=== sensor_timing_gen_flat ===
sensor_timing_gen_flat/congestion.png
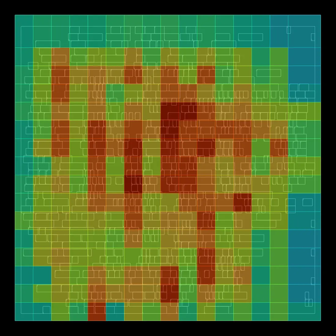
[src/rtl/sensor_timing_gen_pkg.sv]
// Shared types and defaults for the sensor timing generator.
package sensor_tg_pkg;

  localparam int CW_DEF = 12;
  localparam int DW_DEF = 8;

  typedef enum logic [2:0] {
    IDLE,
    VBLANK,
    VPORCH,
    HACT,
    HBLANK
  } tg_state_e;

  // A zero duration would underflow the down-counter load, so it runs as one cycle.
  function automatic logic [31:0] clamp_to_one(input logic [31:0] v);
    return (v == 32'd0) ? 32'd1 : v;
  endfunction

endpackage

[src/rtl/sensor_timing_gen_if.sv]
// Config/run request and timing outputs of the sensor timing generator.
interface sensor_timing_gen_if
  import sensor_tg_pkg::*;
#(
  parameter int CW = CW_DEF,
  parameter int DW = DW_DEF
) ();

  logic          enable;
  logic [CW-1:0] v_blank;
  logic [CW-1:0] v_porch;
  logic [CW-1:0] h_act;
  logic [CW-1:0] h_blank;
  logic [CW-1:0] v_lines;
  logic          vsync;
  logic          hsync;
  logic [DW-1:0] pix_data;
  logic          frame_done;
  logic          busy;

  // master: the timing generator itself
  modport master (
    input  enable, v_blank, v_porch, h_act, h_blank, v_lines,
    output vsync, hsync, pix_data, frame_done, busy
  );

  // slave: the controller that configures it and consumes the timing
  modport slave (
    output enable, v_blank, v_porch, h_act, h_blank, v_lines,
    input  vsync, hsync, pix_data, frame_done, busy
  );

endinterface

[src/rtl/sensor_timing_gen.sv]
// Programmable vsync/hsync frame timing source with optional test pixel pattern.
// Define PIX_PATTERN_EN to generate pix_data = col + line during active lines.
//
//   state  | meaning
//   IDLE   | stopped, waiting for enable
//   VBLANK | vsync low gap before a frame
//   VPORCH | vsync high, before the first line
//   HACT   | active line, hsync high
//   HBLANK | gap after each line; frame ends here after the last line
module sensor_timing_gen
  import sensor_tg_pkg::*;
#(
  parameter int CW = CW_DEF,
  parameter int DW = DW_DEF
) (
  input  logic clk,
  input  logic rst_n,
  sensor_timing_gen_if.master bus
);

  localparam logic [CW-1:0] ONE = CW'(1);

  tg_state_e     state;
  logic [CW-1:0] cnt;
  logic [CW-1:0] line;
  logic [CW-1:0] sh_v_porch, sh_h_act, sh_h_blank, sh_v_lines;
  logic          vsync_q, hsync_q, frame_done_q, busy_q;
  logic [CW-1:0] v_blank_c;
  logic          last_line;
  logic          start_frame;

`ifdef PIX_PATTERN_EN
  logic [CW-1:0] col;
  logic [DW-1:0] pix_q;
`endif

  assign v_blank_c   = CW'(clamp_to_one(32'(bus.v_blank)));
  assign last_line   = (line == sh_v_lines - ONE);
  assign start_frame = bus.enable &&
                       ((state == IDLE) ||
                        (state == HBLANK && cnt == '0 && last_line));

  always_ff @(posedge clk or negedge rst_n) begin
    if (!rst_n) begin
      state        <= IDLE;
      cnt          <= '0;
      line         <= '0;
      sh_v_porch   <= '0;
      sh_h_act     <= '0;
      sh_h_blank   <= '0;
      sh_v_lines   <= '0;
      vsync_q      <= 1'b0;
      hsync_q      <= 1'b0;
      frame_done_q <= 1'b0;
      busy_q       <= 1'b0;
`ifdef PIX_PATTERN_EN
      col          <= '0;
      pix_q        <= '0;
`endif
    end else begin
      frame_done_q <= 1'b0;
      // v_blank is consumed at the load below, so only the later phases need shadows
      if (start_frame) begin
        sh_v_porch <= CW'(clamp_to_one(32'(bus.v_porch)));
        sh_h_act   <= CW'(clamp_to_one(32'(bus.h_act)));
        sh_h_blank <= CW'(clamp_to_one(32'(bus.h_blank)));
        sh_v_lines <= CW'(clamp_to_one(32'(bus.v_lines)));
      end
      case (state)
        IDLE: begin
          if (bus.enable) begin
            state  <= VBLANK;
            cnt    <= v_blank_c - ONE;
            busy_q <= 1'b1;
          end
        end
        VBLANK: begin
          if (cnt == '0) begin
            state   <= VPORCH;
            cnt     <= sh_v_porch - ONE;
            vsync_q <= 1'b1;
          end else begin
            cnt <= cnt - ONE;
          end
        end
        VPORCH: begin
          if (cnt == '0) begin
            state   <= HACT;
            cnt     <= sh_h_act - ONE;
            hsync_q <= 1'b1;
            line    <= '0;
`ifdef PIX_PATTERN_EN
            col     <= '0;
            pix_q   <= '0;
`endif
          end else begin
            cnt <= cnt - ONE;
          end
        end
        HACT: begin
          if (cnt == '0) begin
            state        <= HBLANK;
            cnt          <= sh_h_blank - ONE;
            hsync_q      <= 1'b0;
            // frame_done is registered, so it is raised one cycle ahead of the last HBLANK cycle
            frame_done_q <= (sh_h_blank == ONE) && last_line;
`ifdef PIX_PATTERN_EN
            pix_q        <= '0;
`endif
          end else begin
            cnt   <= cnt - ONE;
`ifdef PIX_PATTERN_EN
            col   <= col + ONE;
            pix_q <= DW'(col + ONE + line);
`endif
          end
        end
        HBLANK: begin
          if (cnt == '0) begin
            if (!last_line) begin
              state   <= HACT;
              cnt     <= sh_h_act - ONE;
              hsync_q <= 1'b1;
              line    <= line + ONE;
`ifdef PIX_PATTERN_EN
              col     <= '0;
              pix_q   <= DW'(line + ONE);
`endif
            end else begin
              vsync_q <= 1'b0;
              if (bus.enable) begin
                state <= VBLANK;
                cnt   <= v_blank_c - ONE;
              end else begin
                state  <= IDLE;
                busy_q <= 1'b0;
              end
            end
          end else begin
            cnt          <= cnt - ONE;
            frame_done_q <= (cnt == ONE) && last_line;
          end
        end
        default: begin
          state <= IDLE;
        end
      endcase
    end
  end

  assign bus.vsync      = vsync_q;
  assign bus.hsync      = hsync_q;
  assign bus.frame_done = frame_done_q;
  assign bus.busy       = busy_q;
`ifdef PIX_PATTERN_EN
  assign bus.pix_data   = pix_q;
`else
  assign bus.pix_data   = {DW{1'b0}};
`endif

endmodule
[src/flat_wrapper.sv]
// flat-port wrapper written by rule: the top's interface ports become plain ports
module sensor_timing_gen_flat import sensor_tg_pkg::*;
#(
  parameter int CW = CW_DEF,
  parameter int DW = DW_DEF
)
  (clk, rst_n, bus_enable, bus_v_blank, bus_v_porch, bus_h_act, bus_h_blank, bus_v_lines, bus_vsync, bus_hsync, bus_pix_data, bus_frame_done, bus_busy);
  sensor_timing_gen_if #(.CW(CW), .DW(DW)) bus_i ();
  input  logic clk;
  input  logic rst_n;
  input wire logic [$bits(bus_i.enable)-1:0] bus_enable;
  input wire logic [$bits(bus_i.v_blank)-1:0] bus_v_blank;
  input wire logic [$bits(bus_i.v_porch)-1:0] bus_v_porch;
  input wire logic [$bits(bus_i.h_act)-1:0] bus_h_act;
  input wire logic [$bits(bus_i.h_blank)-1:0] bus_h_blank;
  input wire logic [$bits(bus_i.v_lines)-1:0] bus_v_lines;
  output wire logic [$bits(bus_i.vsync)-1:0] bus_vsync;
  output wire logic [$bits(bus_i.hsync)-1:0] bus_hsync;
  output wire logic [$bits(bus_i.pix_data)-1:0] bus_pix_data;
  output wire logic [$bits(bus_i.frame_done)-1:0] bus_frame_done;
  output wire logic [$bits(bus_i.busy)-1:0] bus_busy;
  assign bus_i.enable = bus_enable;
  assign bus_i.v_blank = bus_v_blank;
  assign bus_i.v_porch = bus_v_porch;
  assign bus_i.h_act = bus_h_act;
  assign bus_i.h_blank = bus_h_blank;
  assign bus_i.v_lines = bus_v_lines;
  assign bus_vsync = bus_i.vsync;
  assign bus_hsync = bus_i.hsync;
  assign bus_pix_data = bus_i.pix_data;
  assign bus_frame_done = bus_i.frame_done;
  assign bus_busy = bus_i.busy;
  sensor_timing_gen #(.CW(CW), .DW(DW)) u_core (.clk(clk), .rst_n(rst_n), .bus(bus_i));
endmodule
[config.mk]
export PLATFORM = sky130hd
export DESIGN_NAME = sensor_timing_gen_flat
export DESIGN_NICKNAME = d
export VERILOG_FILES = /design/src/rtl/sensor_timing_gen_pkg.sv /design/src/rtl/sensor_timing_gen_if.sv /design/src/rtl/sensor_timing_gen.sv /design/src/flat_wrapper.sv
export SDC_FILE = /design/constraint.sdc
export NUM_CORES = 1
export LEC_CHECK = 0
export CORE_MARGIN = 2
export CORE_UTILIZATION = 47
export CTS_CLUSTER_DIAMETER = 80
export DETAILED_ROUTE_END_ITERATION = 8
export PLACE_DENSITY = 0.69
export SYNTH_ARGS = -nofsm -noshare
export SYNTH_HDL_FRONTEND = slang
export SYNTH_SLANG_ARGS = --single-unit
export TNS_END_PERCENT = 50
[constraint.sdc]
create_clock -name clk -period 4.7 [get_ports clk]
set_input_delay 0.94 -clock clk [delete_from_list [all_inputs] [get_ports clk]]
set_output_delay 0.94 -clock clk [all_outputs]
set_load 0.01 [all_outputs]
==> metrics.cfg <==
[status]
status = complete, no violations

[detailed_routing]
drt_wl_total_mm = 16.02

[finish]
bufAreaShareNonClock_pct = 10.29
layout_top_cell = dfrtp_1
clock_buffers = 14
comb_share_pct = 52.27
flops = 79

[min_path]
min_path_cells = 1

[synthesis]
topCellsByArea = dfrtp_1 (34%), mux2_2 (5.7%), xnor2_1 (4.8%)
ff_type = dfrtp_1

[sta]
worst_pin_slew_ps = 1023
finalClockPeriodUsage_pct = 77.89

[cts]
numClockSinks = 79
cts-resized-gates = 0

[placed_design]
gp_congestion = 0.9355

[floorplanning]
die_h_um = 115.8

Notes on sensor_timing_gen_flat/congestion.png above:
total global-route track usage: 24.91%
met3 GRT Util: 4.132%
GRT busiest layer: met2
wire per inst: 18.12 um


=== ysyx_23060229_regfile_sb ===
## src/rtl/ysyx_23060229_regfile_sb.sv

```systemverilog
// Register file with PC, same-cycle writeback bypass and a per-register busy
// scoreboard used by decode to detect RAW hazards.

module ysyx_23060229_regfile_sb_rport #(
  parameter int ADDR_WIDTH = 5,
  parameter int DATA_WIDTH = 32,
  parameter int ZERO_REG   = 1
) (
  input  logic [(2**ADDR_WIDTH)-1:0][DATA_WIDTH-1:0] regs,
  input  logic [(2**ADDR_WIDTH)-1:0]                 busy,
  input  logic [ADDR_WIDTH-1:0]                      raddr,
  input  logic                                       wen,
  input  logic [ADDR_WIDTH-1:0]                      waddr,
  input  logic [DATA_WIDTH-1:0]                      wdata,
  output logic [DATA_WIDTH-1:0]                      rdata,
  output logic                                       rbusy
);
  logic is_zero, hit;

  assign is_zero = (ZERO_REG != 0) && (raddr == '0);
  assign hit     = wen && (waddr == raddr);

  // Hard-wired x0 outranks the bypass, which outranks the array.
  always_comb begin
    rdata = regs[raddr];
    rbusy = busy[raddr] && !hit;
    if (hit) rdata = wdata;
    if (is_zero) begin
      rdata = '0;
      rbusy = 1'b0;
    end
  end
endmodule

module ysyx_23060229_regfile_sb #(
  parameter int                    ADDR_WIDTH = 5,
  parameter int                    DATA_WIDTH = 32,
  parameter logic [DATA_WIDTH-1:0] RESET_PC   = 32'h80000000,
  parameter int                    ZERO_REG   = 1
) (
  input  logic                  clk,
  input  logic                  rst,
  input  logic                  wen,
  input  logic [ADDR_WIDTH-1:0] waddr,
  input  logic [DATA_WIDTH-1:0] wdata,
  input  logic [ADDR_WIDTH-1:0] raddr1,
  input  logic [ADDR_WIDTH-1:0] raddr2,
  output logic [DATA_WIDTH-1:0] rdata1,
  output logic [DATA_WIDTH-1:0] rdata2,
  output logic                  rbusy1,
  output logic                  rbusy2,
  input  logic                  iss_valid,
  input  logic [ADDR_WIDTH-1:0] iss_rd,
  input  logic                  flush,
  input  logic                  pc_wen,
  input  logic [DATA_WIDTH-1:0] pc_next,
  output logic [DATA_WIDTH-1:0] pc
);
  localparam int NREG  = 2**ADDR_WIDTH;
  localparam int NPORT = 2;

  logic [NREG-1:0][DATA_WIDTH-1:0]  regs;
  logic [NREG-1:0]                  busy;
  logic [NPORT-1:0][ADDR_WIDTH-1:0] raddr_v;
  logic [NPORT-1:0][DATA_WIDTH-1:0] rdata_v;
  logic [NPORT-1:0]                 rbusy_v;

  // A same-cycle issue beats a writeback clear: the issuer is the younger producer.
  always_ff @(posedge clk or posedge rst) begin
    if (rst) begin
      regs <= '0;
      busy <= '0;
    end else begin
      for (int i = 0; i < NREG; i++) begin
        if (!((ZERO_REG != 0) && (i == 0))) begin
          if (wen && (waddr == ADDR_WIDTH'(i))) regs[i] <= wdata;
          if (flush)                                          busy[i] <= 1'b0;
          else if (iss_valid && (iss_rd == ADDR_WIDTH'(i)))   busy[i] <= 1'b1;
          else if (wen && (waddr == ADDR_WIDTH'(i)))          busy[i] <= 1'b0;
        end
      end
    end
  end

  always_ff @(posedge clk or posedge rst) begin
    if (rst)         pc <= RESET_PC;
    else if (pc_wen) pc <= pc_next;
  end

  assign raddr_v = {raddr2, raddr1};
  assign rdata1  = rdata_v[0];
  assign rdata2  = rdata_v[1];
  assign rbusy1  = rbusy_v[0];
  assign rbusy2  = rbusy_v[1];

  for (genvar p = 0; p < NPORT; p++) begin : g_rport
    ysyx_23060229_regfile_sb_rport #(
      .ADDR_WIDTH(ADDR_WIDTH),
      .DATA_WIDTH(DATA_WIDTH),
      .ZERO_REG  (ZERO_REG)
    ) u_rport (
      .regs (regs),
      .busy (busy),
      .raddr(raddr_v[p]),
      .wen  (wen),
      .waddr(waddr),
      .wdata(wdata),
      .rdata(rdata_v[p]),
      .rbusy(rbusy_v[p])
    );
  end
endmodule

```

## config.mk

```make
export PLATFORM = sky130hd
export DESIGN_NAME = ysyx_23060229_regfile_sb
export DESIGN_NICKNAME = d
export VERILOG_FILES = /design/src/rtl/ysyx_23060229_regfile_sb.sv
export SDC_FILE = /design/constraint.sdc
export NUM_CORES = 2
export LEC_CHECK = 0
export CAP_MARGIN = 20
export CORE_ASPECT_RATIO = 0.9
export CORE_MARGIN = 2
export CORE_UTILIZATION = 60
export CTS_CLUSTER_DIAMETER = 30
export CTS_CLUSTER_SIZE = 30
export DETAILED_ROUTE_END_ITERATION = 16
export PLACE_DENSITY = 0.78
export REMOVE_ABC_BUFFERS = 1
export SYNTH_ARGS = -nofsm -noshare
export SYNTH_HDL_FRONTEND = slang
export SYNTH_SLANG_ARGS = --single-unit
```

## constraint.sdc

```tcl
create_clock -name clk -period 53.2 [get_ports clk]
set_input_delay 10.64 -clock clk [delete_from_list [all_inputs] [get_ports clk]]
set_output_delay 10.64 -clock clk [all_outputs]
set_load 0.02 [all_outputs]
```

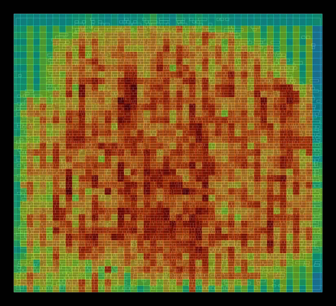
ysyx_23060229_regfile_sb/congestion.png
wire per inst: 32.75 um
total global-route track usage: 37.19%
GRT busiest layer: met2

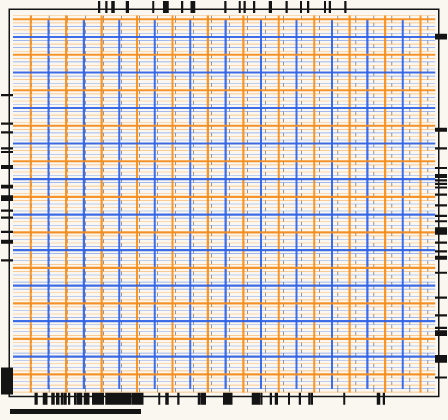
ysyx_23060229_regfile_sb/power_grid.png
Bar = 100 um. Pins as bars on the die edge. Tap cells in grey.
blue -> VDD
orange -> VSS
met5 straps = 21
met4 straps = 23
tap cells = 1242
met1 rails = 107
rows = 106
Max rail drop VDD: 34.27 uV
vertical die size: 295.4 um

==> metrics.cfg <==
[finish]
largest_registers = regs: 992 flops, pc: 32 flops, busy: 31 flops
bufAreaShareNonClock_pct = 4.549
flops = 1055
n_all_buffers = 316
largestClassByArea = multi-input combinational cells
area_growth_pct = 17.47
layout_top_cell = mux2_2

[floorplanning]
initial_core_util_pct = 60.72
taps = 1242

[min_path]
holdPathEnd = pc[20]

[placed_design]
placed_area_mm2 = 0.05923
hpwl_mm = 97.89

[global_routing]
overflow = 0

[cts]
post_cts_buffers = 0
cts_buffer_depth = 3

[worst_setup_path]
required_ps = 42560
r2r_end = regs[48]
endpoint_kind = output port

[synthesis]
synth_cells = 3914

[power]
seqPwrFrac_pct = 37.0
pg_clk_uw = 1310

[detailed_routing]
routed-wl-met2_mm = 80.90

[status]
status = complete, no violations


=== oflow_core_set_dispatcher ===
<file path="src/rtl/oflow_dispatch_pkg.sv">
// Shared types and defaults for the oflow frame-to-set dispatcher.
// The optional watchdog is enabled with OFLOW_DISPATCH_TIMEOUT_EN.
package oflow_dispatch_pkg;

    localparam int PE_NUM_DEF     = 24;
    localparam int MAX_BBOXES_DEF = 256;
    localparam int CNT_W_DEF      = $clog2(MAX_BBOXES_DEF + 1);
    localparam int SET_W_DEF      = $clog2((MAX_BBOXES_DEF + PE_NUM_DEF - 1) / PE_NUM_DEF + 1);
    localparam int MAX_PE         = 64;

    typedef enum logic [2:0] {
        IDLE     = 3'd0,
        WAIT_SET = 3'd1,
        FE_START = 3'd2,
        FE_RUN   = 3'd3,
        HANDOFF  = 3'd4,
        FINISH   = 3'd5
    } state_t;

    // Lanes holding a valid bbox: all pe_num lanes, or the low 'remain' lanes of a short set.
    function automatic logic [MAX_PE-1:0] mask_from_remain(input int unsigned remain,
                                                           input int unsigned pe_num);
        logic [MAX_PE-1:0] m;
        m = '0;
        for (int unsigned i = 0; i < MAX_PE; i++) begin
            if (i < pe_num && i < remain) m[i] = 1'b1;
        end
        return m;
    endfunction

endpackage

</file>
<file path="src/rtl/oflow_set_handoff_slot.sv">
// Single-entry valid/ready register holding the completed set for registration.
// Payload is stable while valid is high; a load takes priority over a same-cycle consume.
module oflow_set_handoff_slot
    import oflow_dispatch_pkg::*;
#(
    parameter int PE_NUM = PE_NUM_DEF,
    parameter int SET_W  = SET_W_DEF
) (
    input  logic              clk,
    input  logic              reset_N,
    input  logic              load,
    input  logic [SET_W-1:0]  load_idx,
    input  logic [PE_NUM-1:0] load_mask,
    input  logic              ready,
    output logic              valid,
    output logic [SET_W-1:0]  idx,
    output logic [PE_NUM-1:0] mask
);

    always_ff @(posedge clk or negedge reset_N) begin
        if (!reset_N) begin
            valid <= 1'b0;
            idx   <= '0;
            mask  <= '0;
        end else if (load) begin
            valid <= 1'b1;
            idx   <= load_idx;
            mask  <= load_mask;
        end else if (valid && ready) begin
            valid <= 1'b0;
        end
    end

endmodule

</file>
<file path="src/rtl/oflow_core_set_dispatcher.sv">
// Splits a frame into PE_NUM-wide sets, runs FE on the valid lanes and hands each set to registration.
// Optional per-set watchdog: define OFLOW_DISPATCH_TIMEOUT_EN.
module oflow_core_set_dispatcher
    import oflow_dispatch_pkg::*;
#(
    parameter int PE_NUM         = PE_NUM_DEF,
    parameter int MAX_BBOXES     = MAX_BBOXES_DEF,
    parameter int CNT_W          = $clog2(MAX_BBOXES + 1),
    parameter int SET_W          = $clog2((MAX_BBOXES + PE_NUM - 1) / PE_NUM + 1),
    parameter int TIMEOUT_CYCLES = 1024
) (
    input  logic              clk,
    input  logic              reset_N,
    input  logic              start_frame,
    input  logic [CNT_W-1:0]  num_of_bbox_in_frame,
    input  logic              new_set_from_dma,
    output logic              ready_new_set,
    output logic [PE_NUM-1:0] start_fe_i,
    input  logic [PE_NUM-1:0] done_fe_i,
    output logic [PE_NUM-1:0] active_mask,
    output logic [SET_W-1:0]  counter_set_fe,
    output logic              set_valid_to_reg,
    input  logic              reg_ready,
    output logic [SET_W-1:0]  set_idx_to_reg,
    output logic [PE_NUM-1:0] mask_to_reg,
    output logic              done_frame,
    output logic              busy,
    output logic              fe_timeout,
    output logic [2:0]        dbg_state
);

    // Handshakes: a transfer happens on any cycle where valid and ready are both 1 at the clock edge
    // (new_set_from_dma/ready_new_set and set_valid_to_reg/reg_ready); valid payload holds until then.

    state_t            state, state_nxt;
    logic [CNT_W-1:0]  n_sat, remain;
    logic [SET_W-1:0]  num_sets, num_sets_d;
    logic [PE_NUM-1:0] mask_reg, mask_nxt, done_acc, load_mask;
    logic              covered, to_hit, timed_q, slot_free, slot_load, last_set, done_frame_q;

    assign n_sat      = (num_of_bbox_in_frame > CNT_W'(MAX_BBOXES)) ? CNT_W'(MAX_BBOXES)
                                                                     : num_of_bbox_in_frame;
    assign num_sets_d = SET_W'((32'(n_sat) + PE_NUM - 1) / PE_NUM);
    assign mask_nxt   = PE_NUM'(mask_from_remain(32'(remain), PE_NUM));
    assign covered    = (state == FE_RUN) && (((done_acc | done_fe_i) & mask_reg) == mask_reg);
    assign slot_free  = !set_valid_to_reg || reg_ready;
    assign last_set   = (SET_W'(counter_set_fe + 1'b1) == num_sets);
    assign load_mask  = timed_q ? done_acc : mask_reg;

`ifdef OFLOW_DISPATCH_TIMEOUT_EN
    localparam int TO_W = $clog2(TIMEOUT_CYCLES + 1);
    logic [TO_W-1:0] to_cnt;

    always_ff @(posedge clk or negedge reset_N) begin
        if (!reset_N) begin
            to_cnt  <= '0;
            timed_q <= 1'b0;
        end else if (state == FE_START) begin
            to_cnt  <= '0;
            timed_q <= 1'b0;
        end else if (state == FE_RUN) begin
            to_cnt  <= to_cnt + 1'b1;
            timed_q <= fe_timeout;
        end
    end

    assign to_hit = (state == FE_RUN) && (to_cnt == TO_W'(TIMEOUT_CYCLES - 1));
`else
    assign to_hit  = 1'b0 & (TIMEOUT_CYCLES == 0);
    assign timed_q = 1'b0;
`endif

    always_ff @(posedge clk or negedge reset_N) begin
        if (!reset_N) state <= IDLE;
        else          state <= state_nxt;
    end

    always_comb begin
        state_nxt = state;
        case (state)
            IDLE:     if (start_frame) state_nxt = (n_sat == '0) ? FINISH : WAIT_SET;
            WAIT_SET: if (new_set_from_dma) state_nxt = FE_START;
            FE_START: state_nxt = FE_RUN;
            FE_RUN:   if (covered || to_hit) state_nxt = HANDOFF;
            HANDOFF:  if (slot_free) state_nxt = last_set ? FINISH : WAIT_SET;
            FINISH:   if (!set_valid_to_reg) state_nxt = IDLE;
            default:  state_nxt = IDLE;
        endcase
    end

    always_comb begin
        ready_new_set = (state == WAIT_SET);
        start_fe_i    = (state == FE_START) ? mask_reg : '0;
        busy          = (state != IDLE);
        fe_timeout    = to_hit && !covered;
        slot_load     = (state == HANDOFF) && slot_free;
        dbg_state     = state;
    end

    always_ff @(posedge clk or negedge reset_N) begin
        if (!reset_N) begin
            num_sets       <= '0;
            remain         <= '0;
            counter_set_fe <= '0;
            mask_reg       <= '0;
            done_acc       <= '0;
            done_frame_q   <= 1'b0;
        end else begin
            done_frame_q <= (state == FINISH) && !set_valid_to_reg;
            if (state == IDLE && start_frame) begin
                num_sets       <= num_sets_d;
                remain         <= n_sat;
                counter_set_fe <= '0;
            end
            if (state == WAIT_SET && new_set_from_dma) mask_reg <= mask_nxt;
            // Dones seen during FE_START belong to no set and are dropped with the clear.
            if (state == FE_START)    done_acc <= '0;
            else if (state == FE_RUN) done_acc <= done_acc | (done_fe_i & mask_reg);
            if (slot_load) begin
                remain         <= remain - CNT_W'($countones(mask_reg));
                counter_set_fe <= counter_set_fe + 1'b1;
            end
        end
    end

    assign active_mask = mask_reg;
    assign done_frame  = done_frame_q;

    oflow_set_handoff_slot #(
        .PE_NUM (PE_NUM),
        .SET_W  (SET_W)
    ) u_slot (
        .clk       (clk),
        .reset_N   (reset_N),
        .load      (slot_load),
        .load_idx  (counter_set_fe),
        .load_mask (load_mask),
        .ready     (reg_ready),
        .valid     (set_valid_to_reg),
        .idx       (set_idx_to_reg),
        .mask      (mask_to_reg)
    );

endmodule

</file>
<file path="config.mk">
export PLATFORM = sky130hd
export DESIGN_NAME = oflow_core_set_dispatcher
export DESIGN_NICKNAME = d
export VERILOG_FILES = /design/src/rtl/oflow_dispatch_pkg.sv /design/src/rtl/oflow_set_handoff_slot.sv /design/src/rtl/oflow_core_set_dispatcher.sv
export SDC_FILE = /design/constraint.sdc
export NUM_CORES = 1
export LEC_CHECK = 0
export ABC_AREA = 1
export CAP_MARGIN = 30
export CORE_MARGIN = 2
export CORE_UTILIZATION = 47
export CTS_CLUSTER_DIAMETER = 50
export DETAILED_ROUTE_END_ITERATION = 12
export PLACE_DENSITY = 0.78
export REMOVE_ABC_BUFFERS = 1
export SYNTH_ARGS = -nofsm -noshare
export SYNTH_HDL_FRONTEND = slang
export SYNTH_SLANG_ARGS = --single-unit
</file>
<file path="constraint.sdc">
create_clock -name clk -period 4.94 [get_ports clk]
set_input_delay 0.988 -clock clk [delete_from_list [all_inputs] [get_ports clk]]
set_output_delay 0.988 -clock clk [all_outputs]
set_load 0.005 [all_outputs]
</file>
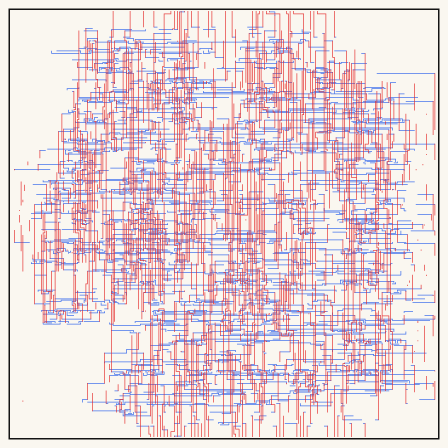
oflow_core_set_dispatcher/wires.png
Only two layers are drawn.
blue -> metal 1  # wire length 6930 um
red -> metal 2  # wire length 8400 um
final WL: 16.54 mm
wire per inst: 16.24 um
total global-route track usage: 25.09%

==> metrics.cfg <==
[worst_setup_path]
crit_start = active_mask[4]
crit_slowest_cell = fa_2
cp_cell_sequence = fa_1 -> ha_2 -> ha_4 -> fa_1 -> inv_2 -> fa_1 -> inv_1 -> fa_1 -> inv_2 -> fa_2 -> fa_2 -> fa_2 -> nand3_2 -> nand2_2 -> nand2_2 -> inv_2 -> o21ai_4 -> nand2_2 -> nor2_4 -> nand2_2 -> xor2_1 -> o21ai_1 -> o21ai_1
slowest_delay_ps = 580
r2r_end = remain[8]

[floorplanning]
die_x_um = 115.6

[finish]
logic_gates = 469
sh_seq_area_pct = 30.71

[status]
violations = negative setup slack
status = complete, but fails checks

[sta]
finalClockPeriodUsage_pct = 113.0
setup_viol = 7
setup_ws_ps = -641.0

[synthesis]
yosysCellCount = 691

[detailed_routing]
ant_nets = 0
met3_length_um = 782

[global_routing]
grt_max_degree = 70
grtUsageMet3_pct = 3.504

[cts]
cts.clk_slew.worst_paths_ps = 70


=== stage23_reg ===
**config.mk**
```make
export PLATFORM = sky130hd
export DESIGN_NAME = stage23_reg
export DESIGN_NICKNAME = d
export VERILOG_FILES = /design/src/rtl/stage23_reg_pkg.sv /design/src/rtl/stage23_reg_load_use_detect.sv /design/src/rtl/stage23_reg.sv
export SDC_FILE = /design/constraint.sdc
export NUM_CORES = 1
export LEC_CHECK = 0
export ABC_CLOCK_PERIOD_IN_PS = 1800
export CAP_MARGIN = 10
export CORE_UTILIZATION = 33
export CTS_CLUSTER_DIAMETER = 120
export DETAILED_ROUTE_END_ITERATION = 8
export PLACE_DENSITY_LB_ADDON = 0.12
export SLEW_MARGIN = 30
export SYNTH_ARGS = -nofsm -noshare
export SYNTH_HDL_FRONTEND = slang
export SYNTH_SLANG_ARGS = --single-unit
```
**constraint.sdc**
```tcl
create_clock -name clk -period 1.8 [get_ports clk]
set_input_delay 0.18 -clock clk [delete_from_list [all_inputs] [get_ports clk]]
set_output_delay 0.18 -clock clk [all_outputs]
set_load 0.03 [all_outputs]
```
**src/rtl/stage23_reg_pkg.sv**
```systemverilog
// Shared pipeline definitions for the phase 2/3 boundary: widths, field positions
// within an instruction, and ALU operation encodings.
package stage23_reg_pkg;

   localparam int PIPE_DW = 16;
   localparam int PIPE_RW = 3;

   localparam int RS_LSB = 11;
   localparam int RD_LSB = 8;

   localparam int CNT_W = 16;
   localparam logic [CNT_W-1:0] CNT_MAX = 16'hFFFF;

   typedef enum logic [3:0] {
      ALU_ADD   = 4'h0,
      ALU_SUB   = 4'h1,
      ALU_AND   = 4'h2,
      ALU_OR    = 4'h3,
      ALU_XOR   = 4'h4,
      ALU_SLL   = 4'h5,
      ALU_SRL   = 4'h6,
      ALU_SLT   = 4'h7,
      ALU_PASSB = 4'h8
   } alu_op_e;

endpackage

```
**src/rtl/stage23_reg_load_use_detect.sv**
```systemverilog
// Combinational load-use hazard: the instruction in phase 1/2 reads a register
// that the load now in phase 2/3 has not yet fetched from memory.
module load_use_detect
   import stage23_reg_pkg::*;
#(
   parameter int RW = PIPE_RW
) (
   input  logic          valid1_2,
   input  logic          valid2_3,
   input  logic          mem_read2_3,
   input  logic          use_a,
   input  logic          use_b,
   input  logic [RW-1:0] wreg2_3,
   input  logic [RW-1:0] rs,
   input  logic [RW-1:0] rd,
   output logic          hazard
);

   logic match_a;
   logic match_b;

   always_comb begin
      match_a = use_a && (wreg2_3 == rs);
      match_b = use_b && (wreg2_3 == rd);
      hazard  = valid1_2 && valid2_3 && mem_read2_3 && (match_a || match_b);
   end

endmodule

```
**src/rtl/stage23_reg.sv**
```systemverilog
// Phase 2/3 pipeline register with load-use stall, flush-to-bubble and a
// saturating count of the bubbles inserted by stalls.
module stage23_reg
   import stage23_reg_pkg::*;
#(
   parameter int DW = PIPE_DW,
   parameter int RW = PIPE_RW
) (
   input  logic            clk,
   input  logic            rst_n,
   input  logic [DW-1:0]   instr1_2,
   input  logic            valid1_2,
   input  logic [DW-1:0]   pc1_2,
   input  logic [DW-1:0]   rdata_a,
   input  logic [DW-1:0]   rdata_b,
   input  logic            RegWrite_d,
   input  logic            MemRead_d,
   input  logic            MemWrite_d,
   input  logic            useA_d,
   input  logic            useB_d,
   input  logic [3:0]      ALUop_d,
   input  logic [RW-1:0]   wreg_d,
   input  logic [DW-1:0]   imm_d,
   input  logic            flush,
   output logic            RegWrite2_3,
   output logic            MemRead2_3,
   output logic            MemWrite2_3,
   output logic            valid2_3,
   output logic [3:0]      ALUop2_3,
   output logic [RW-1:0]   wreg2_3,
   output logic [2*RW-1:0] rsrd2_3,
   output logic [DW-1:0]   a2_3,
   output logic [DW-1:0]   b2_3,
   output logic [DW-1:0]   imm2_3,
   output logic [DW-1:0]   pc2_3,
   output logic            stall,
   output logic [CNT_W-1:0] bubble_cnt
);

   logic [RW-1:0] rs;
   logic [RW-1:0] rd;
   logic          hazard;
   logic          unused_instr_bits;

   assign rs = instr1_2[RS_LSB +: RW];
   assign rd = instr1_2[RD_LSB +: RW];
   assign unused_instr_bits = ^{instr1_2[DW-1:RS_LSB+RW], instr1_2[RD_LSB-1:0]};

   load_use_detect #(.RW(RW)) u_detect (
      .valid1_2    (valid1_2),
      .valid2_3    (valid2_3),
      .mem_read2_3 (MemRead2_3),
      .use_a       (useA_d),
      .use_b       (useB_d),
      .wreg2_3     (wreg2_3),
      .rs          (rs),
      .rd          (rd),
      .hazard      (hazard)
   );

   // A flush already kills the dependent instruction, so it suppresses the stall.
   assign stall = rst_n && hazard && !flush;

   // Bubbles zero every field so downstream stages never see stale operands.
   always_ff @(posedge clk) begin
      if (!rst_n) begin
         RegWrite2_3 <= 1'b0;
         MemRead2_3  <= 1'b0;
         MemWrite2_3 <= 1'b0;
         valid2_3    <= 1'b0;
         ALUop2_3    <= '0;
         wreg2_3     <= '0;
         rsrd2_3     <= '0;
         a2_3        <= '0;
         b2_3        <= '0;
         imm2_3      <= '0;
         pc2_3       <= '0;
         bubble_cnt  <= '0;
      end else if (flush || stall) begin
         RegWrite2_3 <= 1'b0;
         MemRead2_3  <= 1'b0;
         MemWrite2_3 <= 1'b0;
         valid2_3    <= 1'b0;
         ALUop2_3    <= '0;
         wreg2_3     <= '0;
         rsrd2_3     <= '0;
         a2_3        <= '0;
         b2_3        <= '0;
         imm2_3      <= '0;
         pc2_3       <= '0;
         if (stall && (bubble_cnt != CNT_MAX)) begin
            bubble_cnt <= bubble_cnt + 1'b1;
         end
      end else begin
         RegWrite2_3 <= RegWrite_d && valid1_2;
         MemRead2_3  <= MemRead_d && valid1_2;
         MemWrite2_3 <= MemWrite_d && valid1_2;
         valid2_3    <= valid1_2;
         ALUop2_3    <= ALUop_d;
         wreg2_3     <= wreg_d;
         rsrd2_3     <= {rs, rd};
         a2_3        <= rdata_a;
         b2_3        <= rdata_b;
         imm2_3      <= imm_d;
         pc2_3       <= pc1_2;
      end
   end

endmodule

```
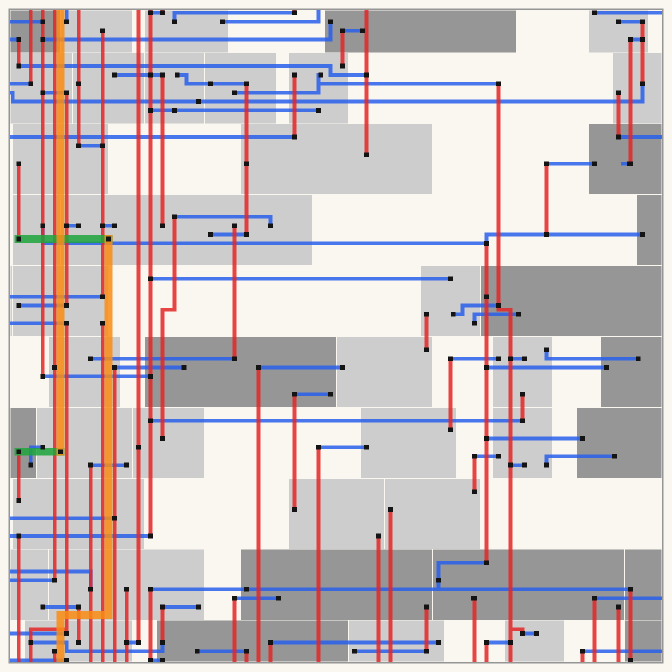
stage23_reg/detail.png
Window x 62 to 87, y 12 to 37 um. Cells in grey, sequential cells in the stronger grey; small squares are vias.
green -> metal 3
red -> metal 2
orange -> metal 4
blue -> metal 1
most frequent = clkdlybuf4s50_1 (8)
cells with their middle in the window = 35
netlist names of flops here include = a2_3 (2), pc2_3 (2), rsrd2_3 (2)
sequential cells in the window = 6

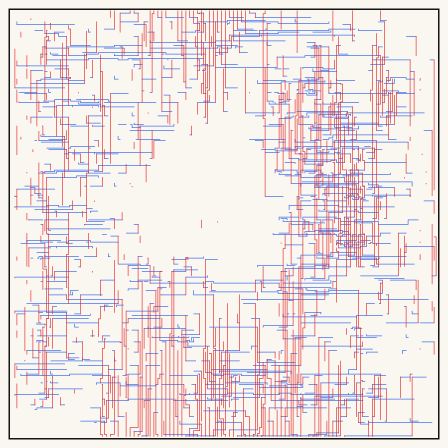
stage23_reg/wires.png
Only two layers are drawn.
blue -> metal 1  # wire length 3530 um
red -> metal 2  # wire length 4200 um

==> metrics.cfg <==
[sta]
rsz0062_at_grt = true
finClkSkew_ps = 9.437

[worst_setup_path]
worstSetupPathType = reg2out
critPathMostFrequentCell = buf_6
endpoint = stall
critPathMaxFanout = 3

[cts]
post_cts_buffers = 2
numCtsBuffers = 9
h-tree-depth = 3

[global_routing]
grt_pass1_vias = 2780
top_usage_layer = met2

[detailed_routing]
drt-initial-drc-count = 48
via_per_inst = 4.719

[floorplanning]
floorplan.io_pins = 194
die_h_um = 99.13

[finish]
layout_top_cell = clkdlybuf4s50_1
fillers = 793
nNetsFinal = 582
comb_share_pct = 22.07

[synthesis]
async_flop_share_pct = 0
yosysCellCount = 290

[status]
status = complete, no violations

[power]
p_leak_uw = 0.002283
cellPowerDensity_mw_per_mm2 = 746.0
clkPwrFrac_pct = 32.2

[run]
max_cap_violations = 0


=== spi_slave_shift_engine ===
spi_slave_shift_engine/layer_met4.png
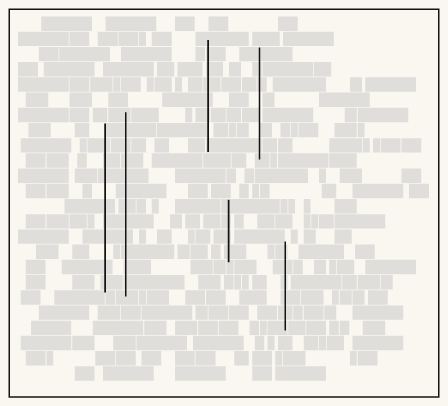
### src/rtl/spi_slave_shift_engine.sv
// SPI responder engine: oversamples sclk/cs_n/mosi0 on pclk, shifts a buffered TX word
// out on miso0 and returns each completed RX word with a one-cycle rx_valid pulse.
module spi_slave_shift_engine #(
    parameter int unsigned DATA_WIDTH  = 8,
    parameter int unsigned SYNC_STAGES = 2
) (
    input  logic                  pclk,
    input  logic                  areset,
    input  logic                  cpol,
    input  logic                  cpha,
    input  logic                  msb_first,
    input  logic                  sclk,
    input  logic                  cs_n,
    input  logic                  mosi0,
    output logic                  miso0,
    output logic                  miso_oe,
    input  logic [DATA_WIDTH-1:0] tx_data,
    input  logic                  tx_valid,
    output logic                  tx_ready,
    output logic [DATA_WIDTH-1:0] rx_data,
    output logic                  rx_valid,
    output logic                  tx_underrun,
    output logic                  busy
);
    localparam int unsigned CNT_W = $clog2(DATA_WIDTH + 1);

    typedef enum logic {IDLE, ACTIVE} state_e;

    state_e                state_q, state_d;
    logic [SYNC_STAGES-1:0] sclk_sync_q, cs_sync_q, mosi_sync_q;
    logic                  sclk_prev_q, cs_prev_q;
    logic                  cpol_q, cpol_d, cpha_q, cpha_d, msb_q, msb_d;
    logic [DATA_WIDTH-1:0] tx_sr_q, tx_sr_d, rx_sr_q, rx_sr_d;
    logic [DATA_WIDTH-1:0] buf_q, buf_d, rx_data_q, rx_data_d;
    logic [CNT_W-1:0]      cnt_q, cnt_d;
    logic                  miso_q, miso_d, tx_ready_q, tx_ready_d;
    logic                  rx_valid_q, rx_valid_d, underrun_q, underrun_d;
    logic                  reload_q, reload_d;
    logic                  sclk_s, cs_s, mosi_s;
    logic                  sclk_edge, lead_edge, trail_edge, sample_edge, shift_edge;
    logic                  cs_fall, cs_rise, take;
    logic [DATA_WIDTH-1:0] load_word, rx_next;

    function automatic logic first_bit(input logic [DATA_WIDTH-1:0] w, input logic msb);
        return msb ? w[DATA_WIDTH-1] : w[0];
    endfunction

    function automatic logic [DATA_WIDTH-1:0] drop_bit(input logic [DATA_WIDTH-1:0] w,
                                                       input logic msb);
        return msb ? (w << 1) : (w >> 1);
    endfunction

    assign sclk_s      = sclk_sync_q[SYNC_STAGES-1];
    assign cs_s        = cs_sync_q[SYNC_STAGES-1];
    assign mosi_s      = mosi_sync_q[SYNC_STAGES-1];
    assign sclk_edge   = sclk_s ^ sclk_prev_q;
    assign lead_edge   = sclk_edge && (sclk_prev_q == cpol_q);
    assign trail_edge  = sclk_edge && (sclk_s == cpol_q);
    assign sample_edge = cpha_q ? trail_edge : lead_edge;
    assign shift_edge  = cpha_q ? lead_edge : trail_edge;
    assign cs_fall     = !cs_s && cs_prev_q;
    assign cs_rise     = cs_s && !cs_prev_q;
    assign load_word   = tx_ready_q ? '0 : buf_q;
    assign rx_next     = msb_q ? {rx_sr_q[DATA_WIDTH-2:0], mosi_s}
                               : {mosi_s, rx_sr_q[DATA_WIDTH-1:1]};

    // Pin synchronizers; cs_n resets deselected so reset release never fakes a select.
    always_ff @(posedge pclk or posedge areset) begin
        if (areset) begin
            sclk_sync_q <= '0;
            cs_sync_q   <= '1;
            mosi_sync_q <= '0;
            sclk_prev_q <= 1'b0;
            cs_prev_q   <= 1'b1;
        end else begin
            sclk_sync_q <= {sclk_sync_q[SYNC_STAGES-2:0], sclk};
            cs_sync_q   <= {cs_sync_q[SYNC_STAGES-2:0], cs_n};
            mosi_sync_q <= {mosi_sync_q[SYNC_STAGES-2:0], mosi0};
            sclk_prev_q <= sclk_s;
            cs_prev_q   <= cs_s;
        end
    end

    always_ff @(posedge pclk or posedge areset) begin
        if (areset) begin
            state_q    <= IDLE;
            cpol_q     <= 1'b0;
            cpha_q     <= 1'b0;
            msb_q      <= 1'b1;
            tx_sr_q    <= '0;
            rx_sr_q    <= '0;
            buf_q      <= '0;
            rx_data_q  <= '0;
            cnt_q      <= '0;
            miso_q     <= 1'b0;
            tx_ready_q <= 1'b1;
            rx_valid_q <= 1'b0;
            underrun_q <= 1'b0;
            reload_q   <= 1'b0;
        end else begin
            state_q    <= state_d;
            cpol_q     <= cpol_d;
            cpha_q     <= cpha_d;
            msb_q      <= msb_d;
            tx_sr_q    <= tx_sr_d;
            rx_sr_q    <= rx_sr_d;
            buf_q      <= buf_d;
            rx_data_q  <= rx_data_d;
            cnt_q      <= cnt_d;
            miso_q     <= miso_d;
            tx_ready_q <= tx_ready_d;
            rx_valid_q <= rx_valid_d;
            underrun_q <= underrun_d;
            reload_q   <= reload_d;
        end
    end

    // Reload after a completed word is deferred to the next shift edge, so a word only
    // starts (and can only underrun) once the master actually clocks it.
    always_comb begin
        state_d    = state_q;
        cpol_d     = cpol_q;
        cpha_d     = cpha_q;
        msb_d      = msb_q;
        tx_sr_d    = tx_sr_q;
        rx_sr_d    = rx_sr_q;
        buf_d      = buf_q;
        rx_data_d  = rx_data_q;
        cnt_d      = cnt_q;
        miso_d     = miso_q;
        tx_ready_d = tx_ready_q;
        rx_valid_d = 1'b0;
        underrun_d = 1'b0;
        reload_d   = reload_q;
        take       = 1'b0;

        case (state_q)
            IDLE: begin
                if (cs_fall) begin
                    state_d    = ACTIVE;
                    cpol_d     = cpol;
                    cpha_d     = cpha;
                    msb_d      = msb_first;
                    cnt_d      = '0;
                    rx_sr_d    = '0;
                    reload_d   = 1'b0;
                    take       = 1'b1;
                    underrun_d = tx_ready_q;
                    if (cpha) begin
                        tx_sr_d = load_word;
                        miso_d  = 1'b0;
                    end else begin
                        miso_d  = first_bit(load_word, msb_first);
                        tx_sr_d = drop_bit(load_word, msb_first);
                    end
                end
            end
            ACTIVE: begin
                if (cs_rise) begin
                    state_d  = IDLE;
                    miso_d   = 1'b0;
                    cnt_d    = '0;
                    reload_d = 1'b0;
                end else if (sample_edge) begin
                    rx_sr_d = rx_next;
                    if (cnt_q == CNT_W'(DATA_WIDTH - 1)) begin
                        rx_data_d  = rx_next;
                        rx_valid_d = 1'b1;
                        cnt_d      = '0;
                        reload_d   = 1'b1;
                    end else begin
                        cnt_d = cnt_q + CNT_W'(1);
                    end
                end else if (shift_edge) begin
                    if (reload_q) begin
                        take       = 1'b1;
                        underrun_d = tx_ready_q;
                        reload_d   = 1'b0;
                        miso_d     = first_bit(load_word, msb_q);
                        tx_sr_d    = drop_bit(load_word, msb_q);
                    end else begin
                        miso_d  = first_bit(tx_sr_q, msb_q);
                        tx_sr_d = drop_bit(tx_sr_q, msb_q);
                    end
                end
            end
            default: state_d = IDLE;
        endcase

        // A write landing in the same cycle the buffer drains is kept.
        if (take) begin
            tx_ready_d = 1'b1;
        end
        if (tx_valid && (tx_ready_q || take)) begin
            buf_d      = tx_data;
            tx_ready_d = 1'b0;
        end
    end

    assign miso0       = miso_q;
    assign miso_oe     = (state_q == ACTIVE);
    assign busy        = (state_q == ACTIVE);
    assign tx_ready    = tx_ready_q;
    assign rx_data     = rx_data_q;
    assign rx_valid    = rx_valid_q;
    assign tx_underrun = underrun_q;
endmodule
### config.mk
export PLATFORM = sky130hd
export DESIGN_NAME = spi_slave_shift_engine
export DESIGN_NICKNAME = d
export VERILOG_FILES = /design/src/rtl/spi_slave_shift_engine.sv
export SDC_FILE = /design/constraint.sdc
export NUM_CORES = 1
export LEC_CHECK = 0
export CAP_MARGIN = 20
export CORE_ASPECT_RATIO = 0.9
export CORE_UTILIZATION = 56
export CTS_CLUSTER_SIZE = 40
export DETAILED_ROUTE_END_ITERATION = 7
export PLACE_DENSITY = 0.79
export SLEW_MARGIN = 30
export SYNTH_ARGS = -nofsm -noshare
export SYNTH_HDL_FRONTEND = slang
export SYNTH_SLANG_ARGS = --single-unit
### constraint.sdc
create_clock -name pclk -period 2.45 [get_ports pclk]
set_input_delay 0.49 -clock pclk [delete_from_list [all_inputs] [get_ports pclk]]
set_output_delay 0.49 -clock pclk [all_outputs]
set_load 0.005 [all_outputs]
==> metrics.cfg <==
[finish]
largestClassByArea = multi-input combinational cells
inverters = 9
stdcell_count = 343

[power]
pg_clk_uw = 621
pwr-share-comb_pct = 29.1
clkPwrFrac_pct = 23.3
irDropWorstVdd_uv = 542.7
cellPowerDensity_mw_per_mm2 = 808.7

[synthesis]
edf_count = 0
adder_share_pct = 0.8043

[worst_setup_path]
required_ps = 1960
r2r_start = cpha_q
worstSetupPathType = reg2out

[global_routing]
gr-usage-met1_pct = 34.39
grt_usage_pct = 25.61

[status]
status = complete, no violations

[sta]
setup_ws_ps = 333.6

[detailed_routing]
drt-initial-drc-count = 293

[floorplanning]
initial_core_util_pct = 57.92

[run]
warnings = 26

[cts]
postCtsHoldBufs = 0

Notes on spi_slave_shift_engine/layer_met4.png above:
wire length on this layer = 129 um
share of all routed wire = 2.1%
longest straight run = 32.6 um


=== uart_rd_sched_flat ===
--- src/rtl/uart_rd_sched_if.sv ---
// Handshake bundle between the UART receive buffers and the read scheduler.
// master = scheduler side, slave = buffer/packer side.
interface uart_rd_sched_if #(
    parameter int NCH   = 5,
    parameter int ADR_W = 5
);
    logic [NCH-1:0]   done;
    logic [NCH-1:0]   rd;
    logic [ADR_W-1:0] rd_adr;
    logic             vld;
    logic [2:0]       ch;
    logic             last;
    logic             busy;
    logic [NCH-1:0]   ovr;

    modport master (
        input  done,
        output rd, rd_adr, vld, ch, last, busy, ovr
    );

    modport slave (
        output done,
        input  rd, rd_adr, vld, ch, last, busy, ovr
    );
endinterface

--- src/rtl/uart_rd_sched.sv ---
// Round-robin read scheduler for the per-channel UART receive buffers.
// Drains one buffer at a time, one byte per rd pulse, on clk80MHz.
module uart_rd_sched #(
    parameter int NCH    = 5,
    parameter int ADR_W  = 5,
    parameter int NBYTES = 8,
    parameter int GAP    = 3
) (
    input logic             clk,
    input logic             rst,
    uart_rd_sched_if.master bus
);
    localparam int CW = (NCH > 1) ? $clog2(NCH) : 1;
    localparam int GW = (GAP > 1) ? $clog2(GAP) : 1;

    typedef enum logic [1:0] {IDLE, READ, HOLD, FLUSH} state_t;

    state_t           state;
    state_t           stateNext;
    logic [NCH-1:0]   doneQ;
    logic [NCH-1:0]   rise;
    logic [NCH-1:0]   pending;
    logic [NCH-1:0]   clr;
    logic [NCH-1:0]   ovrReg;
    logic [2:0]       ptr;
    logic [2:0]       pick;
    logic [2:0]       chReg;
    logic             found;
    logic             grant;
    logic [ADR_W-1:0] idx;
    logic [GW-1:0]    gapCnt;
    logic             lastByte;
    logic             gapDone;
    logic             vldReg;
    logic             lastReg;
    int               cand;

    assign rise     = bus.done & ~doneQ;
    assign lastByte = (idx == ADR_W'(NBYTES - 1));
    assign gapDone  = (int'(gapCnt) == GAP - 1);
    assign clr      = grant ? (NCH'(1) << pick) : '0;

    // Round-robin search: first pending channel after ptr, with wrap
    always_comb begin
        found = 1'b0;
        pick  = ptr;
        cand  = 0;
        for (int k = 1; k <= NCH; k++) begin
            cand = int'(ptr) + k;
            if (cand >= NCH) cand = cand - NCH;
            if (!found && pending[cand[CW-1:0]]) begin
                found = 1'b1;
                pick  = 3'(cand);
            end
        end
    end

    // Next-state logic; a grant only happens from IDLE
    always_comb begin
        stateNext = state;
        grant     = 1'b0;
        unique case (state)
            IDLE: begin
                if (found) begin
                    stateNext = READ;
                    grant     = 1'b1;
                end
            end
            READ: begin
                if (lastByte)      stateNext = FLUSH;
                else if (GAP == 0) stateNext = READ;
                else               stateNext = HOLD;
            end
            HOLD: begin
                if (gapDone) stateNext = READ;
            end
            FLUSH: stateNext = IDLE;
            default: stateNext = IDLE;
        endcase
    end

    // State register
    always_ff @(posedge clk) begin
        if (rst) state <= IDLE;
        else     state <= stateNext;
    end

    // Request capture, overrun tracking, byte index and output registers
    always_ff @(posedge clk) begin
        doneQ <= bus.done;
        if (rst) begin
            pending <= '0;
            ovrReg  <= '0;
            ptr     <= 3'(NCH - 1);
            chReg   <= '0;
            idx     <= '0;
            gapCnt  <= '0;
            vldReg  <= 1'b0;
            lastReg <= 1'b0;
        end else begin
            pending <= (pending & ~clr) | rise;
            ovrReg  <= ovrReg | (rise & pending & ~clr);
            vldReg  <= (state == READ);
            lastReg <= (state == READ) && lastByte;
            if (grant) begin
                chReg <= pick;
                ptr   <= pick;
                idx   <= '0;
            end else if (state == READ && !lastByte) begin
                idx <= idx + 1'b1;
            end
            if (state == HOLD) gapCnt <= gapCnt + 1'b1;
            else               gapCnt <= '0;
        end
    end

    assign bus.rd     = (state == READ) ? (NCH'(1) << chReg) : '0;
    assign bus.rd_adr = idx;
    assign bus.vld    = vldReg;
    assign bus.ch     = chReg;
    assign bus.last   = lastReg;
    assign bus.busy   = (state != IDLE);
    assign bus.ovr    = ovrReg;
endmodule
--- src/flat_wrapper.sv ---
// flat-port wrapper written by rule: the top's interface ports become plain ports
module uart_rd_sched_flat 
#(
    parameter int NCH    = 5,
    parameter int ADR_W  = 5,
    parameter int NBYTES = 8,
    parameter int GAP    = 3
)
  (clk, rst, bus_done, bus_rd, bus_rd_adr, bus_vld, bus_ch, bus_last, bus_busy, bus_ovr);
  uart_rd_sched_if #(.NCH(NCH), .ADR_W(ADR_W)) bus_i ();
  input logic clk;
  input logic rst;
  input wire logic [$bits(bus_i.done)-1:0] bus_done;
  output wire logic [$bits(bus_i.rd)-1:0] bus_rd;
  output wire logic [$bits(bus_i.rd_adr)-1:0] bus_rd_adr;
  output wire logic [$bits(bus_i.vld)-1:0] bus_vld;
  output wire logic [$bits(bus_i.ch)-1:0] bus_ch;
  output wire logic [$bits(bus_i.last)-1:0] bus_last;
  output wire logic [$bits(bus_i.busy)-1:0] bus_busy;
  output wire logic [$bits(bus_i.ovr)-1:0] bus_ovr;
  assign bus_i.done = bus_done;
  assign bus_rd = bus_i.rd;
  assign bus_rd_adr = bus_i.rd_adr;
  assign bus_vld = bus_i.vld;
  assign bus_ch = bus_i.ch;
  assign bus_last = bus_i.last;
  assign bus_busy = bus_i.busy;
  assign bus_ovr = bus_i.ovr;
  uart_rd_sched #(.NCH(NCH), .ADR_W(ADR_W), .NBYTES(NBYTES), .GAP(GAP)) u_core (.clk(clk), .rst(rst), .bus(bus_i));
endmodule
--- config.mk ---
export PLATFORM = sky130hd
export DESIGN_NAME = uart_rd_sched_flat
export DESIGN_NICKNAME = d
export VERILOG_FILES = /design/src/rtl/uart_rd_sched_if.sv /design/src/rtl/uart_rd_sched.sv /design/src/flat_wrapper.sv
export SDC_FILE = /design/constraint.sdc
export NUM_CORES = 1
export LEC_CHECK = 0
export CORE_ASPECT_RATIO = 1.2
export CORE_UTILIZATION = 45
export DETAILED_ROUTE_END_ITERATION = 7
export PLACE_DENSITY = 0.67
export SYNTH_ARGS = -nofsm -noshare
export SYNTH_HDL_FRONTEND = slang
export SYNTH_SLANG_ARGS = --single-unit
--- constraint.sdc ---
create_clock -name clk -period 5.9 [get_ports clk]
set_input_delay 1.77 -clock clk [delete_from_list [all_inputs] [get_ports clk]]
set_output_delay 1.77 -clock clk [all_outputs]
set_load 0.1 [all_outputs]
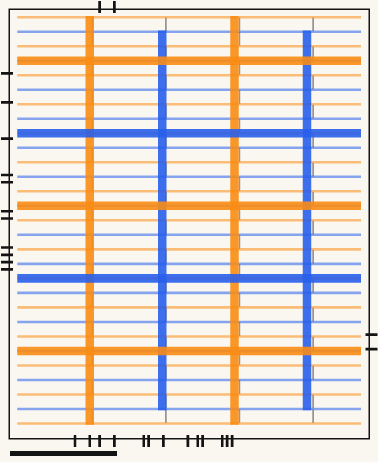
uart_rd_sched_flat/power_grid.png
Bar = 20 um. Pins as bars on the die edge. Tap cells in grey.
orange -> VSS
blue -> VDD
met5 straps = 5
signal pins = 28
met1 rails = 29

==> metrics.cfg <==
[status]
status = complete, no violations

[cts]
clock_latency_ps = 280

[global_routing]
antenna_found_initial = 0
grt_max_degree = 20

[sta]
rsz0062_at_grt = false
finalClockPeriodUsage_pct = 78.36
timing.final.crit_period_ps = 4623

[detailed_routing]
via_per_inst = 5.860
drc = 0

[floorplanning]
core_region_area_mm2 = 0.004905

[synthesis]
top_cells_by_count = dfxtp_1 (30), nor2_1 (25), nand2_1 (19)
async_flop_share_pct = 0
xor_share_pct = 1.908
synth_cells = 276

[worst_setup_path]
r2r_end = u_core.bus.ovr[0]


=== instr_issue_seq ===
--- config.mk ---
export PLATFORM = sky130hd
export DESIGN_NAME = instr_issue_seq
export DESIGN_NICKNAME = d
export VERILOG_FILES = /design/src/rtl/instr_issue_seq.sv
export SDC_FILE = /design/constraint.sdc
export NUM_CORES = 1
export LEC_CHECK = 0
export ABC_AREA = 0
export ABC_CLOCK_PERIOD_IN_PS = 2500
export CAP_MARGIN = 30
export CORE_ASPECT_RATIO = 1.4
export CORE_MARGIN = 1.5
export CORE_UTILIZATION = 50
export CTS_BUF_LIST = sky130_fd_sc_hd__clkbuf_16
export CTS_CLUSTER_DIAMETER = 50
export DETAILED_ROUTE_END_ITERATION = 10
export PLACE_DENSITY = 0.76
export SLEW_MARGIN = 20
export SYNTH_ARGS = -nofsm -noshare
export SYNTH_HDL_FRONTEND = slang
export SYNTH_SLANG_ARGS = --single-unit
export TNS_END_PERCENT = 1
--- constraint.sdc ---
create_clock -name clk -period 2.5 [get_ports clk]
set_input_delay 0.5 -clock clk [delete_from_list [all_inputs] [get_ports clk]]
set_output_delay 0.5 -clock clk [all_outputs]
set_load 0.01 [all_outputs]
--- src/rtl/instr_issue_seq.sv ---
// instr_issue_seq: instruction sequencer feeding a 2-bit-opcode decode stage.
// Holds a small writable program store, walks it with a PC and presents one instruction at a
// time with a valid/stall handshake. Opcode 10 (HALT) is consumed here and never issued.
//
// Ports:
//   clk, rst              clock (rising edge), asynchronous active-high reset
//   prog_we/addr/data     program store write port (honoured only in IDLE or HALT)
//   start                 1-cycle pulse, begin execution at PC 0 (ignored while busy)
//   stall                 downstream not accepting this cycle
//   issue_valid           opcode_o/operand_o carry a real instruction
//   opcode_o, operand_o   instruction fields; 11 / 0 whenever issue_valid=0
//   pc_o                  address of the instruction currently held
//   busy, halted          state is FETCH/ISSUE, state is HALT
module instr_issue_seq #(
  parameter int unsigned IW = 8,
  parameter int unsigned AW = 4
) (
  input  logic          clk,
  input  logic          rst,
  input  logic          prog_we,
  input  logic [AW-1:0] prog_addr,
  input  logic [IW-1:0] prog_data,
  input  logic          start,
  input  logic          stall,
  output logic          issue_valid,
  output logic [1:0]    opcode_o,
  output logic [IW-3:0] operand_o,
  output logic [AW-1:0] pc_o,
  output logic          busy,
  output logic          halted
);

  localparam logic [1:0]    OpHalt = 2'b10;
  localparam logic [1:0]    OpNop  = 2'b11;
  localparam logic [AW-1:0] PcMax  = '1;

  typedef enum logic [1:0] {StIdle, StFetch, StIssue, StHalt} state_e;

  state_e        state_q, state_d;
  logic [AW-1:0] pc_q, pc_d;
  logic          valid_q, valid_d;
  logic [1:0]    op_q, op_d;
  logic [IW-3:0] opr_q, opr_d;

  logic [IW-1:0] mem [2**AW];
  logic [IW-1:0] fetch_word;

  // Store is not reset; writes only land while the sequencer is not walking it.
  always_ff @(posedge clk) begin
    if (prog_we && (state_q == StIdle || state_q == StHalt)) begin
      mem[prog_addr] <= prog_data;
    end
  end

  assign fetch_word = mem[pc_q];

  always_comb begin
    state_d = state_q;
    pc_d    = pc_q;
    valid_d = valid_q;
    op_d    = op_q;
    opr_d   = opr_q;
    unique case (state_q)
      StIdle, StHalt: begin
        if (start) begin
          pc_d    = '0;
          state_d = StFetch;
        end
      end
      StFetch: begin
        // Decode at fetch so the ISSUE cycle already drives registered outputs.
        // A HALT word leaves issue_valid low and is never presented downstream.
        state_d = StIssue;
        if (fetch_word[IW-1:IW-2] != OpHalt) begin
          valid_d = 1'b1;
          op_d    = fetch_word[IW-1:IW-2];
          opr_d   = fetch_word[IW-3:0];
        end
      end
      StIssue: begin
        if (!valid_q) begin
          state_d = StHalt;
        end else if (!stall) begin
          valid_d = 1'b0;
          op_d    = OpNop;
          opr_d   = '0;
          // End of store forces HALT instead of wrapping the PC.
          if (pc_q == PcMax) begin
            state_d = StHalt;
          end else begin
            pc_d    = pc_q + 1'b1;
            state_d = StFetch;
          end
        end
      end
      default: state_d = StIdle;
    endcase
  end

  always_ff @(posedge clk or posedge rst) begin
    if (rst) begin
      state_q <= StIdle;
      pc_q    <= '0;
      valid_q <= 1'b0;
      op_q    <= OpNop;
      opr_q   <= '0;
    end else begin
      state_q <= state_d;
      pc_q    <= pc_d;
      valid_q <= valid_d;
      op_q    <= op_d;
      opr_q   <= opr_d;
    end
  end

  assign issue_valid = valid_q;
  assign opcode_o    = op_q;
  assign operand_o   = opr_q;
  assign pc_o        = pc_q;
  assign busy        = (state_q == StFetch) || (state_q == StIssue);
  assign halted      = (state_q == StHalt);

endmodule
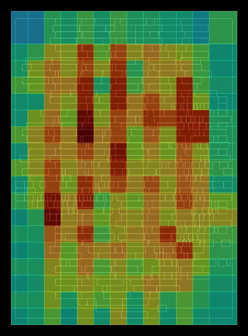
instr_issue_seq/congestion.png
met3 GRT Util: 4.977%
fin util: 61.82%
wire per inst: 22.26 um
total global-route track usage: 21.46%

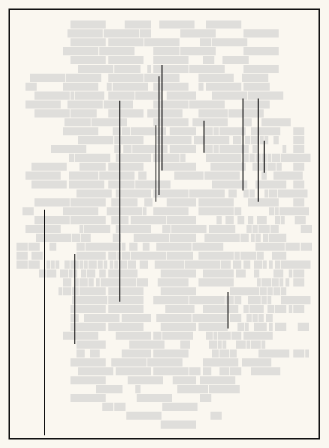
instr_issue_seq/layer_met4.png
longest straight run = 68.7 um
nets with wire on the layer = 9
wire length on this layer = 337 um
final WL: 12.11 mm
DR vias: 3246

==> metrics.cfg <==
[status]
status = complete, no violations

[detailed_routing]
drt-initial-drc-count = 263
firstDrtPassIters = 5
dr.max_layer_used = met4
met1_length_mm = 4.752

[synthesis]
ys_chip_area_mm2 = 0.005843
top_cells_by_count = edfxtp_1 (128), mux4_2 (24), nor2_1 (20)
mux_area_share_pct = 13.02
topCellsByArea = edfxtp_1 (66%), mux4_2 (9.3%), dfrtp_1 (5.6%)
ys_sh_simple_pct = 5.546

[floorplanning]
row_count = 46
core_region_area_mm2 = 0.01134
chip_area_mm2 = 0.01235

[worst_setup_path]
critPathMaxFanout = 8
critPathMostFrequentCell = inv_1

[power]
cellPowerDensity_mw_per_mm2 = 936.5

[finish]
clock_buffers = 19

[cts]
cts-resized-gates = 0

[sta]
fin_tns_setup_ps = 0


=== prog_sequencer ===
prog_sequencer/flops_by_reg.png
Other cells in grey.
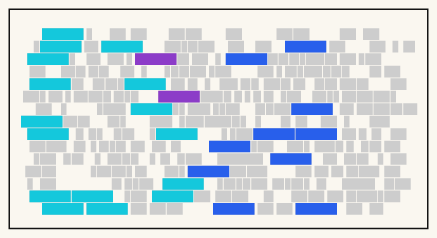
prog_sequencer/detail.png
Window x 56 to 81, y 0 to 25 um. Cells in grey, sequential cells in the stronger grey; small squares are vias.
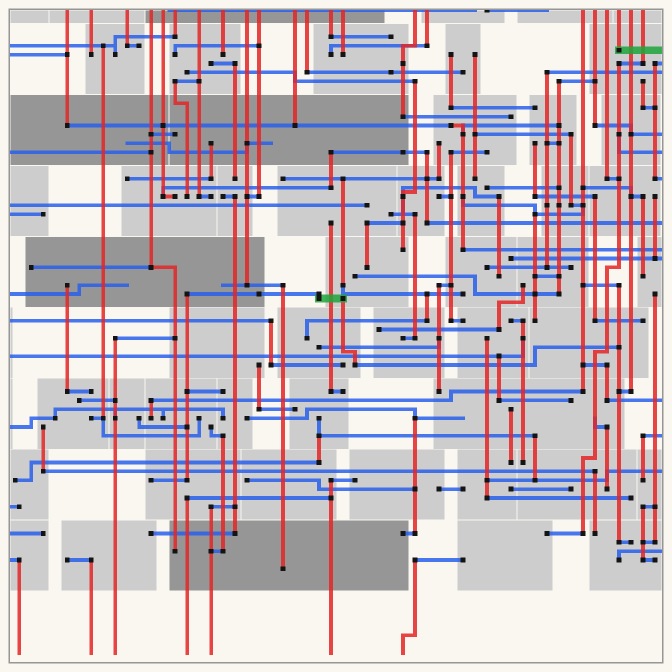
--- src/rtl/prog_sequencer.sv ---
// Program sequencer: PC, IDLE/RUN/HALT run control, optional return stack, retired-instruction counter.
// Optional return stack is built when PROG_SEQ_RETSTACK_EN is defined.
module prog_sequencer #(
   parameter int          PW       = 10,
   parameter int          OW       = 6,
   parameter int          SD       = 4,
   parameter int unsigned RESET_PC = 0
) (
   input  logic          Clk,
   input  logic          Reset,
   input  logic          Start,
   input  logic          Done,
   input  logic          Stall,
   input  logic          JmpEq,
   input  logic          JmpNe,
   input  logic          Zero,
   input  logic          OffsetEn,
   input  logic [OW-1:0] Offset,
   input  logic          AbsEn,
   input  logic [PW-1:0] AbsTarget,
   input  logic          Call,
   input  logic          Ret,
   output logic [PW-1:0] ProgCtr,
   output logic          Running,
   output logic          Ack,
   output logic          StackErr,
   output logic [15:0]   InstCount
);

   localparam logic [PW-1:0] RST_PC = PW'(RESET_PC);

   typedef enum logic [1:0] {S_IDLE, S_RUN, S_HALT} state_e;

   state_e        state_q, state_d;
   logic [PW-1:0] pc_q, pc_d;
   logic [15:0]   cnt_q, cnt_d;
   logic [PW-1:0] pc_inc;
   logic [PW-1:0] off_ext;
   logic          taken;

   assign pc_inc  = pc_q + 1'b1;
   assign off_ext = PW'($signed(Offset));
   assign taken   = (JmpEq & Zero) | (JmpNe & ~Zero) | (~JmpEq & ~JmpNe);

`ifdef PROG_SEQ_RETSTACK_EN
   // Pointer counts occupied entries, so it needs one extra bit to represent "full".
   localparam int SPW = $clog2(SD) + 1;

   logic [PW-1:0]  stack_q [SD];
   logic [SPW-1:0] sp_q, sp_d, sp_m1;
   logic           err_q, err_d;
   logic           push;

   assign sp_m1 = sp_q - 1'b1;

   always_ff @(posedge Clk) begin
      if (push) stack_q[sp_q[SPW-2:0]] <= pc_inc;
   end

   always_ff @(posedge Clk or posedge Reset) begin
      if (Reset) begin
         sp_q  <= '0;
         err_q <= 1'b0;
      end else begin
         sp_q  <= sp_d;
         err_q <= err_d;
      end
   end

   assign StackErr = err_q;
`else
   logic unused_flow;
   assign unused_flow = Call ^ Ret;
   assign StackErr    = 1'b0;
`endif

   always_ff @(posedge Clk or posedge Reset) begin
      if (Reset) begin
         state_q <= S_IDLE;
         pc_q    <= RST_PC;
         cnt_q   <= '0;
      end else begin
         state_q <= state_d;
         pc_q    <= pc_d;
         cnt_q   <= cnt_d;
      end
   end

   always_comb begin
      state_d = state_q;
      pc_d    = pc_q;
      cnt_d   = cnt_q;
`ifdef PROG_SEQ_RETSTACK_EN
      sp_d    = sp_q;
      err_d   = err_q;
      push    = 1'b0;
`endif
      if (Start) begin
         state_d = S_RUN;
         pc_d    = RST_PC;
         cnt_d   = '0;
`ifdef PROG_SEQ_RETSTACK_EN
         sp_d    = '0;
         err_d   = 1'b0;
`endif
      end else if (state_q == S_RUN && !Stall) begin
         cnt_d = (cnt_q == '1) ? cnt_q : cnt_q + 1'b1;
         if (Done) begin
            state_d = S_HALT;
         end else begin
`ifdef PROG_SEQ_RETSTACK_EN
            if (Ret) begin
               if (sp_q != '0) begin
                  pc_d = stack_q[sp_m1[SPW-2:0]];
                  sp_d = sp_m1;
               end else begin
                  err_d = 1'b1;
                  pc_d  = pc_inc;
               end
            end else if (Call) begin
               pc_d = AbsTarget;
               if (sp_q == SPW'(SD)) begin
                  err_d = 1'b1;
               end else begin
                  push = 1'b1;
                  sp_d = sp_q + 1'b1;
               end
            end else
`endif
            if (AbsEn)                pc_d = AbsTarget;
            else if (OffsetEn && taken) pc_d = pc_q + off_ext;
            else                      pc_d = pc_inc;
         end
      end
   end

   assign ProgCtr   = pc_q;
   assign Running   = (state_q == S_RUN);
   assign Ack       = (state_q == S_HALT);
   assign InstCount = cnt_q;

endmodule

--- config.mk ---
export PLATFORM = sky130hd
export DESIGN_NAME = prog_sequencer
export DESIGN_NICKNAME = d
export VERILOG_FILES = /design/src/rtl/prog_sequencer.sv
export SDC_FILE = /design/constraint.sdc
export NUM_CORES = 1
export LEC_CHECK = 0
export CAP_MARGIN = 20
export CORE_ASPECT_RATIO = 0.5
export CORE_MARGIN = 2
export CORE_UTILIZATION = 51
export CTS_CLUSTER_SIZE = 20
export DETAILED_ROUTE_END_ITERATION = 8
export GPL_TIMING_DRIVEN = 0
export PLACE_DENSITY = 0.81
export SYNTH_ARGS = -nofsm -noshare
export SYNTH_HDL_FRONTEND = slang
export SYNTH_SLANG_ARGS = --single-unit
--- constraint.sdc ---
create_clock -name Clk -period 6.45 [get_ports Clk]
set_clock_uncertainty 0.15 [all_clocks]
set_input_delay 1.29 -clock Clk [delete_from_list [all_inputs] [get_ports Clk]]
set_output_delay 1.29 -clock Clk [all_outputs]
set_load 0.05 [all_outputs]
==> metrics.cfg <==
[status]
status = complete, no violations

[worst_setup_path]
path_delay_family = simple AND/OR/NAND/NOR gates
endpoint_kind = register
critPathMostFrequentCell = mux2i_1
slowest_delay_ps = 570

[sta]
setup_viol = 0
rsz0062_at_grt = false
fin_tns_setup_ps = 0

[finish]
logic_gates = 171
area_growth_pct = 35.20
combGateArea_mm2 = 0.001159
inverters = 4
final_cell_mix = clkdlybuf4s50_1 (53), dfrtp_1 (28), nor2_1 (24), nand2_1 (18), clkbuf_1 (9)

[detailed_routing]
via_count = 1823
via_per_inst = 5.627

[floorplanning]
initial_core_util_pct = 54.50
core_region_area_mm2 = 0.003528
taps = 51

[synthesis]
post_synth_instance_area_mm2 = 0.001923

[global_routing]
grt_max_degree = 29

[power]
power_uw = 416.4

[cts]
numCtsBuffers = 3

[placed_design]
dpl_worst_slack_ps = 1668
placed_area_mm2 = 0.002517

[run]
warnings = 28

Notes on prog_sequencer/flops_by_reg.png above:
cyan -> InstCount  # flops 16
purple -> state_q  # flops 2
blue -> ProgCtr  # flops 10

Notes on prog_sequencer/detail.png above:
green -> metal 3
blue -> metal 1
red -> metal 2
sequential cells in the window = 4
netlist names of flops here include = ProgCtr (4)
most frequent = clkdlybuf4s50_1 (6)
cells with their middle in the window = 44


=== rc4_prga_decrypt_param ===
File: config.mk
export PLATFORM = sky130hd
export DESIGN_NAME = rc4_prga_decrypt_param
export DESIGN_NICKNAME = d
export VERILOG_FILES = /design/src/rtl/rc4_prga_decrypt_param.sv
export SDC_FILE = /design/constraint.sdc
export NUM_CORES = 1
export LEC_CHECK = 0
export ABC_AREA = 1
export CORE_MARGIN = 2
export CORE_UTILIZATION = 49
export CTS_CLUSTER_DIAMETER = 30
export DETAILED_ROUTE_END_ITERATION = 8
export PLACE_DENSITY = 0.77
export REMOVE_ABC_BUFFERS = 1
export SYNTH_ARGS = -nofsm -noshare
export SYNTH_HDL_FRONTEND = slang
export SYNTH_SLANG_ARGS = --single-unit
File: constraint.sdc
create_clock -name clk -period 1.8 [get_ports clk]
set_input_delay 0.36 -clock clk [delete_from_list [all_inputs] [get_ports clk]]
set_output_delay 0.36 -clock clk [all_outputs]
set_load 0.005 [all_outputs]
File: src/rtl/rc4_prga_decrypt_param.sv
// rc4_prga_decrypt_param: RC4 keystream (PRGA) decrypt engine.
// Reads the S-box, performs the i/j swap, XORs the keystream byte with the
// ciphertext ROM and writes the plaintext RAM. The S RAM, ciphertext ROM and
// plaintext RAM each have their own port, so ct[k] is fetched while S[i] is read.
// All reads take RD_LAT cycles from address to sample.
// Optional feature macro: PT_CHECK_EN (abort on a plaintext byte that is not a
// lowercase letter or a space; clears key_valid).
module rc4_prga_decrypt_param #(
  parameter int MSG_AW = 5,
  parameter int RD_LAT = 2
) (
  input  logic              clk,
  input  logic              reset_n,
  input  logic              start,
  input  logic [MSG_AW-1:0] msg_len,
  output logic              busy,
  output logic              done,
  output logic              key_valid,
  output logic [7:0]        s_addr,
  output logic [7:0]        s_wdata,
  output logic              s_wren,
  input  logic [7:0]        s_rdata,
  output logic [MSG_AW-1:0] ct_addr,
  input  logic [7:0]        ct_rdata,
  output logic [MSG_AW-1:0] pt_addr,
  output logic [7:0]        pt_wdata,
  output logic              pt_wren
);

  typedef enum logic [3:0] {
    ST_IDLE,
    ST_INIT,
    ST_INC_I,
    ST_RD_SI,
    ST_ADD_J,
    ST_RD_SJ,
    ST_WR_SI,
    ST_WR_SJ,
    ST_RD_F,
    ST_WR_PT,
    ST_DONE
  } state_e;

  // Dwell counter width: counts 0 .. RD_LAT-1 inside each read state.
  localparam int              CW         = (RD_LAT > 1) ? $clog2(RD_LAT) : 1;
  localparam logic [CW-1:0]   DWELL_LAST = CW'(RD_LAT - 1);

  state_e            state_q, state_d;
  logic [7:0]        i_q, i_d;
  logic [7:0]        j_q, j_d;
  logic [MSG_AW-1:0] k_q, k_d;
  logic [MSG_AW-1:0] len_q, len_d;
  logic [7:0]        si_q, si_d;
  logic [7:0]        sj_q, sj_d;
  logic [7:0]        f_q, f_d;
  logic [7:0]        ct_q, ct_d;
  logic [CW-1:0]     dwell_q, dwell_d;
  logic              key_valid_q, key_valid_d;

  logic              rd_last;
  logic [7:0]        pt_byte;
  logic              pt_ok;

  assign rd_last = (dwell_q == DWELL_LAST);
  assign pt_byte = f_q ^ ct_q;

`ifdef PT_CHECK_EN
  // Accept only 'a'..'z' and space as plausible plaintext.
  assign pt_ok = ((pt_byte >= 8'h61) && (pt_byte <= 8'h7A)) || (pt_byte == 8'h20);
`else
  assign pt_ok = 1'b1;
`endif

  // State and datapath registers; reset returns to IDLE with everything cleared.
  always_ff @(posedge clk or negedge reset_n) begin
    if (!reset_n) begin
      state_q     <= ST_IDLE;
      i_q         <= '0;
      j_q         <= '0;
      k_q         <= '0;
      len_q       <= '0;
      si_q        <= '0;
      sj_q        <= '0;
      f_q         <= '0;
      ct_q        <= '0;
      dwell_q     <= '0;
      key_valid_q <= 1'b0;
    end else begin
      // NOTE: non-blocking assignments so every register sees pre-edge values.
      state_q     <= state_d;
      i_q         <= i_d;
      j_q         <= j_d;
      k_q         <= k_d;
      len_q       <= len_d;
      si_q        <= si_d;
      sj_q        <= sj_d;
      f_q         <= f_d;
      ct_q        <= ct_d;
      dwell_q     <= dwell_d;
      key_valid_q <= key_valid_d;
    end
  end

  // Next-state and datapath update logic.
  always_comb begin
    // NOTE: every target gets a default first so no latch can be inferred.
    state_d     = state_q;
    i_d         = i_q;
    j_d         = j_q;
    k_d         = k_q;
    len_d       = len_q;
    si_d        = si_q;
    sj_d        = sj_q;
    f_d         = f_q;
    ct_d        = ct_q;
    dwell_d     = '0;
    key_valid_d = key_valid_q;

    unique case (state_q)
      ST_IDLE: begin
        if (start) begin
          len_d   = msg_len;
          state_d = ST_INIT;
        end
      end
      ST_INIT: begin
        i_d         = '0;
        j_d         = '0;
        k_d         = '0;
        key_valid_d = 1'b1;
        state_d     = ST_INC_I;
      end
      ST_INC_I: begin
        i_d     = i_q + 8'd1;
        state_d = ST_RD_SI;
      end
      ST_RD_SI: begin
        if (rd_last) begin
          si_d    = s_rdata;
          ct_d    = ct_rdata;
          state_d = ST_ADD_J;
        end else begin
          dwell_d = dwell_q + CW'(1);
        end
      end
      ST_ADD_J: begin
        j_d     = j_q + si_q;
        state_d = ST_RD_SJ;
      end
      ST_RD_SJ: begin
        if (rd_last) begin
          sj_d    = s_rdata;
          state_d = ST_WR_SI;
        end else begin
          dwell_d = dwell_q + CW'(1);
        end
      end
      ST_WR_SI: state_d = ST_WR_SJ;
      ST_WR_SJ: state_d = ST_RD_F;
      ST_RD_F: begin
        if (rd_last) begin
          f_d     = s_rdata;
          state_d = ST_WR_PT;
        end else begin
          dwell_d = dwell_q + CW'(1);
        end
      end
      ST_WR_PT: begin
        if (!pt_ok) begin
          key_valid_d = 1'b0;
          state_d     = ST_DONE;
        end else if (k_q == len_q) begin
          state_d = ST_DONE;
        end else begin
          k_d     = k_q + MSG_AW'(1);
          state_d = ST_INC_I;
        end
      end
      ST_DONE: state_d = ST_IDLE;
      default: state_d = ST_IDLE;
    endcase
  end

  // Moore output decode from the registered state and datapath.
  always_comb begin
    s_addr   = i_q;
    s_wdata  = sj_q;
    s_wren   = 1'b0;
    ct_addr  = k_q;
    pt_addr  = k_q;
    pt_wdata = pt_byte;
    pt_wren  = 1'b0;

    unique case (state_q)
      ST_RD_SJ: s_addr = j_q;
      ST_WR_SI: begin
        s_addr  = i_q;
        s_wdata = sj_q;
        s_wren  = 1'b1;
      end
      ST_WR_SJ: begin
        s_addr  = j_q;
        s_wdata = si_q;
        s_wren  = 1'b1;
      end
      ST_RD_F:  s_addr  = si_q + sj_q;
      ST_WR_PT: pt_wren = pt_ok;
      default: ;
    endcase
  end

  assign busy      = (state_q != ST_IDLE);
  assign done      = (state_q == ST_DONE);
  assign key_valid = key_valid_q;

endmodule
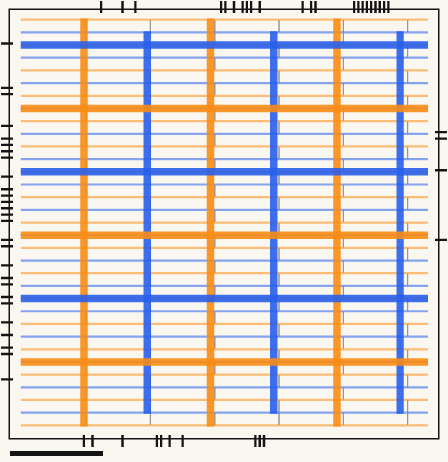
rc4_prga_decrypt_param/power_grid.png
Bar = 20 um. Pins as bars on the die edge. Tap cells in grey.
orange -> VSS
blue -> VDD
rows = 32
met1 rails = 33

==> metrics.cfg <==
[finish]
fillers = 509
inverters = 66
clock_area_share_pct = 4.324
layout_top_cell = nand2_1
largestClassByArea = multi-input combinational cells
clock_buffers = 11

[min_path]
hold_class = in2async

[sta]
setup_ws_ps = -571.2
worst_pin_slew_ps = 463.7
rsz0062_at_grt = true
setup_viol = 18

[cts]
numCtsBuffers = 9

[worst_setup_path]
endpoint_kind = output port
required_ps = 1440
r2r_start = si_q[0]

[synthesis]
ys_top_logic_family = simple AND/OR/NAND/NOR gates
synth_flops = 64
adder_share_pct = 6.353

[floorplanning]
die_h_um = 91.85
taps = 102

[power]
seqPwrFrac_pct = 39.6

[detailed_routing]
routed-wl-met2_mm = 5.443
post_drt_wl_per_cell_um = 15.14

[placed_design]
hpwl_mm = 6.600

[global_routing]
grtUsageMet3_pct = 5.588
grt_usage_pct = 25.34

[status]
violations = negative setup slack
status = complete, but fails checks


=== dsp_divider ===
dsp_divider/layer_met4.png
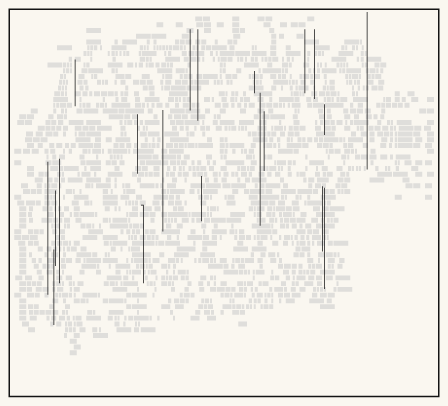
dsp_divider/congestion.png
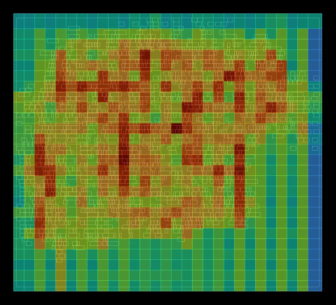
**config.mk**
```make
export PLATFORM = sky130hd
export DESIGN_NAME = dsp_divider
export DESIGN_NICKNAME = d
export VERILOG_FILES = /design/src/rtl/dsp_divider_pkg.sv /design/src/rtl/div_trial_sub.sv /design/src/rtl/dsp_divider.sv
export SDC_FILE = /design/constraint.sdc
export NUM_CORES = 1
export LEC_CHECK = 0
export CAP_MARGIN = 5
export CORE_ASPECT_RATIO = 0.9
export CORE_MARGIN = 1.5
export CORE_UTILIZATION = 30
export DETAILED_ROUTE_END_ITERATION = 8
export SYNTH_ARGS = -nofsm -noshare
export SYNTH_HDL_FRONTEND = slang
export SYNTH_SLANG_ARGS = --single-unit
```
**constraint.sdc**
```tcl
create_clock -name clk -period 3.6 [get_ports clk]
set_clock_uncertainty 0.15 [all_clocks]
set_input_delay 0.72 -clock clk [delete_from_list [all_inputs] [get_ports clk]]
set_output_delay 0.72 -clock clk [all_outputs]
set_load 0.01 [all_outputs]
```
**src/rtl/dsp_divider_pkg.sv**
```systemverilog
// Shared definitions for the 32-bit radix-2 restoring divider:
// op encodings, FSM states, widths and the special-case constants.
package dsp_divider_pkg;

    localparam int DATA_W = 32;
    localparam int ITER_N = 32;
    localparam int CNT_W  = 5;

    localparam logic [DATA_W-1:0] ALL_ONES = 32'hFFFF_FFFF;
    localparam logic [DATA_W-1:0] INT_MIN  = 32'h8000_0000;

    typedef enum logic [1:0] {
        OP_DIV  = 2'b00,
        OP_DIVU = 2'b01,
        OP_REM  = 2'b10,
        OP_REMU = 2'b11
    } op_e;

    typedef enum logic [1:0] {
        ST_IDLE  = 2'b00,
        ST_CALC  = 2'b01,
        ST_FIXUP = 2'b10,
        ST_DONE  = 2'b11
    } state_e;

    function automatic logic op_is_signed(input op_e o);
        return ~o[0];
    endfunction

    function automatic logic op_is_rem(input op_e o);
        return o[1];
    endfunction

endpackage

```
**src/rtl/div_trial_sub.sv**
```systemverilog
// Trial subtract for one restoring-division step: 33-bit partial remainder
// minus the zero-extended divisor, with the borrow reported separately.
module div_trial_sub
    import dsp_divider_pkg::*;
(
    input  logic [DATA_W:0]   rem_shifted,
    input  logic [DATA_W-1:0] divisor,
    output logic [DATA_W:0]   diff,
    output logic              borrow
);

    logic [DATA_W+1:0] full;

    assign full   = {1'b0, rem_shifted} - {2'b00, divisor};
    assign diff   = full[DATA_W:0];
    assign borrow = full[DATA_W+1];

endmodule

```
**src/rtl/dsp_divider.sv**
```systemverilog
// RV32M-style divider: 32 restoring iterations on magnitudes, then sign fixup.
// Divide-by-zero and signed overflow bypass the iterations and finish in one cycle.
//
// state | meaning
// IDLE  | waiting for start
// CALC  | one restoring step per cycle, 32 cycles
// FIXUP | apply signs, register result
// DONE  | done pulse; a new start may be accepted here
module dsp_divider
    import dsp_divider_pkg::*;
(
    input  logic              clk,
    input  logic              rst,
    input  logic              start,
    input  logic [1:0]        op,
    input  logic [DATA_W-1:0] dividend,
    input  logic [DATA_W-1:0] divisor,
    output logic              busy,
    output logic              done,
    output logic [DATA_W-1:0] result
);

    state_e            state_q, state_d;
    op_e               op_q, op_d;
    logic [DATA_W-1:0] div_q, div_d;
    logic [DATA_W-1:0] rem_q, rem_d;
    logic [DATA_W-1:0] quo_q, quo_d;
    logic [CNT_W-1:0]  cnt_q, cnt_d;
    logic              qneg_q, qneg_d;
    logic              rneg_q, rneg_d;
    logic [DATA_W-1:0] result_q, result_d;

    logic [DATA_W:0]   rem_shifted;
    logic [DATA_W:0]   diff;
    logic              borrow;
    logic              diff_msb_unused;

    op_e               op_in;
    logic              in_signed;
    logic              in_rem;
    logic              div_zero;
    logic              overflow;
    logic [DATA_W-1:0] abs_a;
    logic [DATA_W-1:0] abs_b;
    logic [DATA_W-1:0] special_res;

    assign rem_shifted = {rem_q, quo_q[DATA_W-1]};

    div_trial_sub u_trial (
        .rem_shifted (rem_shifted),
        .divisor     (div_q),
        .diff        (diff),
        .borrow      (borrow)
    );

    // When no borrow occurs the difference is below the divisor, so bit 32 is always zero.
    assign diff_msb_unused = diff[DATA_W];

    assign op_in     = op_e'(op);
    assign in_signed = op_is_signed(op_in);
    assign in_rem    = op_is_rem(op_in);
    assign div_zero  = (divisor == '0);
    assign overflow  = in_signed && (dividend == INT_MIN) && (divisor == ALL_ONES);
    assign abs_a     = (in_signed && dividend[DATA_W-1]) ? -dividend : dividend;
    assign abs_b     = (in_signed && divisor[DATA_W-1])  ? -divisor  : divisor;

    always_comb begin
        special_res = '0;
        if (div_zero) begin
            special_res = in_rem ? dividend : ALL_ONES;
        end else begin
            special_res = in_rem ? '0 : INT_MIN;
        end
    end

    always_comb begin
        state_d  = state_q;
        op_d     = op_q;
        div_d    = div_q;
        rem_d    = rem_q;
        quo_d    = quo_q;
        cnt_d    = cnt_q;
        qneg_d   = qneg_q;
        rneg_d   = rneg_q;
        result_d = result_q;

        case (state_q)
            ST_IDLE, ST_DONE: begin
                state_d = ST_IDLE;
                if (start) begin
                    op_d = op_in;
                    if (div_zero || overflow) begin
                        result_d = special_res;
                        state_d  = ST_DONE;
                    end else begin
                        div_d   = abs_b;
                        rem_d   = '0;
                        quo_d   = abs_a;
                        cnt_d   = '0;
                        qneg_d  = in_signed && (dividend[DATA_W-1] ^ divisor[DATA_W-1]);
                        rneg_d  = in_signed && dividend[DATA_W-1];
                        state_d = ST_CALC;
                    end
                end
            end
            ST_CALC: begin
                rem_d = borrow ? rem_shifted[DATA_W-1:0] : diff[DATA_W-1:0];
                quo_d = {quo_q[DATA_W-2:0], ~borrow};
                cnt_d = cnt_q + 1'b1;
                if (cnt_q == CNT_W'(ITER_N - 1)) begin
                    state_d = ST_FIXUP;
                end
            end
            ST_FIXUP: begin
                if (op_is_rem(op_q)) begin
                    result_d = rneg_q ? -rem_q : rem_q;
                end else begin
                    result_d = qneg_q ? -quo_q : quo_q;
                end
                state_d = ST_DONE;
            end
            default: state_d = ST_IDLE;
        endcase
    end

    always_ff @(posedge clk) begin
        if (rst) begin
            state_q  <= ST_IDLE;
            op_q     <= OP_DIV;
            div_q    <= '0;
            rem_q    <= '0;
            quo_q    <= '0;
            cnt_q    <= '0;
            qneg_q   <= 1'b0;
            rneg_q   <= 1'b0;
            result_q <= '0;
        end else begin
            state_q  <= state_d;
            op_q     <= op_d;
            div_q    <= div_d;
            rem_q    <= rem_d;
            quo_q    <= quo_d;
            cnt_q    <= cnt_d;
            qneg_q   <= qneg_d;
            rneg_q   <= rneg_d;
            result_q <= result_d;
        end
    end

    assign busy   = (state_q == ST_CALC) || (state_q == ST_FIXUP);
    assign done   = (state_q == ST_DONE);
    assign result = result_q;

endmodule

```
==> metrics.cfg <==
[finish]
logic_gates = 1154
comb_share_pct = 54.10
area_growth_pct = 27.25

[detailed_routing]
firstDrtPassIters = 6

[sta]
finalClockPeriodUsage_pct = 93.38

[synthesis]
aoi_share_pct = 27.13
synth_cell_types = 75
adder_share_pct = 5.087
yosysTopAreaCellShare_pct = 25.76

[worst_setup_path]
cp_cell_sequence = clkdlybuf4s50_1 -> or4_4 -> or3_4 -> or4_4 -> o41ai_4 -> buf_12 -> a31oi_4 -> nor3_4 -> buf_4 -> a32o_1
worst-path-buf-inv = 3
r2r_start = quo_q[31]
path_delay_family = simple AND/OR/NAND/NOR gates

[cts]
clock_latency_ps = 440
cts_root_buf = clkbuf_16

[global_routing]
grt_max_degree = 65

[placed_design]
dpl_worst_slack_ps = -199.8

[status]
status = complete, no violations

[min_path]
min_from = cnt_q[4]

## Picture notes: dsp_divider/layer_met4.png
share of all routed wire = 2.1%
nets with wire on the layer = 16
wire length on this layer = 768 um
longest straight run = 74.1 um

## Picture notes: dsp_divider/congestion.png
total global-route track usage: 19.69%
fin util: 38.84%


=== xor_unit_arbiter ===
xor_unit_arbiter/flops_by_reg.png
Other sequential cells in the stronger grey, the rest of the logic in the fainter grey.
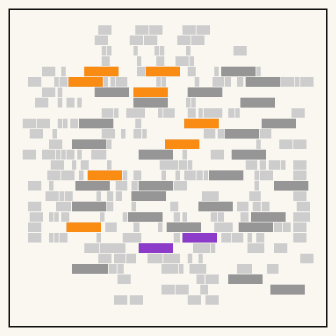
xor_unit_arbiter/detail.png
Window x 50 to 75, y 8 to 33 um. Cells in grey, sequential cells in the stronger grey; small squares are vias.
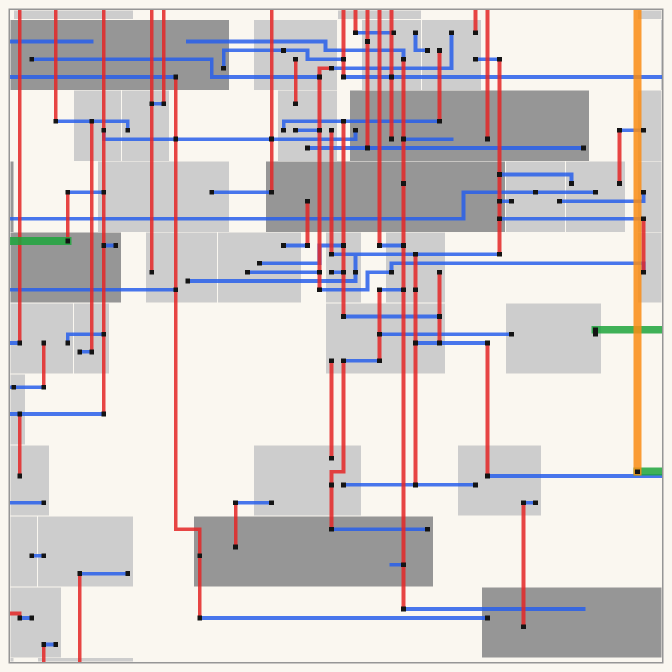
xor_unit_arbiter/wires.png
Only two layers are drawn.
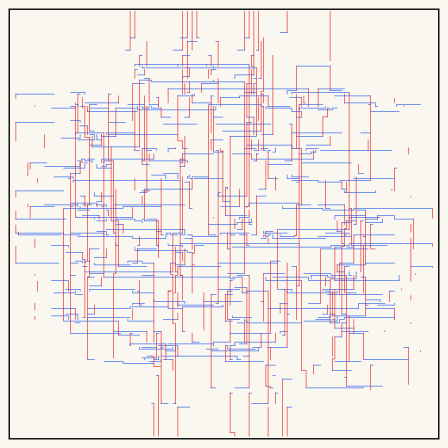
**src/rtl/xor_unit_arbiter.sv**
```systemverilog
// Round-robin arbiter sharing one registered XOR unit between two req/ack requesters.
// Grant edge -> ack (CAPTURE) -> result registered (COMPUTE) -> done (RESPOND); one op per 4 cycles.
module xor_unit_arbiter #(
  parameter int WIDTH = 8,
  parameter int CNT_W = 8
) (
  input  logic             clk,
  input  logic             reset,
  input  logic             req0,
  input  logic [WIDTH-1:0] a0,
  input  logic [WIDTH-1:0] b0,
  input  logic             req1,
  input  logic [WIDTH-1:0] a1,
  input  logic [WIDTH-1:0] b1,
  output logic             ack0,
  output logic             ack1,
  output logic             done0,
  output logic             done1,
  output logic [WIDTH-1:0] result,
  output logic             owner,
  output logic             busy,
  output logic [CNT_W-1:0] op_count
);

  typedef enum logic [1:0] {
    IDLE    = 2'd0,
    CAPTURE = 2'd1,
    COMPUTE = 2'd2,
    RESPOND = 2'd3
  } state_e;

  state_e           state_q, state_d;
  logic             last_grant_q;
  logic             owner_q;
  logic [WIDTH-1:0] op_a_q, op_b_q;
  logic [WIDTH-1:0] result_q;
  logic [CNT_W-1:0] cnt_q;

  logic grant_vld;
  logic grant_idx;

  // On a tie the requester that did not win last time gets the unit.
  always_comb begin
    grant_vld = req0 | req1;
    grant_idx = 1'b0;
    if (req0 && req1) begin
      grant_idx = ~last_grant_q;
    end else if (req1) begin
      grant_idx = 1'b1;
    end
  end

  always_ff @(posedge clk or posedge reset) begin
    if (reset) begin
      state_q <= IDLE;
    end else begin
      state_q <= state_d;
    end
  end

  always_comb begin
    state_d = state_q;
    case (state_q)
      IDLE:    if (grant_vld) state_d = CAPTURE;
      CAPTURE: state_d = COMPUTE;
      COMPUTE: state_d = RESPOND;
      RESPOND: state_d = IDLE;
      default: state_d = IDLE;
    endcase
  end

  always_ff @(posedge clk or posedge reset) begin
    if (reset) begin
      last_grant_q <= 1'b1;
      owner_q      <= 1'b0;
      op_a_q       <= '0;
      op_b_q       <= '0;
      result_q     <= '0;
      cnt_q        <= '0;
    end else begin
      if (state_q == IDLE && grant_vld) begin
        op_a_q       <= grant_idx ? a1 : a0;
        op_b_q       <= grant_idx ? b1 : b0;
        owner_q      <= grant_idx;
        last_grant_q <= grant_idx;
      end
      if (state_q == COMPUTE) begin
        result_q <= op_a_q ^ op_b_q;
      end
      if (state_q == RESPOND) begin
        cnt_q <= cnt_q + CNT_W'(1);
      end
    end
  end

  always_comb begin
    ack0  = (state_q == CAPTURE) && !owner_q;
    ack1  = (state_q == CAPTURE) &&  owner_q;
    done0 = (state_q == RESPOND) && !owner_q;
    done1 = (state_q == RESPOND) &&  owner_q;
    busy  = (state_q != IDLE);
  end

  assign result   = result_q;
  assign owner    = owner_q;
  assign op_count = cnt_q;

endmodule

```
**config.mk**
```make
export PLATFORM = sky130hd
export DESIGN_NAME = xor_unit_arbiter
export DESIGN_NICKNAME = d
export VERILOG_FILES = /design/src/rtl/xor_unit_arbiter.sv
export SDC_FILE = /design/constraint.sdc
export NUM_CORES = 1
export LEC_CHECK = 0
export CAP_MARGIN = 20
export CORE_MARGIN = 3
export CORE_UTILIZATION = 29
export DETAILED_ROUTE_END_ITERATION = 8
export GPL_TIMING_DRIVEN = 0
export PLACE_DENSITY = 0.52
export SKIP_LAST_GASP = 1
export SLEW_MARGIN = 10
export SYNTH_ARGS = -nofsm -noshare
export SYNTH_HDL_FRONTEND = slang
export SYNTH_SLANG_ARGS = --single-unit
```
**constraint.sdc**
```tcl
create_clock -name clk -period 2.7 [get_ports clk]
set_input_delay 0.81 -clock clk [delete_from_list [all_inputs] [get_ports clk]]
set_output_delay 0.81 -clock clk [all_outputs]
set_load 0.03 [all_outputs]
```
==> metrics.cfg <==
[run]
max_cap_violations = 0

[synthesis]
topCellsByArea = dfrtp_1 (51%), nand2_1 (7.7%), a31oi_1 (6.2%)
fp_nets = 217
yosysCellCount = 175

[finish]
largestClassByArea = flip-flops and latches
flops = 36

[placed_design]
hpwl_mm = 2.905
dpl_worst_slack_ps = 396.6

[power]
pg_clk_uw = 358
irDropWorstVdd_uv = 474.0

[status]
status = complete, no violations

[cts]
h-tree-depth = 2

[worst_setup_path]
arrival_ps = 1800
cp.depth = 4
cp_cell_sequence = inv_1 -> ha_1 -> inv_1 -> clkdlybuf4s50_1

[detailed_routing]
met3_length_um = 316

[sta]
finClkSkew_ps = 3.387

## Picture notes: xor_unit_arbiter/flops_by_reg.png
purple -> state_q  # flops 2
orange -> op_b_q  # flops 8
not coloured = 26
Seq power: 1010 uW
sequential cell area share: 36.84%
fin util: 43.66%
FF+latch area: 902.1 um2

## Picture notes: xor_unit_arbiter/detail.png
red -> metal 2
green -> metal 3
orange -> metal 4
blue -> metal 1
most frequent = dfrtp_1 (5), nand4_1 (3)
cells with their middle in the window = 26
netlist names of flops here include = op_count (5)
sequential cells in the window = 5

## Picture notes: xor_unit_arbiter/wires.png
red -> metal 2  # wire length 1790 um
blue -> metal 1  # wire length 1870 um


=== inst_mem_arbiter ===
inst_mem_arbiter/detail.png
Window x 75 to 100, y 11 to 36 um. Cells in grey, sequential cells in the stronger grey; small squares are vias.
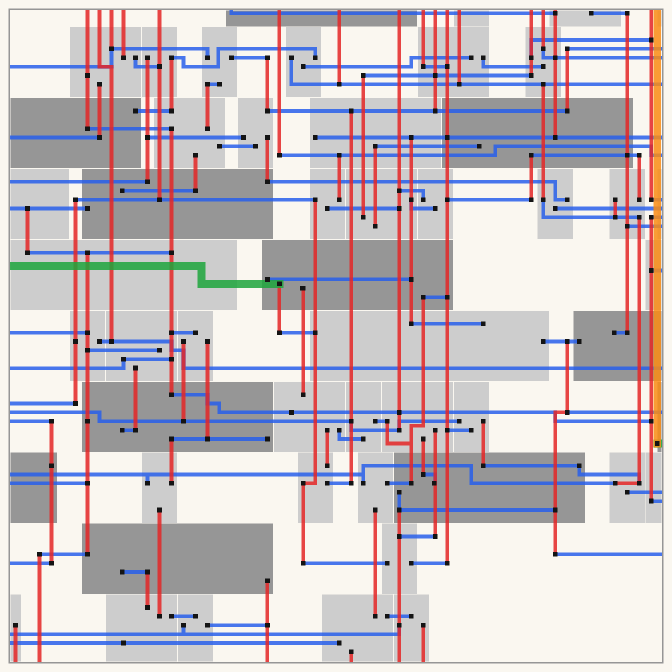
$ cat src/rtl/inst_mem_pkg.sv
// Shared types and address checks for the instruction memory path.
// Used by the RAM arbiter and by the fetch stage.
package inst_mem_pkg;

  localparam int unsigned WORD_BYTES = 4;
  localparam int unsigned ADDR_W_DEF = 7;

  typedef enum logic [2:0] {
    ST_IDLE,
    ST_RD,
    ST_RDW,
    ST_FERR,
    ST_WR
  } state_e;

  function automatic logic addr_in_range(
    input logic [31:0] a,
    input int unsigned aw
  );
    return (a >> aw) == 32'd0;
  endfunction

  function automatic logic fetch_addr_ok(
    input logic [31:0] a,
    input int unsigned aw
  );
    return (a[1:0] == 2'b00) && addr_in_range(a, aw);
  endfunction

endpackage

$ cat src/rtl/inst_mem_arbiter.sv
// Shares the byte RAM between 32-bit fetch reads and loader byte writes.
// Faulting addresses are answered without touching the RAM.
module inst_mem_arbiter
  import inst_mem_pkg::*;
#(
  parameter int unsigned ADDR_W = ADDR_W_DEF
) (
  input  logic              CLK,
  input  logic              RST_N,
  input  logic              F_REQ,
  input  logic [31:0]       F_ADDR,
  output logic              F_RDY,
  output logic              F_VALID,
  output logic [31:0]       F_DATA,
  output logic              F_ERR,
  input  logic              L_REQ,
  input  logic [31:0]       L_ADDR,
  input  logic [7:0]        L_DATA,
  output logic              L_ACK,
  output logic              L_ERR,
  output logic [ADDR_W-1:0] M_ADDR,
  output logic              M_WE,
  output logic [7:0]        M_DI,
  input  logic [7:0]        M_DO
);

  localparam logic [1:0] K_LAST = 2'(WORD_BYTES - 1);

  state_e              state_q, state_d;
  logic [1:0]          k_q, k_d;
  logic [ADDR_W-1:0]   m_addr_q, m_addr_d;
  logic [7:0]          m_di_q, m_di_d;
  logic                wr_ok_q, wr_ok_d;
  logic [23:0]         asm_q, asm_d;
  logic [31:0]         f_data_q, f_data_d;
  logic                f_valid_q, f_valid_d;
  logic                f_err_q, f_err_d;

  always_comb begin
    state_d   = state_q;
    k_d       = k_q;
    m_addr_d  = m_addr_q;
    m_di_d    = m_di_q;
    wr_ok_d   = wr_ok_q;
    asm_d     = asm_q;
    f_data_d  = f_data_q;
    f_valid_d = 1'b0;
    f_err_d   = f_err_q;
    unique case (state_q)
      ST_IDLE: begin
        if (L_REQ) begin
          state_d  = ST_WR;
          m_addr_d = L_ADDR[ADDR_W-1:0];
          m_di_d   = L_DATA;
          wr_ok_d  = addr_in_range(L_ADDR, ADDR_W);
        end else if (F_REQ) begin
          if (fetch_addr_ok(F_ADDR, ADDR_W)) begin
            state_d  = ST_RD;
            k_d      = 2'd0;
            m_addr_d = F_ADDR[ADDR_W-1:0];
          end else begin
            state_d = ST_FERR;
          end
        end
      end
      ST_RD: begin
        // M_DO carries the byte addressed one cycle earlier
        case (k_q)
          2'd1:    asm_d[7:0]   = M_DO;
          2'd2:    asm_d[15:8]  = M_DO;
          2'd3:    asm_d[23:16] = M_DO;
          default: ;
        endcase
        if (k_q == K_LAST) begin
          state_d = ST_RDW;
        end else begin
          k_d      = k_q + 2'd1;
          m_addr_d = m_addr_q + ADDR_W'(1);
        end
      end
      ST_RDW: begin
        f_data_d  = {M_DO, asm_q};
        f_valid_d = 1'b1;
        f_err_d   = 1'b0;
        k_d       = 2'd0;
        state_d   = ST_IDLE;
      end
      ST_FERR: begin
        f_valid_d = 1'b1;
        f_err_d   = 1'b1;
        state_d   = ST_IDLE;
      end
      ST_WR: begin
        state_d = ST_IDLE;
      end
      default: begin
        state_d = ST_IDLE;
      end
    endcase
  end

  always_ff @(posedge CLK) begin
    if (!RST_N) begin
      state_q   <= ST_IDLE;
      k_q       <= 2'd0;
      m_addr_q  <= '0;
      m_di_q    <= 8'd0;
      wr_ok_q   <= 1'b0;
      asm_q     <= 24'd0;
      f_data_q  <= 32'd0;
      f_valid_q <= 1'b0;
      f_err_q   <= 1'b0;
    end else begin
      state_q   <= state_d;
      k_q       <= k_d;
      m_addr_q  <= m_addr_d;
      m_di_q    <= m_di_d;
      wr_ok_q   <= wr_ok_d;
      asm_q     <= asm_d;
      f_data_q  <= f_data_d;
      f_valid_q <= f_valid_d;
      f_err_q   <= f_err_d;
    end
  end

  assign F_RDY   = (state_q == ST_IDLE) & ~L_REQ;
  assign F_VALID = f_valid_q;
  assign F_DATA  = f_data_q;
  assign F_ERR   = f_err_q;
  assign L_ACK   = (state_q == ST_WR);
  assign L_ERR   = (state_q == ST_WR) & ~wr_ok_q;
  // reset landing on a write cycle must not corrupt the RAM
  assign M_WE    = (state_q == ST_WR) & wr_ok_q & RST_N;
  assign M_ADDR  = m_addr_q;
  assign M_DI    = m_di_q;

endmodule

$ cat config.mk
export PLATFORM = sky130hd
export DESIGN_NAME = inst_mem_arbiter
export DESIGN_NICKNAME = d
export VERILOG_FILES = /design/src/rtl/inst_mem_pkg.sv /design/src/rtl/inst_mem_arbiter.sv
export SDC_FILE = /design/constraint.sdc
export NUM_CORES = 1
export LEC_CHECK = 0
export CORE_ASPECT_RATIO = 0.8
export CORE_MARGIN = 2
export CORE_UTILIZATION = 34
export CTS_CLUSTER_DIAMETER = 40
export CTS_CLUSTER_SIZE = 10
export DETAILED_ROUTE_END_ITERATION = 8
export PLACE_DENSITY_LB_ADDON = 0.3
export RECOVER_POWER = 25
export SYNTH_ARGS = -nofsm -noshare
export SYNTH_HDL_FRONTEND = slang
export SYNTH_SLANG_ARGS = --single-unit
$ cat constraint.sdc
create_clock -name CLK -period 2.21 [get_ports CLK]
set_input_delay 0.442 -clock CLK [delete_from_list [all_inputs] [get_ports CLK]]
set_output_delay 0.442 -clock CLK [all_outputs]
set_load 0.005 [all_outputs]
==> metrics.cfg <==
[status]
status = complete, no violations

[placed_design]
dpl_worst_slack_ps = -182.0

[global_routing]
grtUsageMet2_pct = 28.95
gr-usage-met1_pct = 19.52

[synthesis]
ys_sh_simple_pct = 26.69
yosysTopAreaCellShare_pct = 45.29
synth_cells = 429
synth_flops = 79
edf_count = 0

[worst_setup_path]
cp.depth = 7
required_ps = 2420

[cts]
cts_buffer_depth = 2
numClockSinks = 79
cts_tree = yes

[sta]
timing.fmax_ghz = 0.4839
max_slew_margin_pct = 32.89
hold_viol = 0
timing.hold.ws_ps = 460.7
worst_pin_slew_ps = 1007

[detailed_routing]
routed-wl-met2_mm = 4.403

[finish]
flops = 79
comb_share_pct = 33.18
clock_area_share_pct = 5.631

[floorplanning]
core_region_area_mm2 = 0.01012
initial_core_util_pct = 34.52

[run]
max_cap_violations = 0

About inst_mem_arbiter/detail.png:
green -> metal 3
red -> metal 2
orange -> metal 4
blue -> metal 1
most frequent = nand2_1 (20), a21boi_0 (9), dfxtp_1 (7)
cells with their middle in the window = 40
sequential cells in the window = 7
netlist names of flops here include = asm_q (6), F_DATA (1)


=== instr_fetch_unit ===
instr_fetch_unit/layer_met4.png
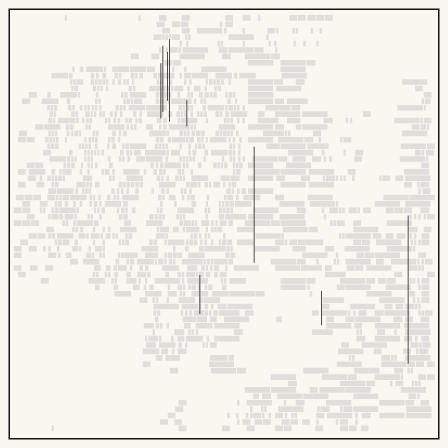
instr_fetch_unit/wires.png
Only two layers are drawn.
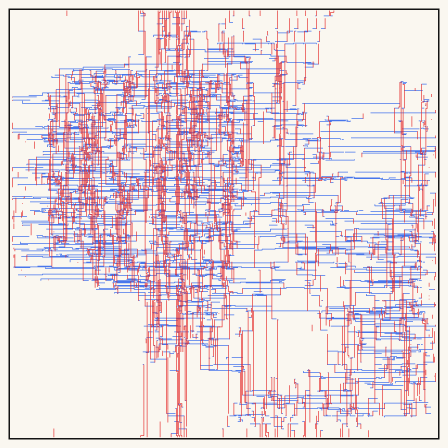
### src/rtl/instr_fetch_unit.sv
// Instruction fetch front end: fetch PC, imem request/response tracking,
// a small instruction buffer toward decode, and redirect/reset flushing.
//
// Ports:
//   clk, rst                        clock, synchronous active-high reset
//   imem_req_valid/ready/addr       word request channel (addr[1:0]=00)
//   imem_rsp_valid/data             in-order responses, one per request
//   redirect_valid/pc               branch/jump restart (pc[1:0] ignored)
//   instr_valid/ready, instr/pc     buffer head toward the decoder
module instr_fetch_unit #(
    parameter logic [31:0] RESET_PC        = 32'h0000_0000,
    parameter int          FIFO_DEPTH      = 2,
    parameter int          MAX_OUTSTANDING = 2
) (
    input  logic        clk,
    input  logic        rst,
    output logic        imem_req_valid,
    input  logic        imem_req_ready,
    output logic [31:0] imem_req_addr,
    input  logic        imem_rsp_valid,
    input  logic [31:0] imem_rsp_data,
    input  logic        redirect_valid,
    input  logic [31:0] redirect_pc,
    output logic        instr_valid,
    input  logic        instr_ready,
    output logic [31:0] instr,
    output logic [31:0] instr_pc
);
    localparam logic [31:0] NOP   = 32'h0000_0013;
    localparam logic [31:0] DEPTH = 32'(FIFO_DEPTH);
    localparam logic [31:0] MAXO  = 32'(MAX_OUTSTANDING);
    localparam int CW = $clog2(FIFO_DEPTH + 1);
    localparam int OW = $clog2(MAX_OUTSTANDING + 1);
    localparam int PW = (FIFO_DEPTH > 1) ? $clog2(FIFO_DEPTH) : 1;

    logic [31:0]   fetch_pc;
    logic [31:0]   rsp_pc;
    logic [OW-1:0] outstanding;
    logic [OW-1:0] discard;
    logic [CW-1:0] count;
    logic [PW-1:0] rd_ptr;
    logic [PW-1:0] wr_ptr;
    logic [31:0]   buf_data [FIFO_DEPTH];
    logic [31:0]   buf_pc   [FIFO_DEPTH];

    logic [OW-1:0] live;
    logic [OW-1:0] outstanding_next;
    logic          credit_ok;
    logic          req_fire;
    logic          push;
    logic          drop;
    logic          pop;

    function automatic logic [PW-1:0] ptr_inc(input logic [PW-1:0] p);
        return (p == PW'(FIFO_DEPTH - 1)) ? '0 : p + PW'(1);
    endfunction

    // A request only goes out if its word is guaranteed a buffer slot,
    // counting words already buffered and live requests still in flight.
    assign live      = outstanding - discard;
    assign credit_ok = (32'(count) + 32'(live)) < DEPTH;

    assign imem_req_valid = !rst && !redirect_valid && credit_ok &&
                            (32'(outstanding) < MAXO);
    assign imem_req_addr  = fetch_pc;
    assign req_fire       = imem_req_valid && imem_req_ready;

    assign drop = imem_rsp_valid && (discard != '0);
    assign push = imem_rsp_valid && (discard == '0);

    assign instr_valid = !rst && (count != '0);
    assign pop         = instr_valid && instr_ready;
    assign instr       = instr_valid ? buf_data[rd_ptr] : NOP;
    assign instr_pc    = instr_valid ? buf_pc[rd_ptr] : '0;

    assign outstanding_next = outstanding + OW'(req_fire) - OW'(imem_rsp_valid);

    // Memory is not reset with us, so requests in flight at reset or
    // redirect are still counted; all of them are marked for discard,
    // which leaves zero live requests.
    always_ff @(posedge clk) begin
        if (rst) begin
            fetch_pc    <= RESET_PC;
            rsp_pc      <= RESET_PC;
            count       <= '0;
            rd_ptr      <= '0;
            wr_ptr      <= '0;
            outstanding <= outstanding_next;
            discard     <= outstanding_next;
        end else if (redirect_valid) begin
            fetch_pc    <= {redirect_pc[31:2], 2'b00};
            rsp_pc      <= {redirect_pc[31:2], 2'b00};
            count       <= '0;
            rd_ptr      <= '0;
            wr_ptr      <= '0;
            outstanding <= outstanding_next;
            discard     <= outstanding_next;
        end else begin
            outstanding <= outstanding_next;
            if (req_fire) begin
                fetch_pc <= fetch_pc + 32'd4;
            end
            if (drop) begin
                discard <= discard - OW'(1);
            end
            if (push) begin
                rsp_pc <= rsp_pc + 32'd4;
                wr_ptr <= ptr_inc(wr_ptr);
            end
            if (pop) begin
                rd_ptr <= ptr_inc(rd_ptr);
            end
            count <= count + CW'(push) - CW'(pop);
        end
    end

    // Buffer storage needs no reset; occupancy is tracked by count.
    always_ff @(posedge clk) begin
        if (push && !rst && !redirect_valid) begin
            buf_data[wr_ptr] <= imem_rsp_data;
            buf_pc[wr_ptr]   <= rsp_pc;
        end
    end

endmodule
### config.mk
export PLATFORM = sky130hd
export DESIGN_NAME = instr_fetch_unit
export DESIGN_NICKNAME = d
export VERILOG_FILES = /design/src/rtl/instr_fetch_unit.sv
export SDC_FILE = /design/constraint.sdc
export NUM_CORES = 1
export LEC_CHECK = 0
export ABC_AREA = 1
export CORE_UTILIZATION = 30
export CTS_CLUSTER_DIAMETER = 120
export CTS_CLUSTER_SIZE = 40
export DETAILED_ROUTE_END_ITERATION = 6
export GPL_TIMING_DRIVEN = 1
export SYNTH_ARGS = -nofsm -noshare
export SYNTH_HDL_FRONTEND = slang
export SYNTH_SLANG_ARGS = --single-unit
### constraint.sdc
create_clock -name clk -period 5.8 [get_ports clk]
set_input_delay 1.16 -clock clk [delete_from_list [all_inputs] [get_ports clk]]
set_output_delay 1.16 -clock clk [all_outputs]
set_load 0.005 [all_outputs]
==> metrics.cfg <==
[global_routing]
gr-usage-met1_pct = 20.49
grt_max_degree = 66
grtUsageMet2_pct = 23.66

[finish]
post-route-util_pct = 38.87
clock_area_share_pct = 5.077
logic_gates = 692
combGateArea_mm2 = 0.003710
layout_top_cell = nand2_1

[worst_setup_path]
critPathMaxFanout = 38
r2r_start = discard[1]
rr_worst_depth = 8

[cts]
postCtsHoldBufs = 0
post_cts_buffers = 0
clock_latency_ps = 440
numClockSinks = 193
cts-resized-gates = 0

[detailed_routing]
firstDrtPassIters = 5
drc = 0
routed-wl-met2_mm = 10.71

[floorplanning]
core_region_area_mm2 = 0.03164

[power]
pwr-share-comb_pct = 14.3
cellPowerDensity_mw_per_mm2 = 269.2
clkPwrFrac_pct = 36.8

[synthesis]
top_cell = nand2_1
synth_cell_types = 39
ys_sh_simple_pct = 21.28
yosysTopAreaCellShare_pct = 39.14

[min_path]
hold_class = reg2reg

[sta]
rsz0062_at_grt = false

[status]
status = complete, no violations

Notes on instr_fetch_unit/layer_met4.png above:
nets with wire on the layer = 6
wire length on this layer = 259 um
longest straight run = 62.6 um
final WL: 24.27 mm
DR vias: 7549

Notes on instr_fetch_unit/wires.png above:
blue -> metal 1  # wire length 11700 um
red -> metal 2  # wire length 10700 um


=== ceespu_writeback ===
ceespu_writeback/wires.png
Only two layers are drawn.
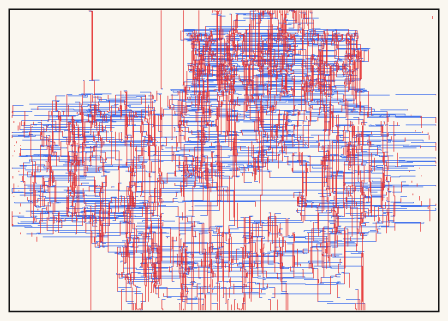
ceespu_writeback/layer_met4.png
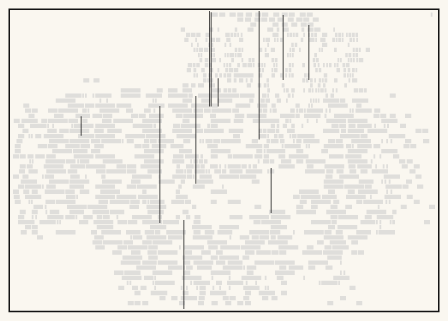
### src/rtl/ceespu_writeback.sv
// ceespu_writeback: write-side front end for ceespu_regfile.
// Merges ALU and load results into an in-order FIFO and drains one
// register-file write per cycle. It also exports a mask of registers
// that still have a write in flight, for the hazard logic.
module ceespu_writeback #(
    parameter int DATA_W = 32,
    parameter int SEL_W  = 5,
    parameter int DEPTH  = 4
) (
    input  logic                     I_clk,
    input  logic                     I_rst,
    input  logic                     I_alu_valid,
    input  logic [SEL_W-1:0]         I_alu_sel,
    input  logic [DATA_W-1:0]        I_alu_data,
    output logic                     O_alu_ready,
    input  logic                     I_mem_valid,
    input  logic [SEL_W-1:0]         I_mem_sel,
    input  logic [DATA_W-1:0]        I_mem_data,
    output logic                     O_mem_ready,
    output logic                     O_we,
    output logic [SEL_W-1:0]         O_selD,
    output logic [DATA_W-1:0]        O_dataD,
    output logic [31:0]              O_pending,
    output logic [$clog2(DEPTH):0]   O_count
);

    localparam int PTR_W = $clog2(DEPTH);
    localparam int CNT_W = PTR_W + 1;

    logic [SEL_W-1:0]  sel_mem  [DEPTH];
    logic [DATA_W-1:0] data_mem [DEPTH];

    logic [PTR_W-1:0]  wr_ptr;
    logic [PTR_W-1:0]  rd_ptr;
    logic [PTR_W-1:0]  alu_wr_ptr;
    logic [CNT_W-1:0]  count;

    logic              mem_push;
    logic              alu_push;
    logic              pop;

    // Readiness looks only at the registered occupancy, so valid never
    // feeds ready. The ALU needs one more free slot than the load path
    // so that a simultaneous push of both always fits.
    assign O_mem_ready = I_rst && (count <= CNT_W'(DEPTH - 1));
    assign O_alu_ready = I_rst && (count <= CNT_W'(DEPTH - 2));

    // Writes to r0 complete the handshake but never occupy a slot.
    assign mem_push = I_mem_valid && O_mem_ready && (I_mem_sel != '0);
    assign alu_push = I_alu_valid && O_alu_ready && (I_alu_sel != '0);

    // Pop decision uses occupancy before this edge's pushes, so a
    // result always spends at least one cycle in the queue.
    assign pop = (count != '0);

    // The load entry is older, so the ALU entry lands one slot behind it.
    assign alu_wr_ptr = wr_ptr + PTR_W'(mem_push);

    assign O_count = count;

    // Entry storage carries no reset; occupancy alone decides validity.
    always_ff @(posedge I_clk) begin
        if (mem_push) begin
            sel_mem[wr_ptr]  <= I_mem_sel;
            data_mem[wr_ptr] <= I_mem_data;
        end
        if (alu_push) begin
            sel_mem[alu_wr_ptr]  <= I_alu_sel;
            data_mem[alu_wr_ptr] <= I_alu_data;
        end
    end

    // Pointer/occupancy bookkeeping and the registered regfile write port.
    always_ff @(posedge I_clk or negedge I_rst) begin
        if (!I_rst) begin
            wr_ptr  <= '0;
            rd_ptr  <= '0;
            count   <= '0;
            O_we    <= 1'b0;
            O_selD  <= '0;
            O_dataD <= '0;
        end else begin
            wr_ptr <= wr_ptr + PTR_W'(mem_push) + PTR_W'(alu_push);
            count  <= count + CNT_W'(mem_push) + CNT_W'(alu_push) - CNT_W'(pop);
            if (pop) begin
                rd_ptr  <= rd_ptr + PTR_W'(1);
                O_we    <= 1'b1;
                O_selD  <= sel_mem[rd_ptr];
                O_dataD <= data_mem[rd_ptr];
            end else begin
                O_we <= 1'b0;
            end
        end
    end

    // Pending mask: every occupied slot plus the write currently on the
    // port. A slot is occupied when its distance from the head is below
    // the occupancy.
    always_comb begin
        logic [PTR_W-1:0] offset;
        O_pending = '0;
        offset    = '0;
        for (int i = 0; i < DEPTH; i++) begin
            offset = PTR_W'(i) - rd_ptr;
            if (CNT_W'(offset) < count) begin
                O_pending[sel_mem[i]] = 1'b1;
            end
        end
        if (O_we) begin
            O_pending[O_selD] = 1'b1;
        end
        O_pending[0] = 1'b0;
    end

    // Ready rules make overflow impossible; flag it if that ever breaks.
    no_overflow: assert property (@(posedge I_clk) disable iff (!I_rst)
        (int'(count) + int'(mem_push) + int'(alu_push)) <= DEPTH);

endmodule

### config.mk
export PLATFORM = sky130hd
export DESIGN_NAME = ceespu_writeback
export DESIGN_NICKNAME = d
export VERILOG_FILES = /design/src/rtl/ceespu_writeback.sv
export SDC_FILE = /design/constraint.sdc
export NUM_CORES = 1
export LEC_CHECK = 0
export ABC_AREA = 0
export CORE_ASPECT_RATIO = 0.7
export CORE_UTILIZATION = 30
export CTS_CLUSTER_SIZE = 40
export DETAILED_ROUTE_END_ITERATION = 8
export SYNTH_ARGS = -nofsm -noshare
export SYNTH_HDL_FRONTEND = slang
export SYNTH_SLANG_ARGS = --single-unit
### constraint.sdc
create_clock -name I_clk -period 5.1 [get_ports I_clk]
set_clock_uncertainty 0.1 [all_clocks]
set_input_delay 1.53 -clock I_clk [delete_from_list [all_inputs] [get_ports I_clk]]
set_output_delay 1.53 -clock I_clk [all_outputs]
set_load 0.005 [all_outputs]
==> metrics.cfg <==
[finish]
stdcell_area_mm2 = 0.01370
bufAreaShareNonClock_pct = 13.24
largest_reg_flops = 128
post-route-util_pct = 38.21
flops = 193

[worst_setup_path]
critPathMostFrequentCell = buf_4
cp.depth = 8
arrival_ps = 3120

[power]
p_sw_share_pct = 37.23
pwr-share-comb_pct = 44.4

[status]
status = complete, no violations

[synthesis]
synth_cell_types = 42
mux_area_share_pct = 25.52
synth_flops = 193
post_synth_instance_area_mm2 = 0.01091
top_cells_by_count = nand2_1 (154), edfxtp_1 (148), mux2_4 (76)
yosysTopAreaCell = edfxtp_1

[min_path]
min_from = O_dataD[2]

[placed_design]
dp_cells = 1478

[cts]
h-tree-depth = 4
postCtsHoldBufs = 0

[detailed_routing]
firstDrtPassIters = 5

## Picture notes: ceespu_writeback/wires.png
blue -> metal 1  # wire length 16200 um
red -> metal 2  # wire length 13900 um
total global-route track usage: 17.81%
final WL: 32.58 mm
DR vias: 7720
wire per inst: 21.56 um

## Picture notes: ceespu_writeback/layer_met4.png
longest straight run = 68.7 um
wire length on this layer = 440 um
share of all routed wire = 1.4%


=== ysyx_23060332_ifu ===
<file path="src/rtl/ysyx_23060332_ifu.sv">
// Instruction fetch unit: one outstanding word read, fetched word handed to decode over valid/ready.
// Optional feature macro: YSYX_23060332_IFU_EBREAK_HALT_EN (stop fetching after an accepted ebreak).
module ysyx_23060332_ifu #(
    parameter logic [31:0] RESET_PC = 32'h8000_0000
) (
    input  logic        clk,
    input  logic        rst_n,
    output logic        mem_req_valid,
    output logic [31:0] mem_req_addr,
    input  logic        mem_req_ready,
    input  logic        mem_rsp_valid,
    input  logic [31:0] mem_rsp_data,
    output logic        inst_valid,
    output logic [31:0] inst,
    output logic [31:0] inst_pc,
    input  logic        inst_ready,
    input  logic        redirect_valid,
    input  logic [31:0] redirect_pc,
    output logic        halted
);

    typedef enum logic [2:0] {
        S_REQ,
        S_WAIT,
        S_HOLD,
        S_DROP,
        S_HALT
    } state_t;

`ifdef YSYX_23060332_IFU_EBREAK_HALT_EN
    localparam logic [31:0] EBREAK = 32'h0010_0073;
`endif

    state_t      state_q, state_d;
    logic [31:0] pc_q, pc_d;
    logic [31:0] inst_q, inst_d;
    logic [31:0] inst_pc_q, inst_pc_d;
    logic [31:0] redirect_target;
    logic [31:0] pc_inc;
    logic        unused_redirect_lsbs;

    assign redirect_target      = {redirect_pc[31:2], 2'b00};
    assign pc_inc               = pc_q + 32'd4;
    assign unused_redirect_lsbs = &{1'b0, redirect_pc[1:0]};

    // Redirect is checked first in every state so it overrides handshakes in the same cycle.
    always_comb begin
        state_d   = state_q;
        pc_d      = pc_q;
        inst_d    = inst_q;
        inst_pc_d = inst_pc_q;
        unique case (state_q)
            S_REQ: begin
                if (redirect_valid) begin
                    pc_d    = redirect_target;
                    state_d = mem_req_ready ? S_DROP : S_REQ;
                end else if (mem_req_ready) begin
                    state_d = S_WAIT;
                end
            end
            S_WAIT: begin
                if (redirect_valid) begin
                    pc_d    = redirect_target;
                    state_d = mem_rsp_valid ? S_REQ : S_DROP;
                end else if (mem_rsp_valid) begin
                    inst_d    = mem_rsp_data;
                    inst_pc_d = pc_q;
                    state_d   = S_HOLD;
                end
            end
            S_HOLD: begin
                if (redirect_valid) begin
                    pc_d    = redirect_target;
                    state_d = S_REQ;
                end else if (inst_ready) begin
                    pc_d    = pc_inc;
                    state_d = S_REQ;
`ifdef YSYX_23060332_IFU_EBREAK_HALT_EN
                    if (inst_q == EBREAK) begin
                        state_d = S_HALT;
                    end
`endif
                end
            end
            S_DROP: begin
                if (redirect_valid) begin
                    pc_d = redirect_target;
                end
                if (mem_rsp_valid) begin
                    state_d = S_REQ;
                end
            end
            S_HALT: begin
                state_d = S_HALT;
            end
            default: begin
                state_d = S_REQ;
            end
        endcase
    end

    always_ff @(posedge clk or negedge rst_n) begin
        if (!rst_n) begin
            state_q   <= S_REQ;
            pc_q      <= RESET_PC;
            inst_q    <= 32'd0;
            inst_pc_q <= 32'd0;
        end else begin
            state_q   <= state_d;
            pc_q      <= pc_d;
            inst_q    <= inst_d;
            inst_pc_q <= inst_pc_d;
        end
    end

    assign mem_req_valid = (state_q == S_REQ);
    assign mem_req_addr  = pc_q;
    assign inst_valid    = (state_q == S_HOLD);
    assign inst          = inst_q;
    assign inst_pc       = inst_pc_q;

`ifdef YSYX_23060332_IFU_EBREAK_HALT_EN
    assign halted = (state_q == S_HALT);
`else
    assign halted = 1'b0;
`endif

endmodule
</file>
<file path="config.mk">
export PLATFORM = sky130hd
export DESIGN_NAME = ysyx_23060332_ifu
export DESIGN_NICKNAME = d
export VERILOG_FILES = /design/src/rtl/ysyx_23060332_ifu.sv
export SDC_FILE = /design/constraint.sdc
export NUM_CORES = 1
export LEC_CHECK = 0
export CORE_MARGIN = 2
export CORE_UTILIZATION = 47
export CTS_CLUSTER_DIAMETER = 60
export DETAILED_ROUTE_END_ITERATION = 8
export PLACE_DENSITY = 0.84
export SYNTH_ARGS = -nofsm -noshare
export SYNTH_HDL_FRONTEND = slang
export SYNTH_SLANG_ARGS = --single-unit
</file>
<file path="constraint.sdc">
create_clock -name clk -period 3.72 [get_ports clk]
set_input_delay 1.116 -clock clk [delete_from_list [all_inputs] [get_ports clk]]
set_output_delay 1.116 -clock clk [all_outputs]
set_load 0.02 [all_outputs]
</file>
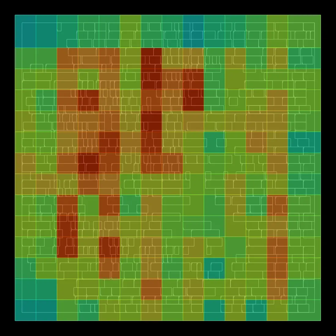
ysyx_23060332_ifu/congestion.png
GRT busiest layer: met2
met3 GRT Util: 4.577%
fin util: 69.01%

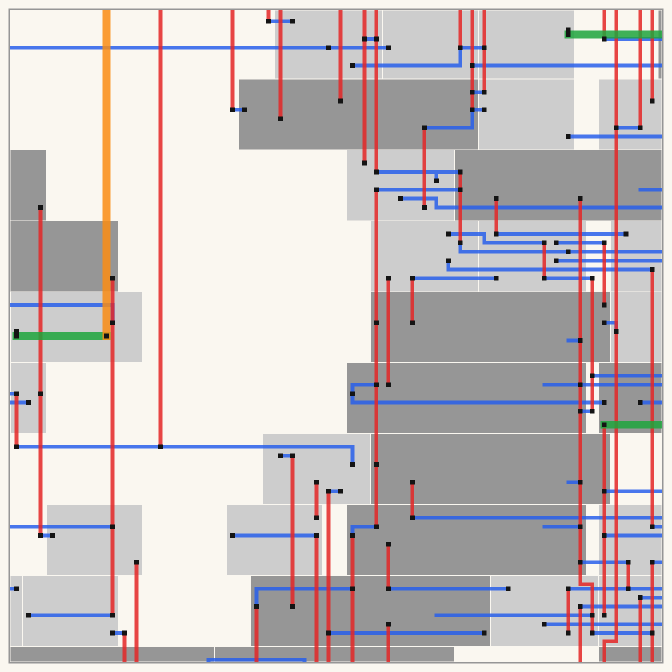
ysyx_23060332_ifu/detail.png
Window x 63 to 88, y 13 to 38 um. Cells in grey, sequential cells in the stronger grey; small squares are vias.
red -> metal 2
orange -> metal 4
blue -> metal 1
green -> metal 3
netlist names of flops here include = inst (6), inst_pc (1)
sequential cells in the window = 7
cells with their middle in the window = 25
most frequent = clkdlybuf4s50_1 (9), mux2_2 (7), dfrtp_1 (7)

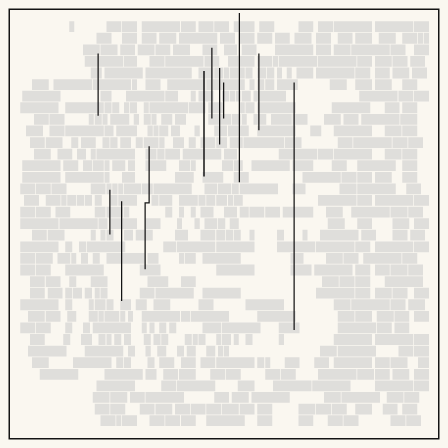
ysyx_23060332_ifu/layer_met4.png
nets with wire on the layer = 10
longest straight run = 57.8 um
share of all routed wire = 2.2%
main direction = vertical

==> metrics.cfg <==
[synthesis]
ys_top_logic_family = multiplexers
top_cell = dfrtp_1
yosysWarnings = 0

[status]
status = complete, no violations

[global_routing]
grt_pass1_vias = 3587

[placed_design]
gp_congestion = 0.8120

[detailed_routing]
drc = 0
via_per_inst = 5.661

[cts]
post_cts_buffers = 0

[floorplanning]
row_count = 35
core_region_area_mm2 = 0.009153
chip_area_mm2 = 0.01009

[finish]
sh_seq_area_pct = 37.66
antenna_cells = 0
clock_buffers = 10
stdcell_count = 658

[sta]
finClkSkew_ps = 12.46



==> screenshots <==
A small window of the routed layout.
picture 1
Window x 74 to 99, y 16 to 41 um. Cells in grey, sequential cells in the stronger grey; small squares are vias.
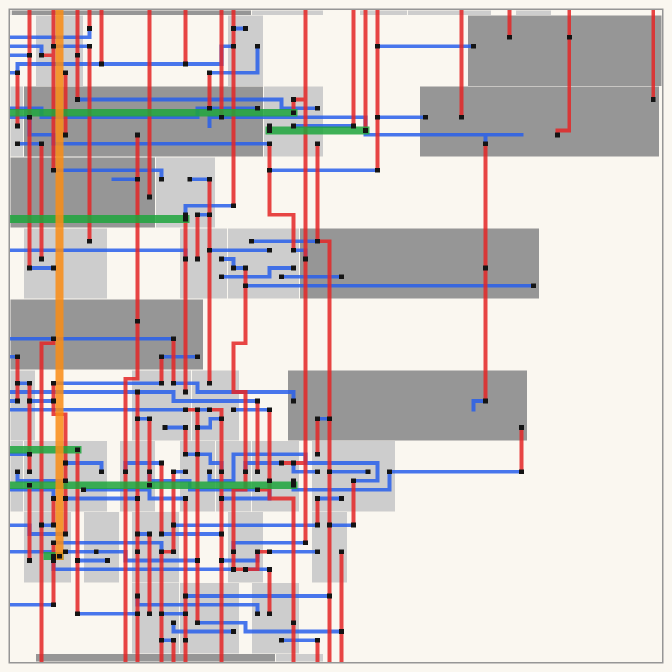
picture 2
Window x 233 to 258, y 61 to 86 um. Cells in grey, sequential cells in the stronger grey; small squares are vias.
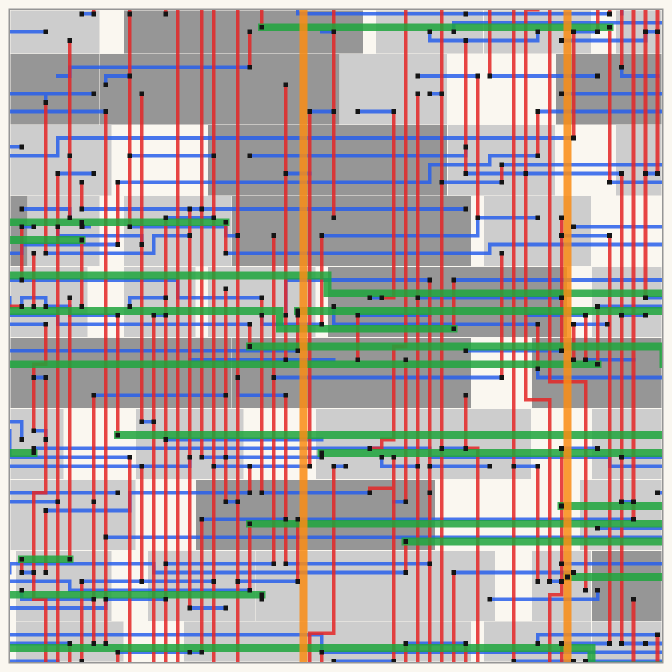
picture 3
Window x 45 to 70, y 5 to 30 um. Cells in grey, sequential cells in the stronger grey; small squares are vias.
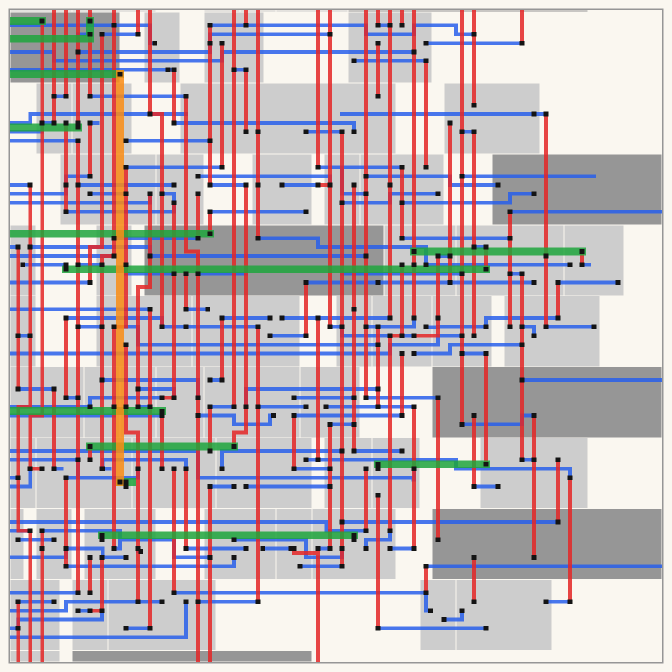
picture 4
Window x 38 to 63, y 8 to 33 um. Cells in grey, sequential cells in the stronger grey; small squares are vias.
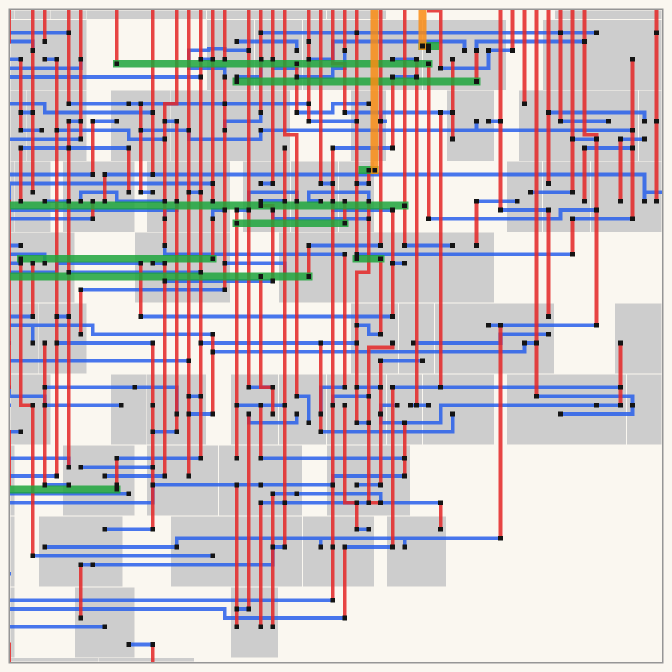
picture 5
Window x 160 to 185, y 28 to 53 um. Cells in grey, sequential cells in the stronger grey; small squares are vias.
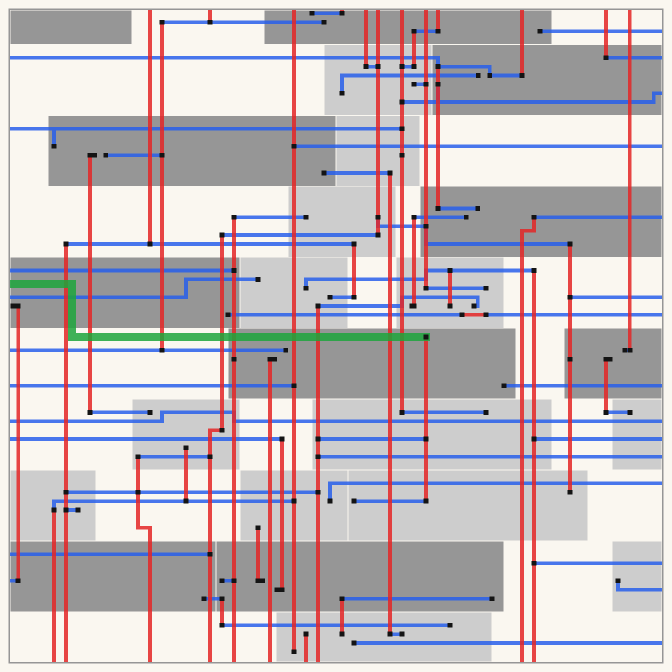
picture 6
Window x 58 to 83, y 20 to 45 um. Cells in grey, sequential cells in the stronger grey; small squares are vias.
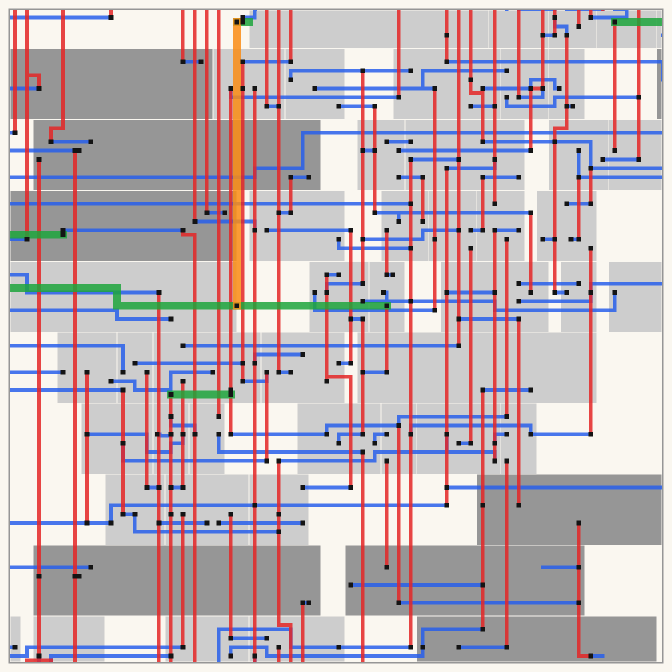
ceespu_writeback -> picture 5
instr_issue_seq -> picture 6
ysyx_23060229_regfile_sb -> picture 2
spi_slave_shift_engine -> picture 3
uart_rd_sched_flat -> picture 4
sensor_timing_gen_flat -> picture 1

Key to picture 4:
blue -> metal 1
red -> metal 2
green -> metal 3
orange -> metal 4
sequential cells in the window = 0
most frequent = ha_1 (6), o21ai_0 (5)
cells with their middle in the window = 47


==> layout pictures side by side <==
Routing congestion map.
panel A
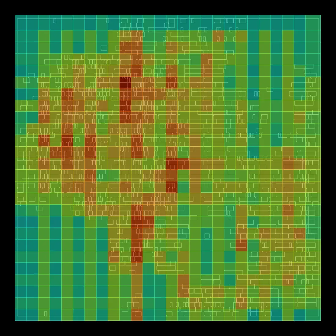
panel B
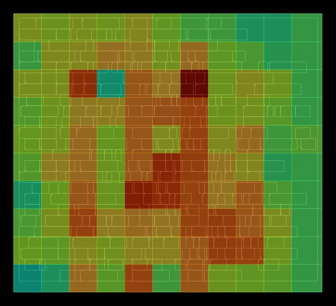
panel C
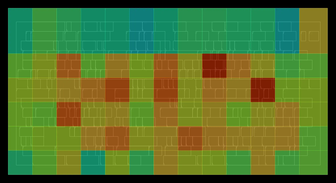
panel D
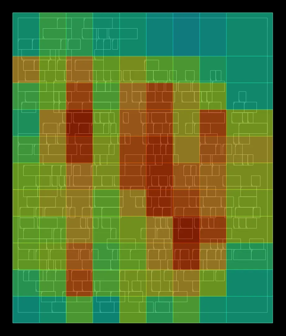
panel E
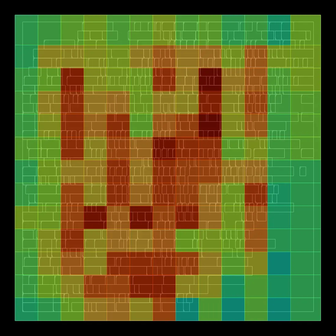
- lowest track usage: panel A
- lowest utilization: panel A
prog_sequencer -> panel C
spi_slave_shift_engine -> panel B
uart_rd_sched_flat -> panel D
rc4_prga_decrypt_param -> panel E
instr_fetch_unit -> panel A

Power figures rest on the tool's default switching activity, not on a simulated workload.
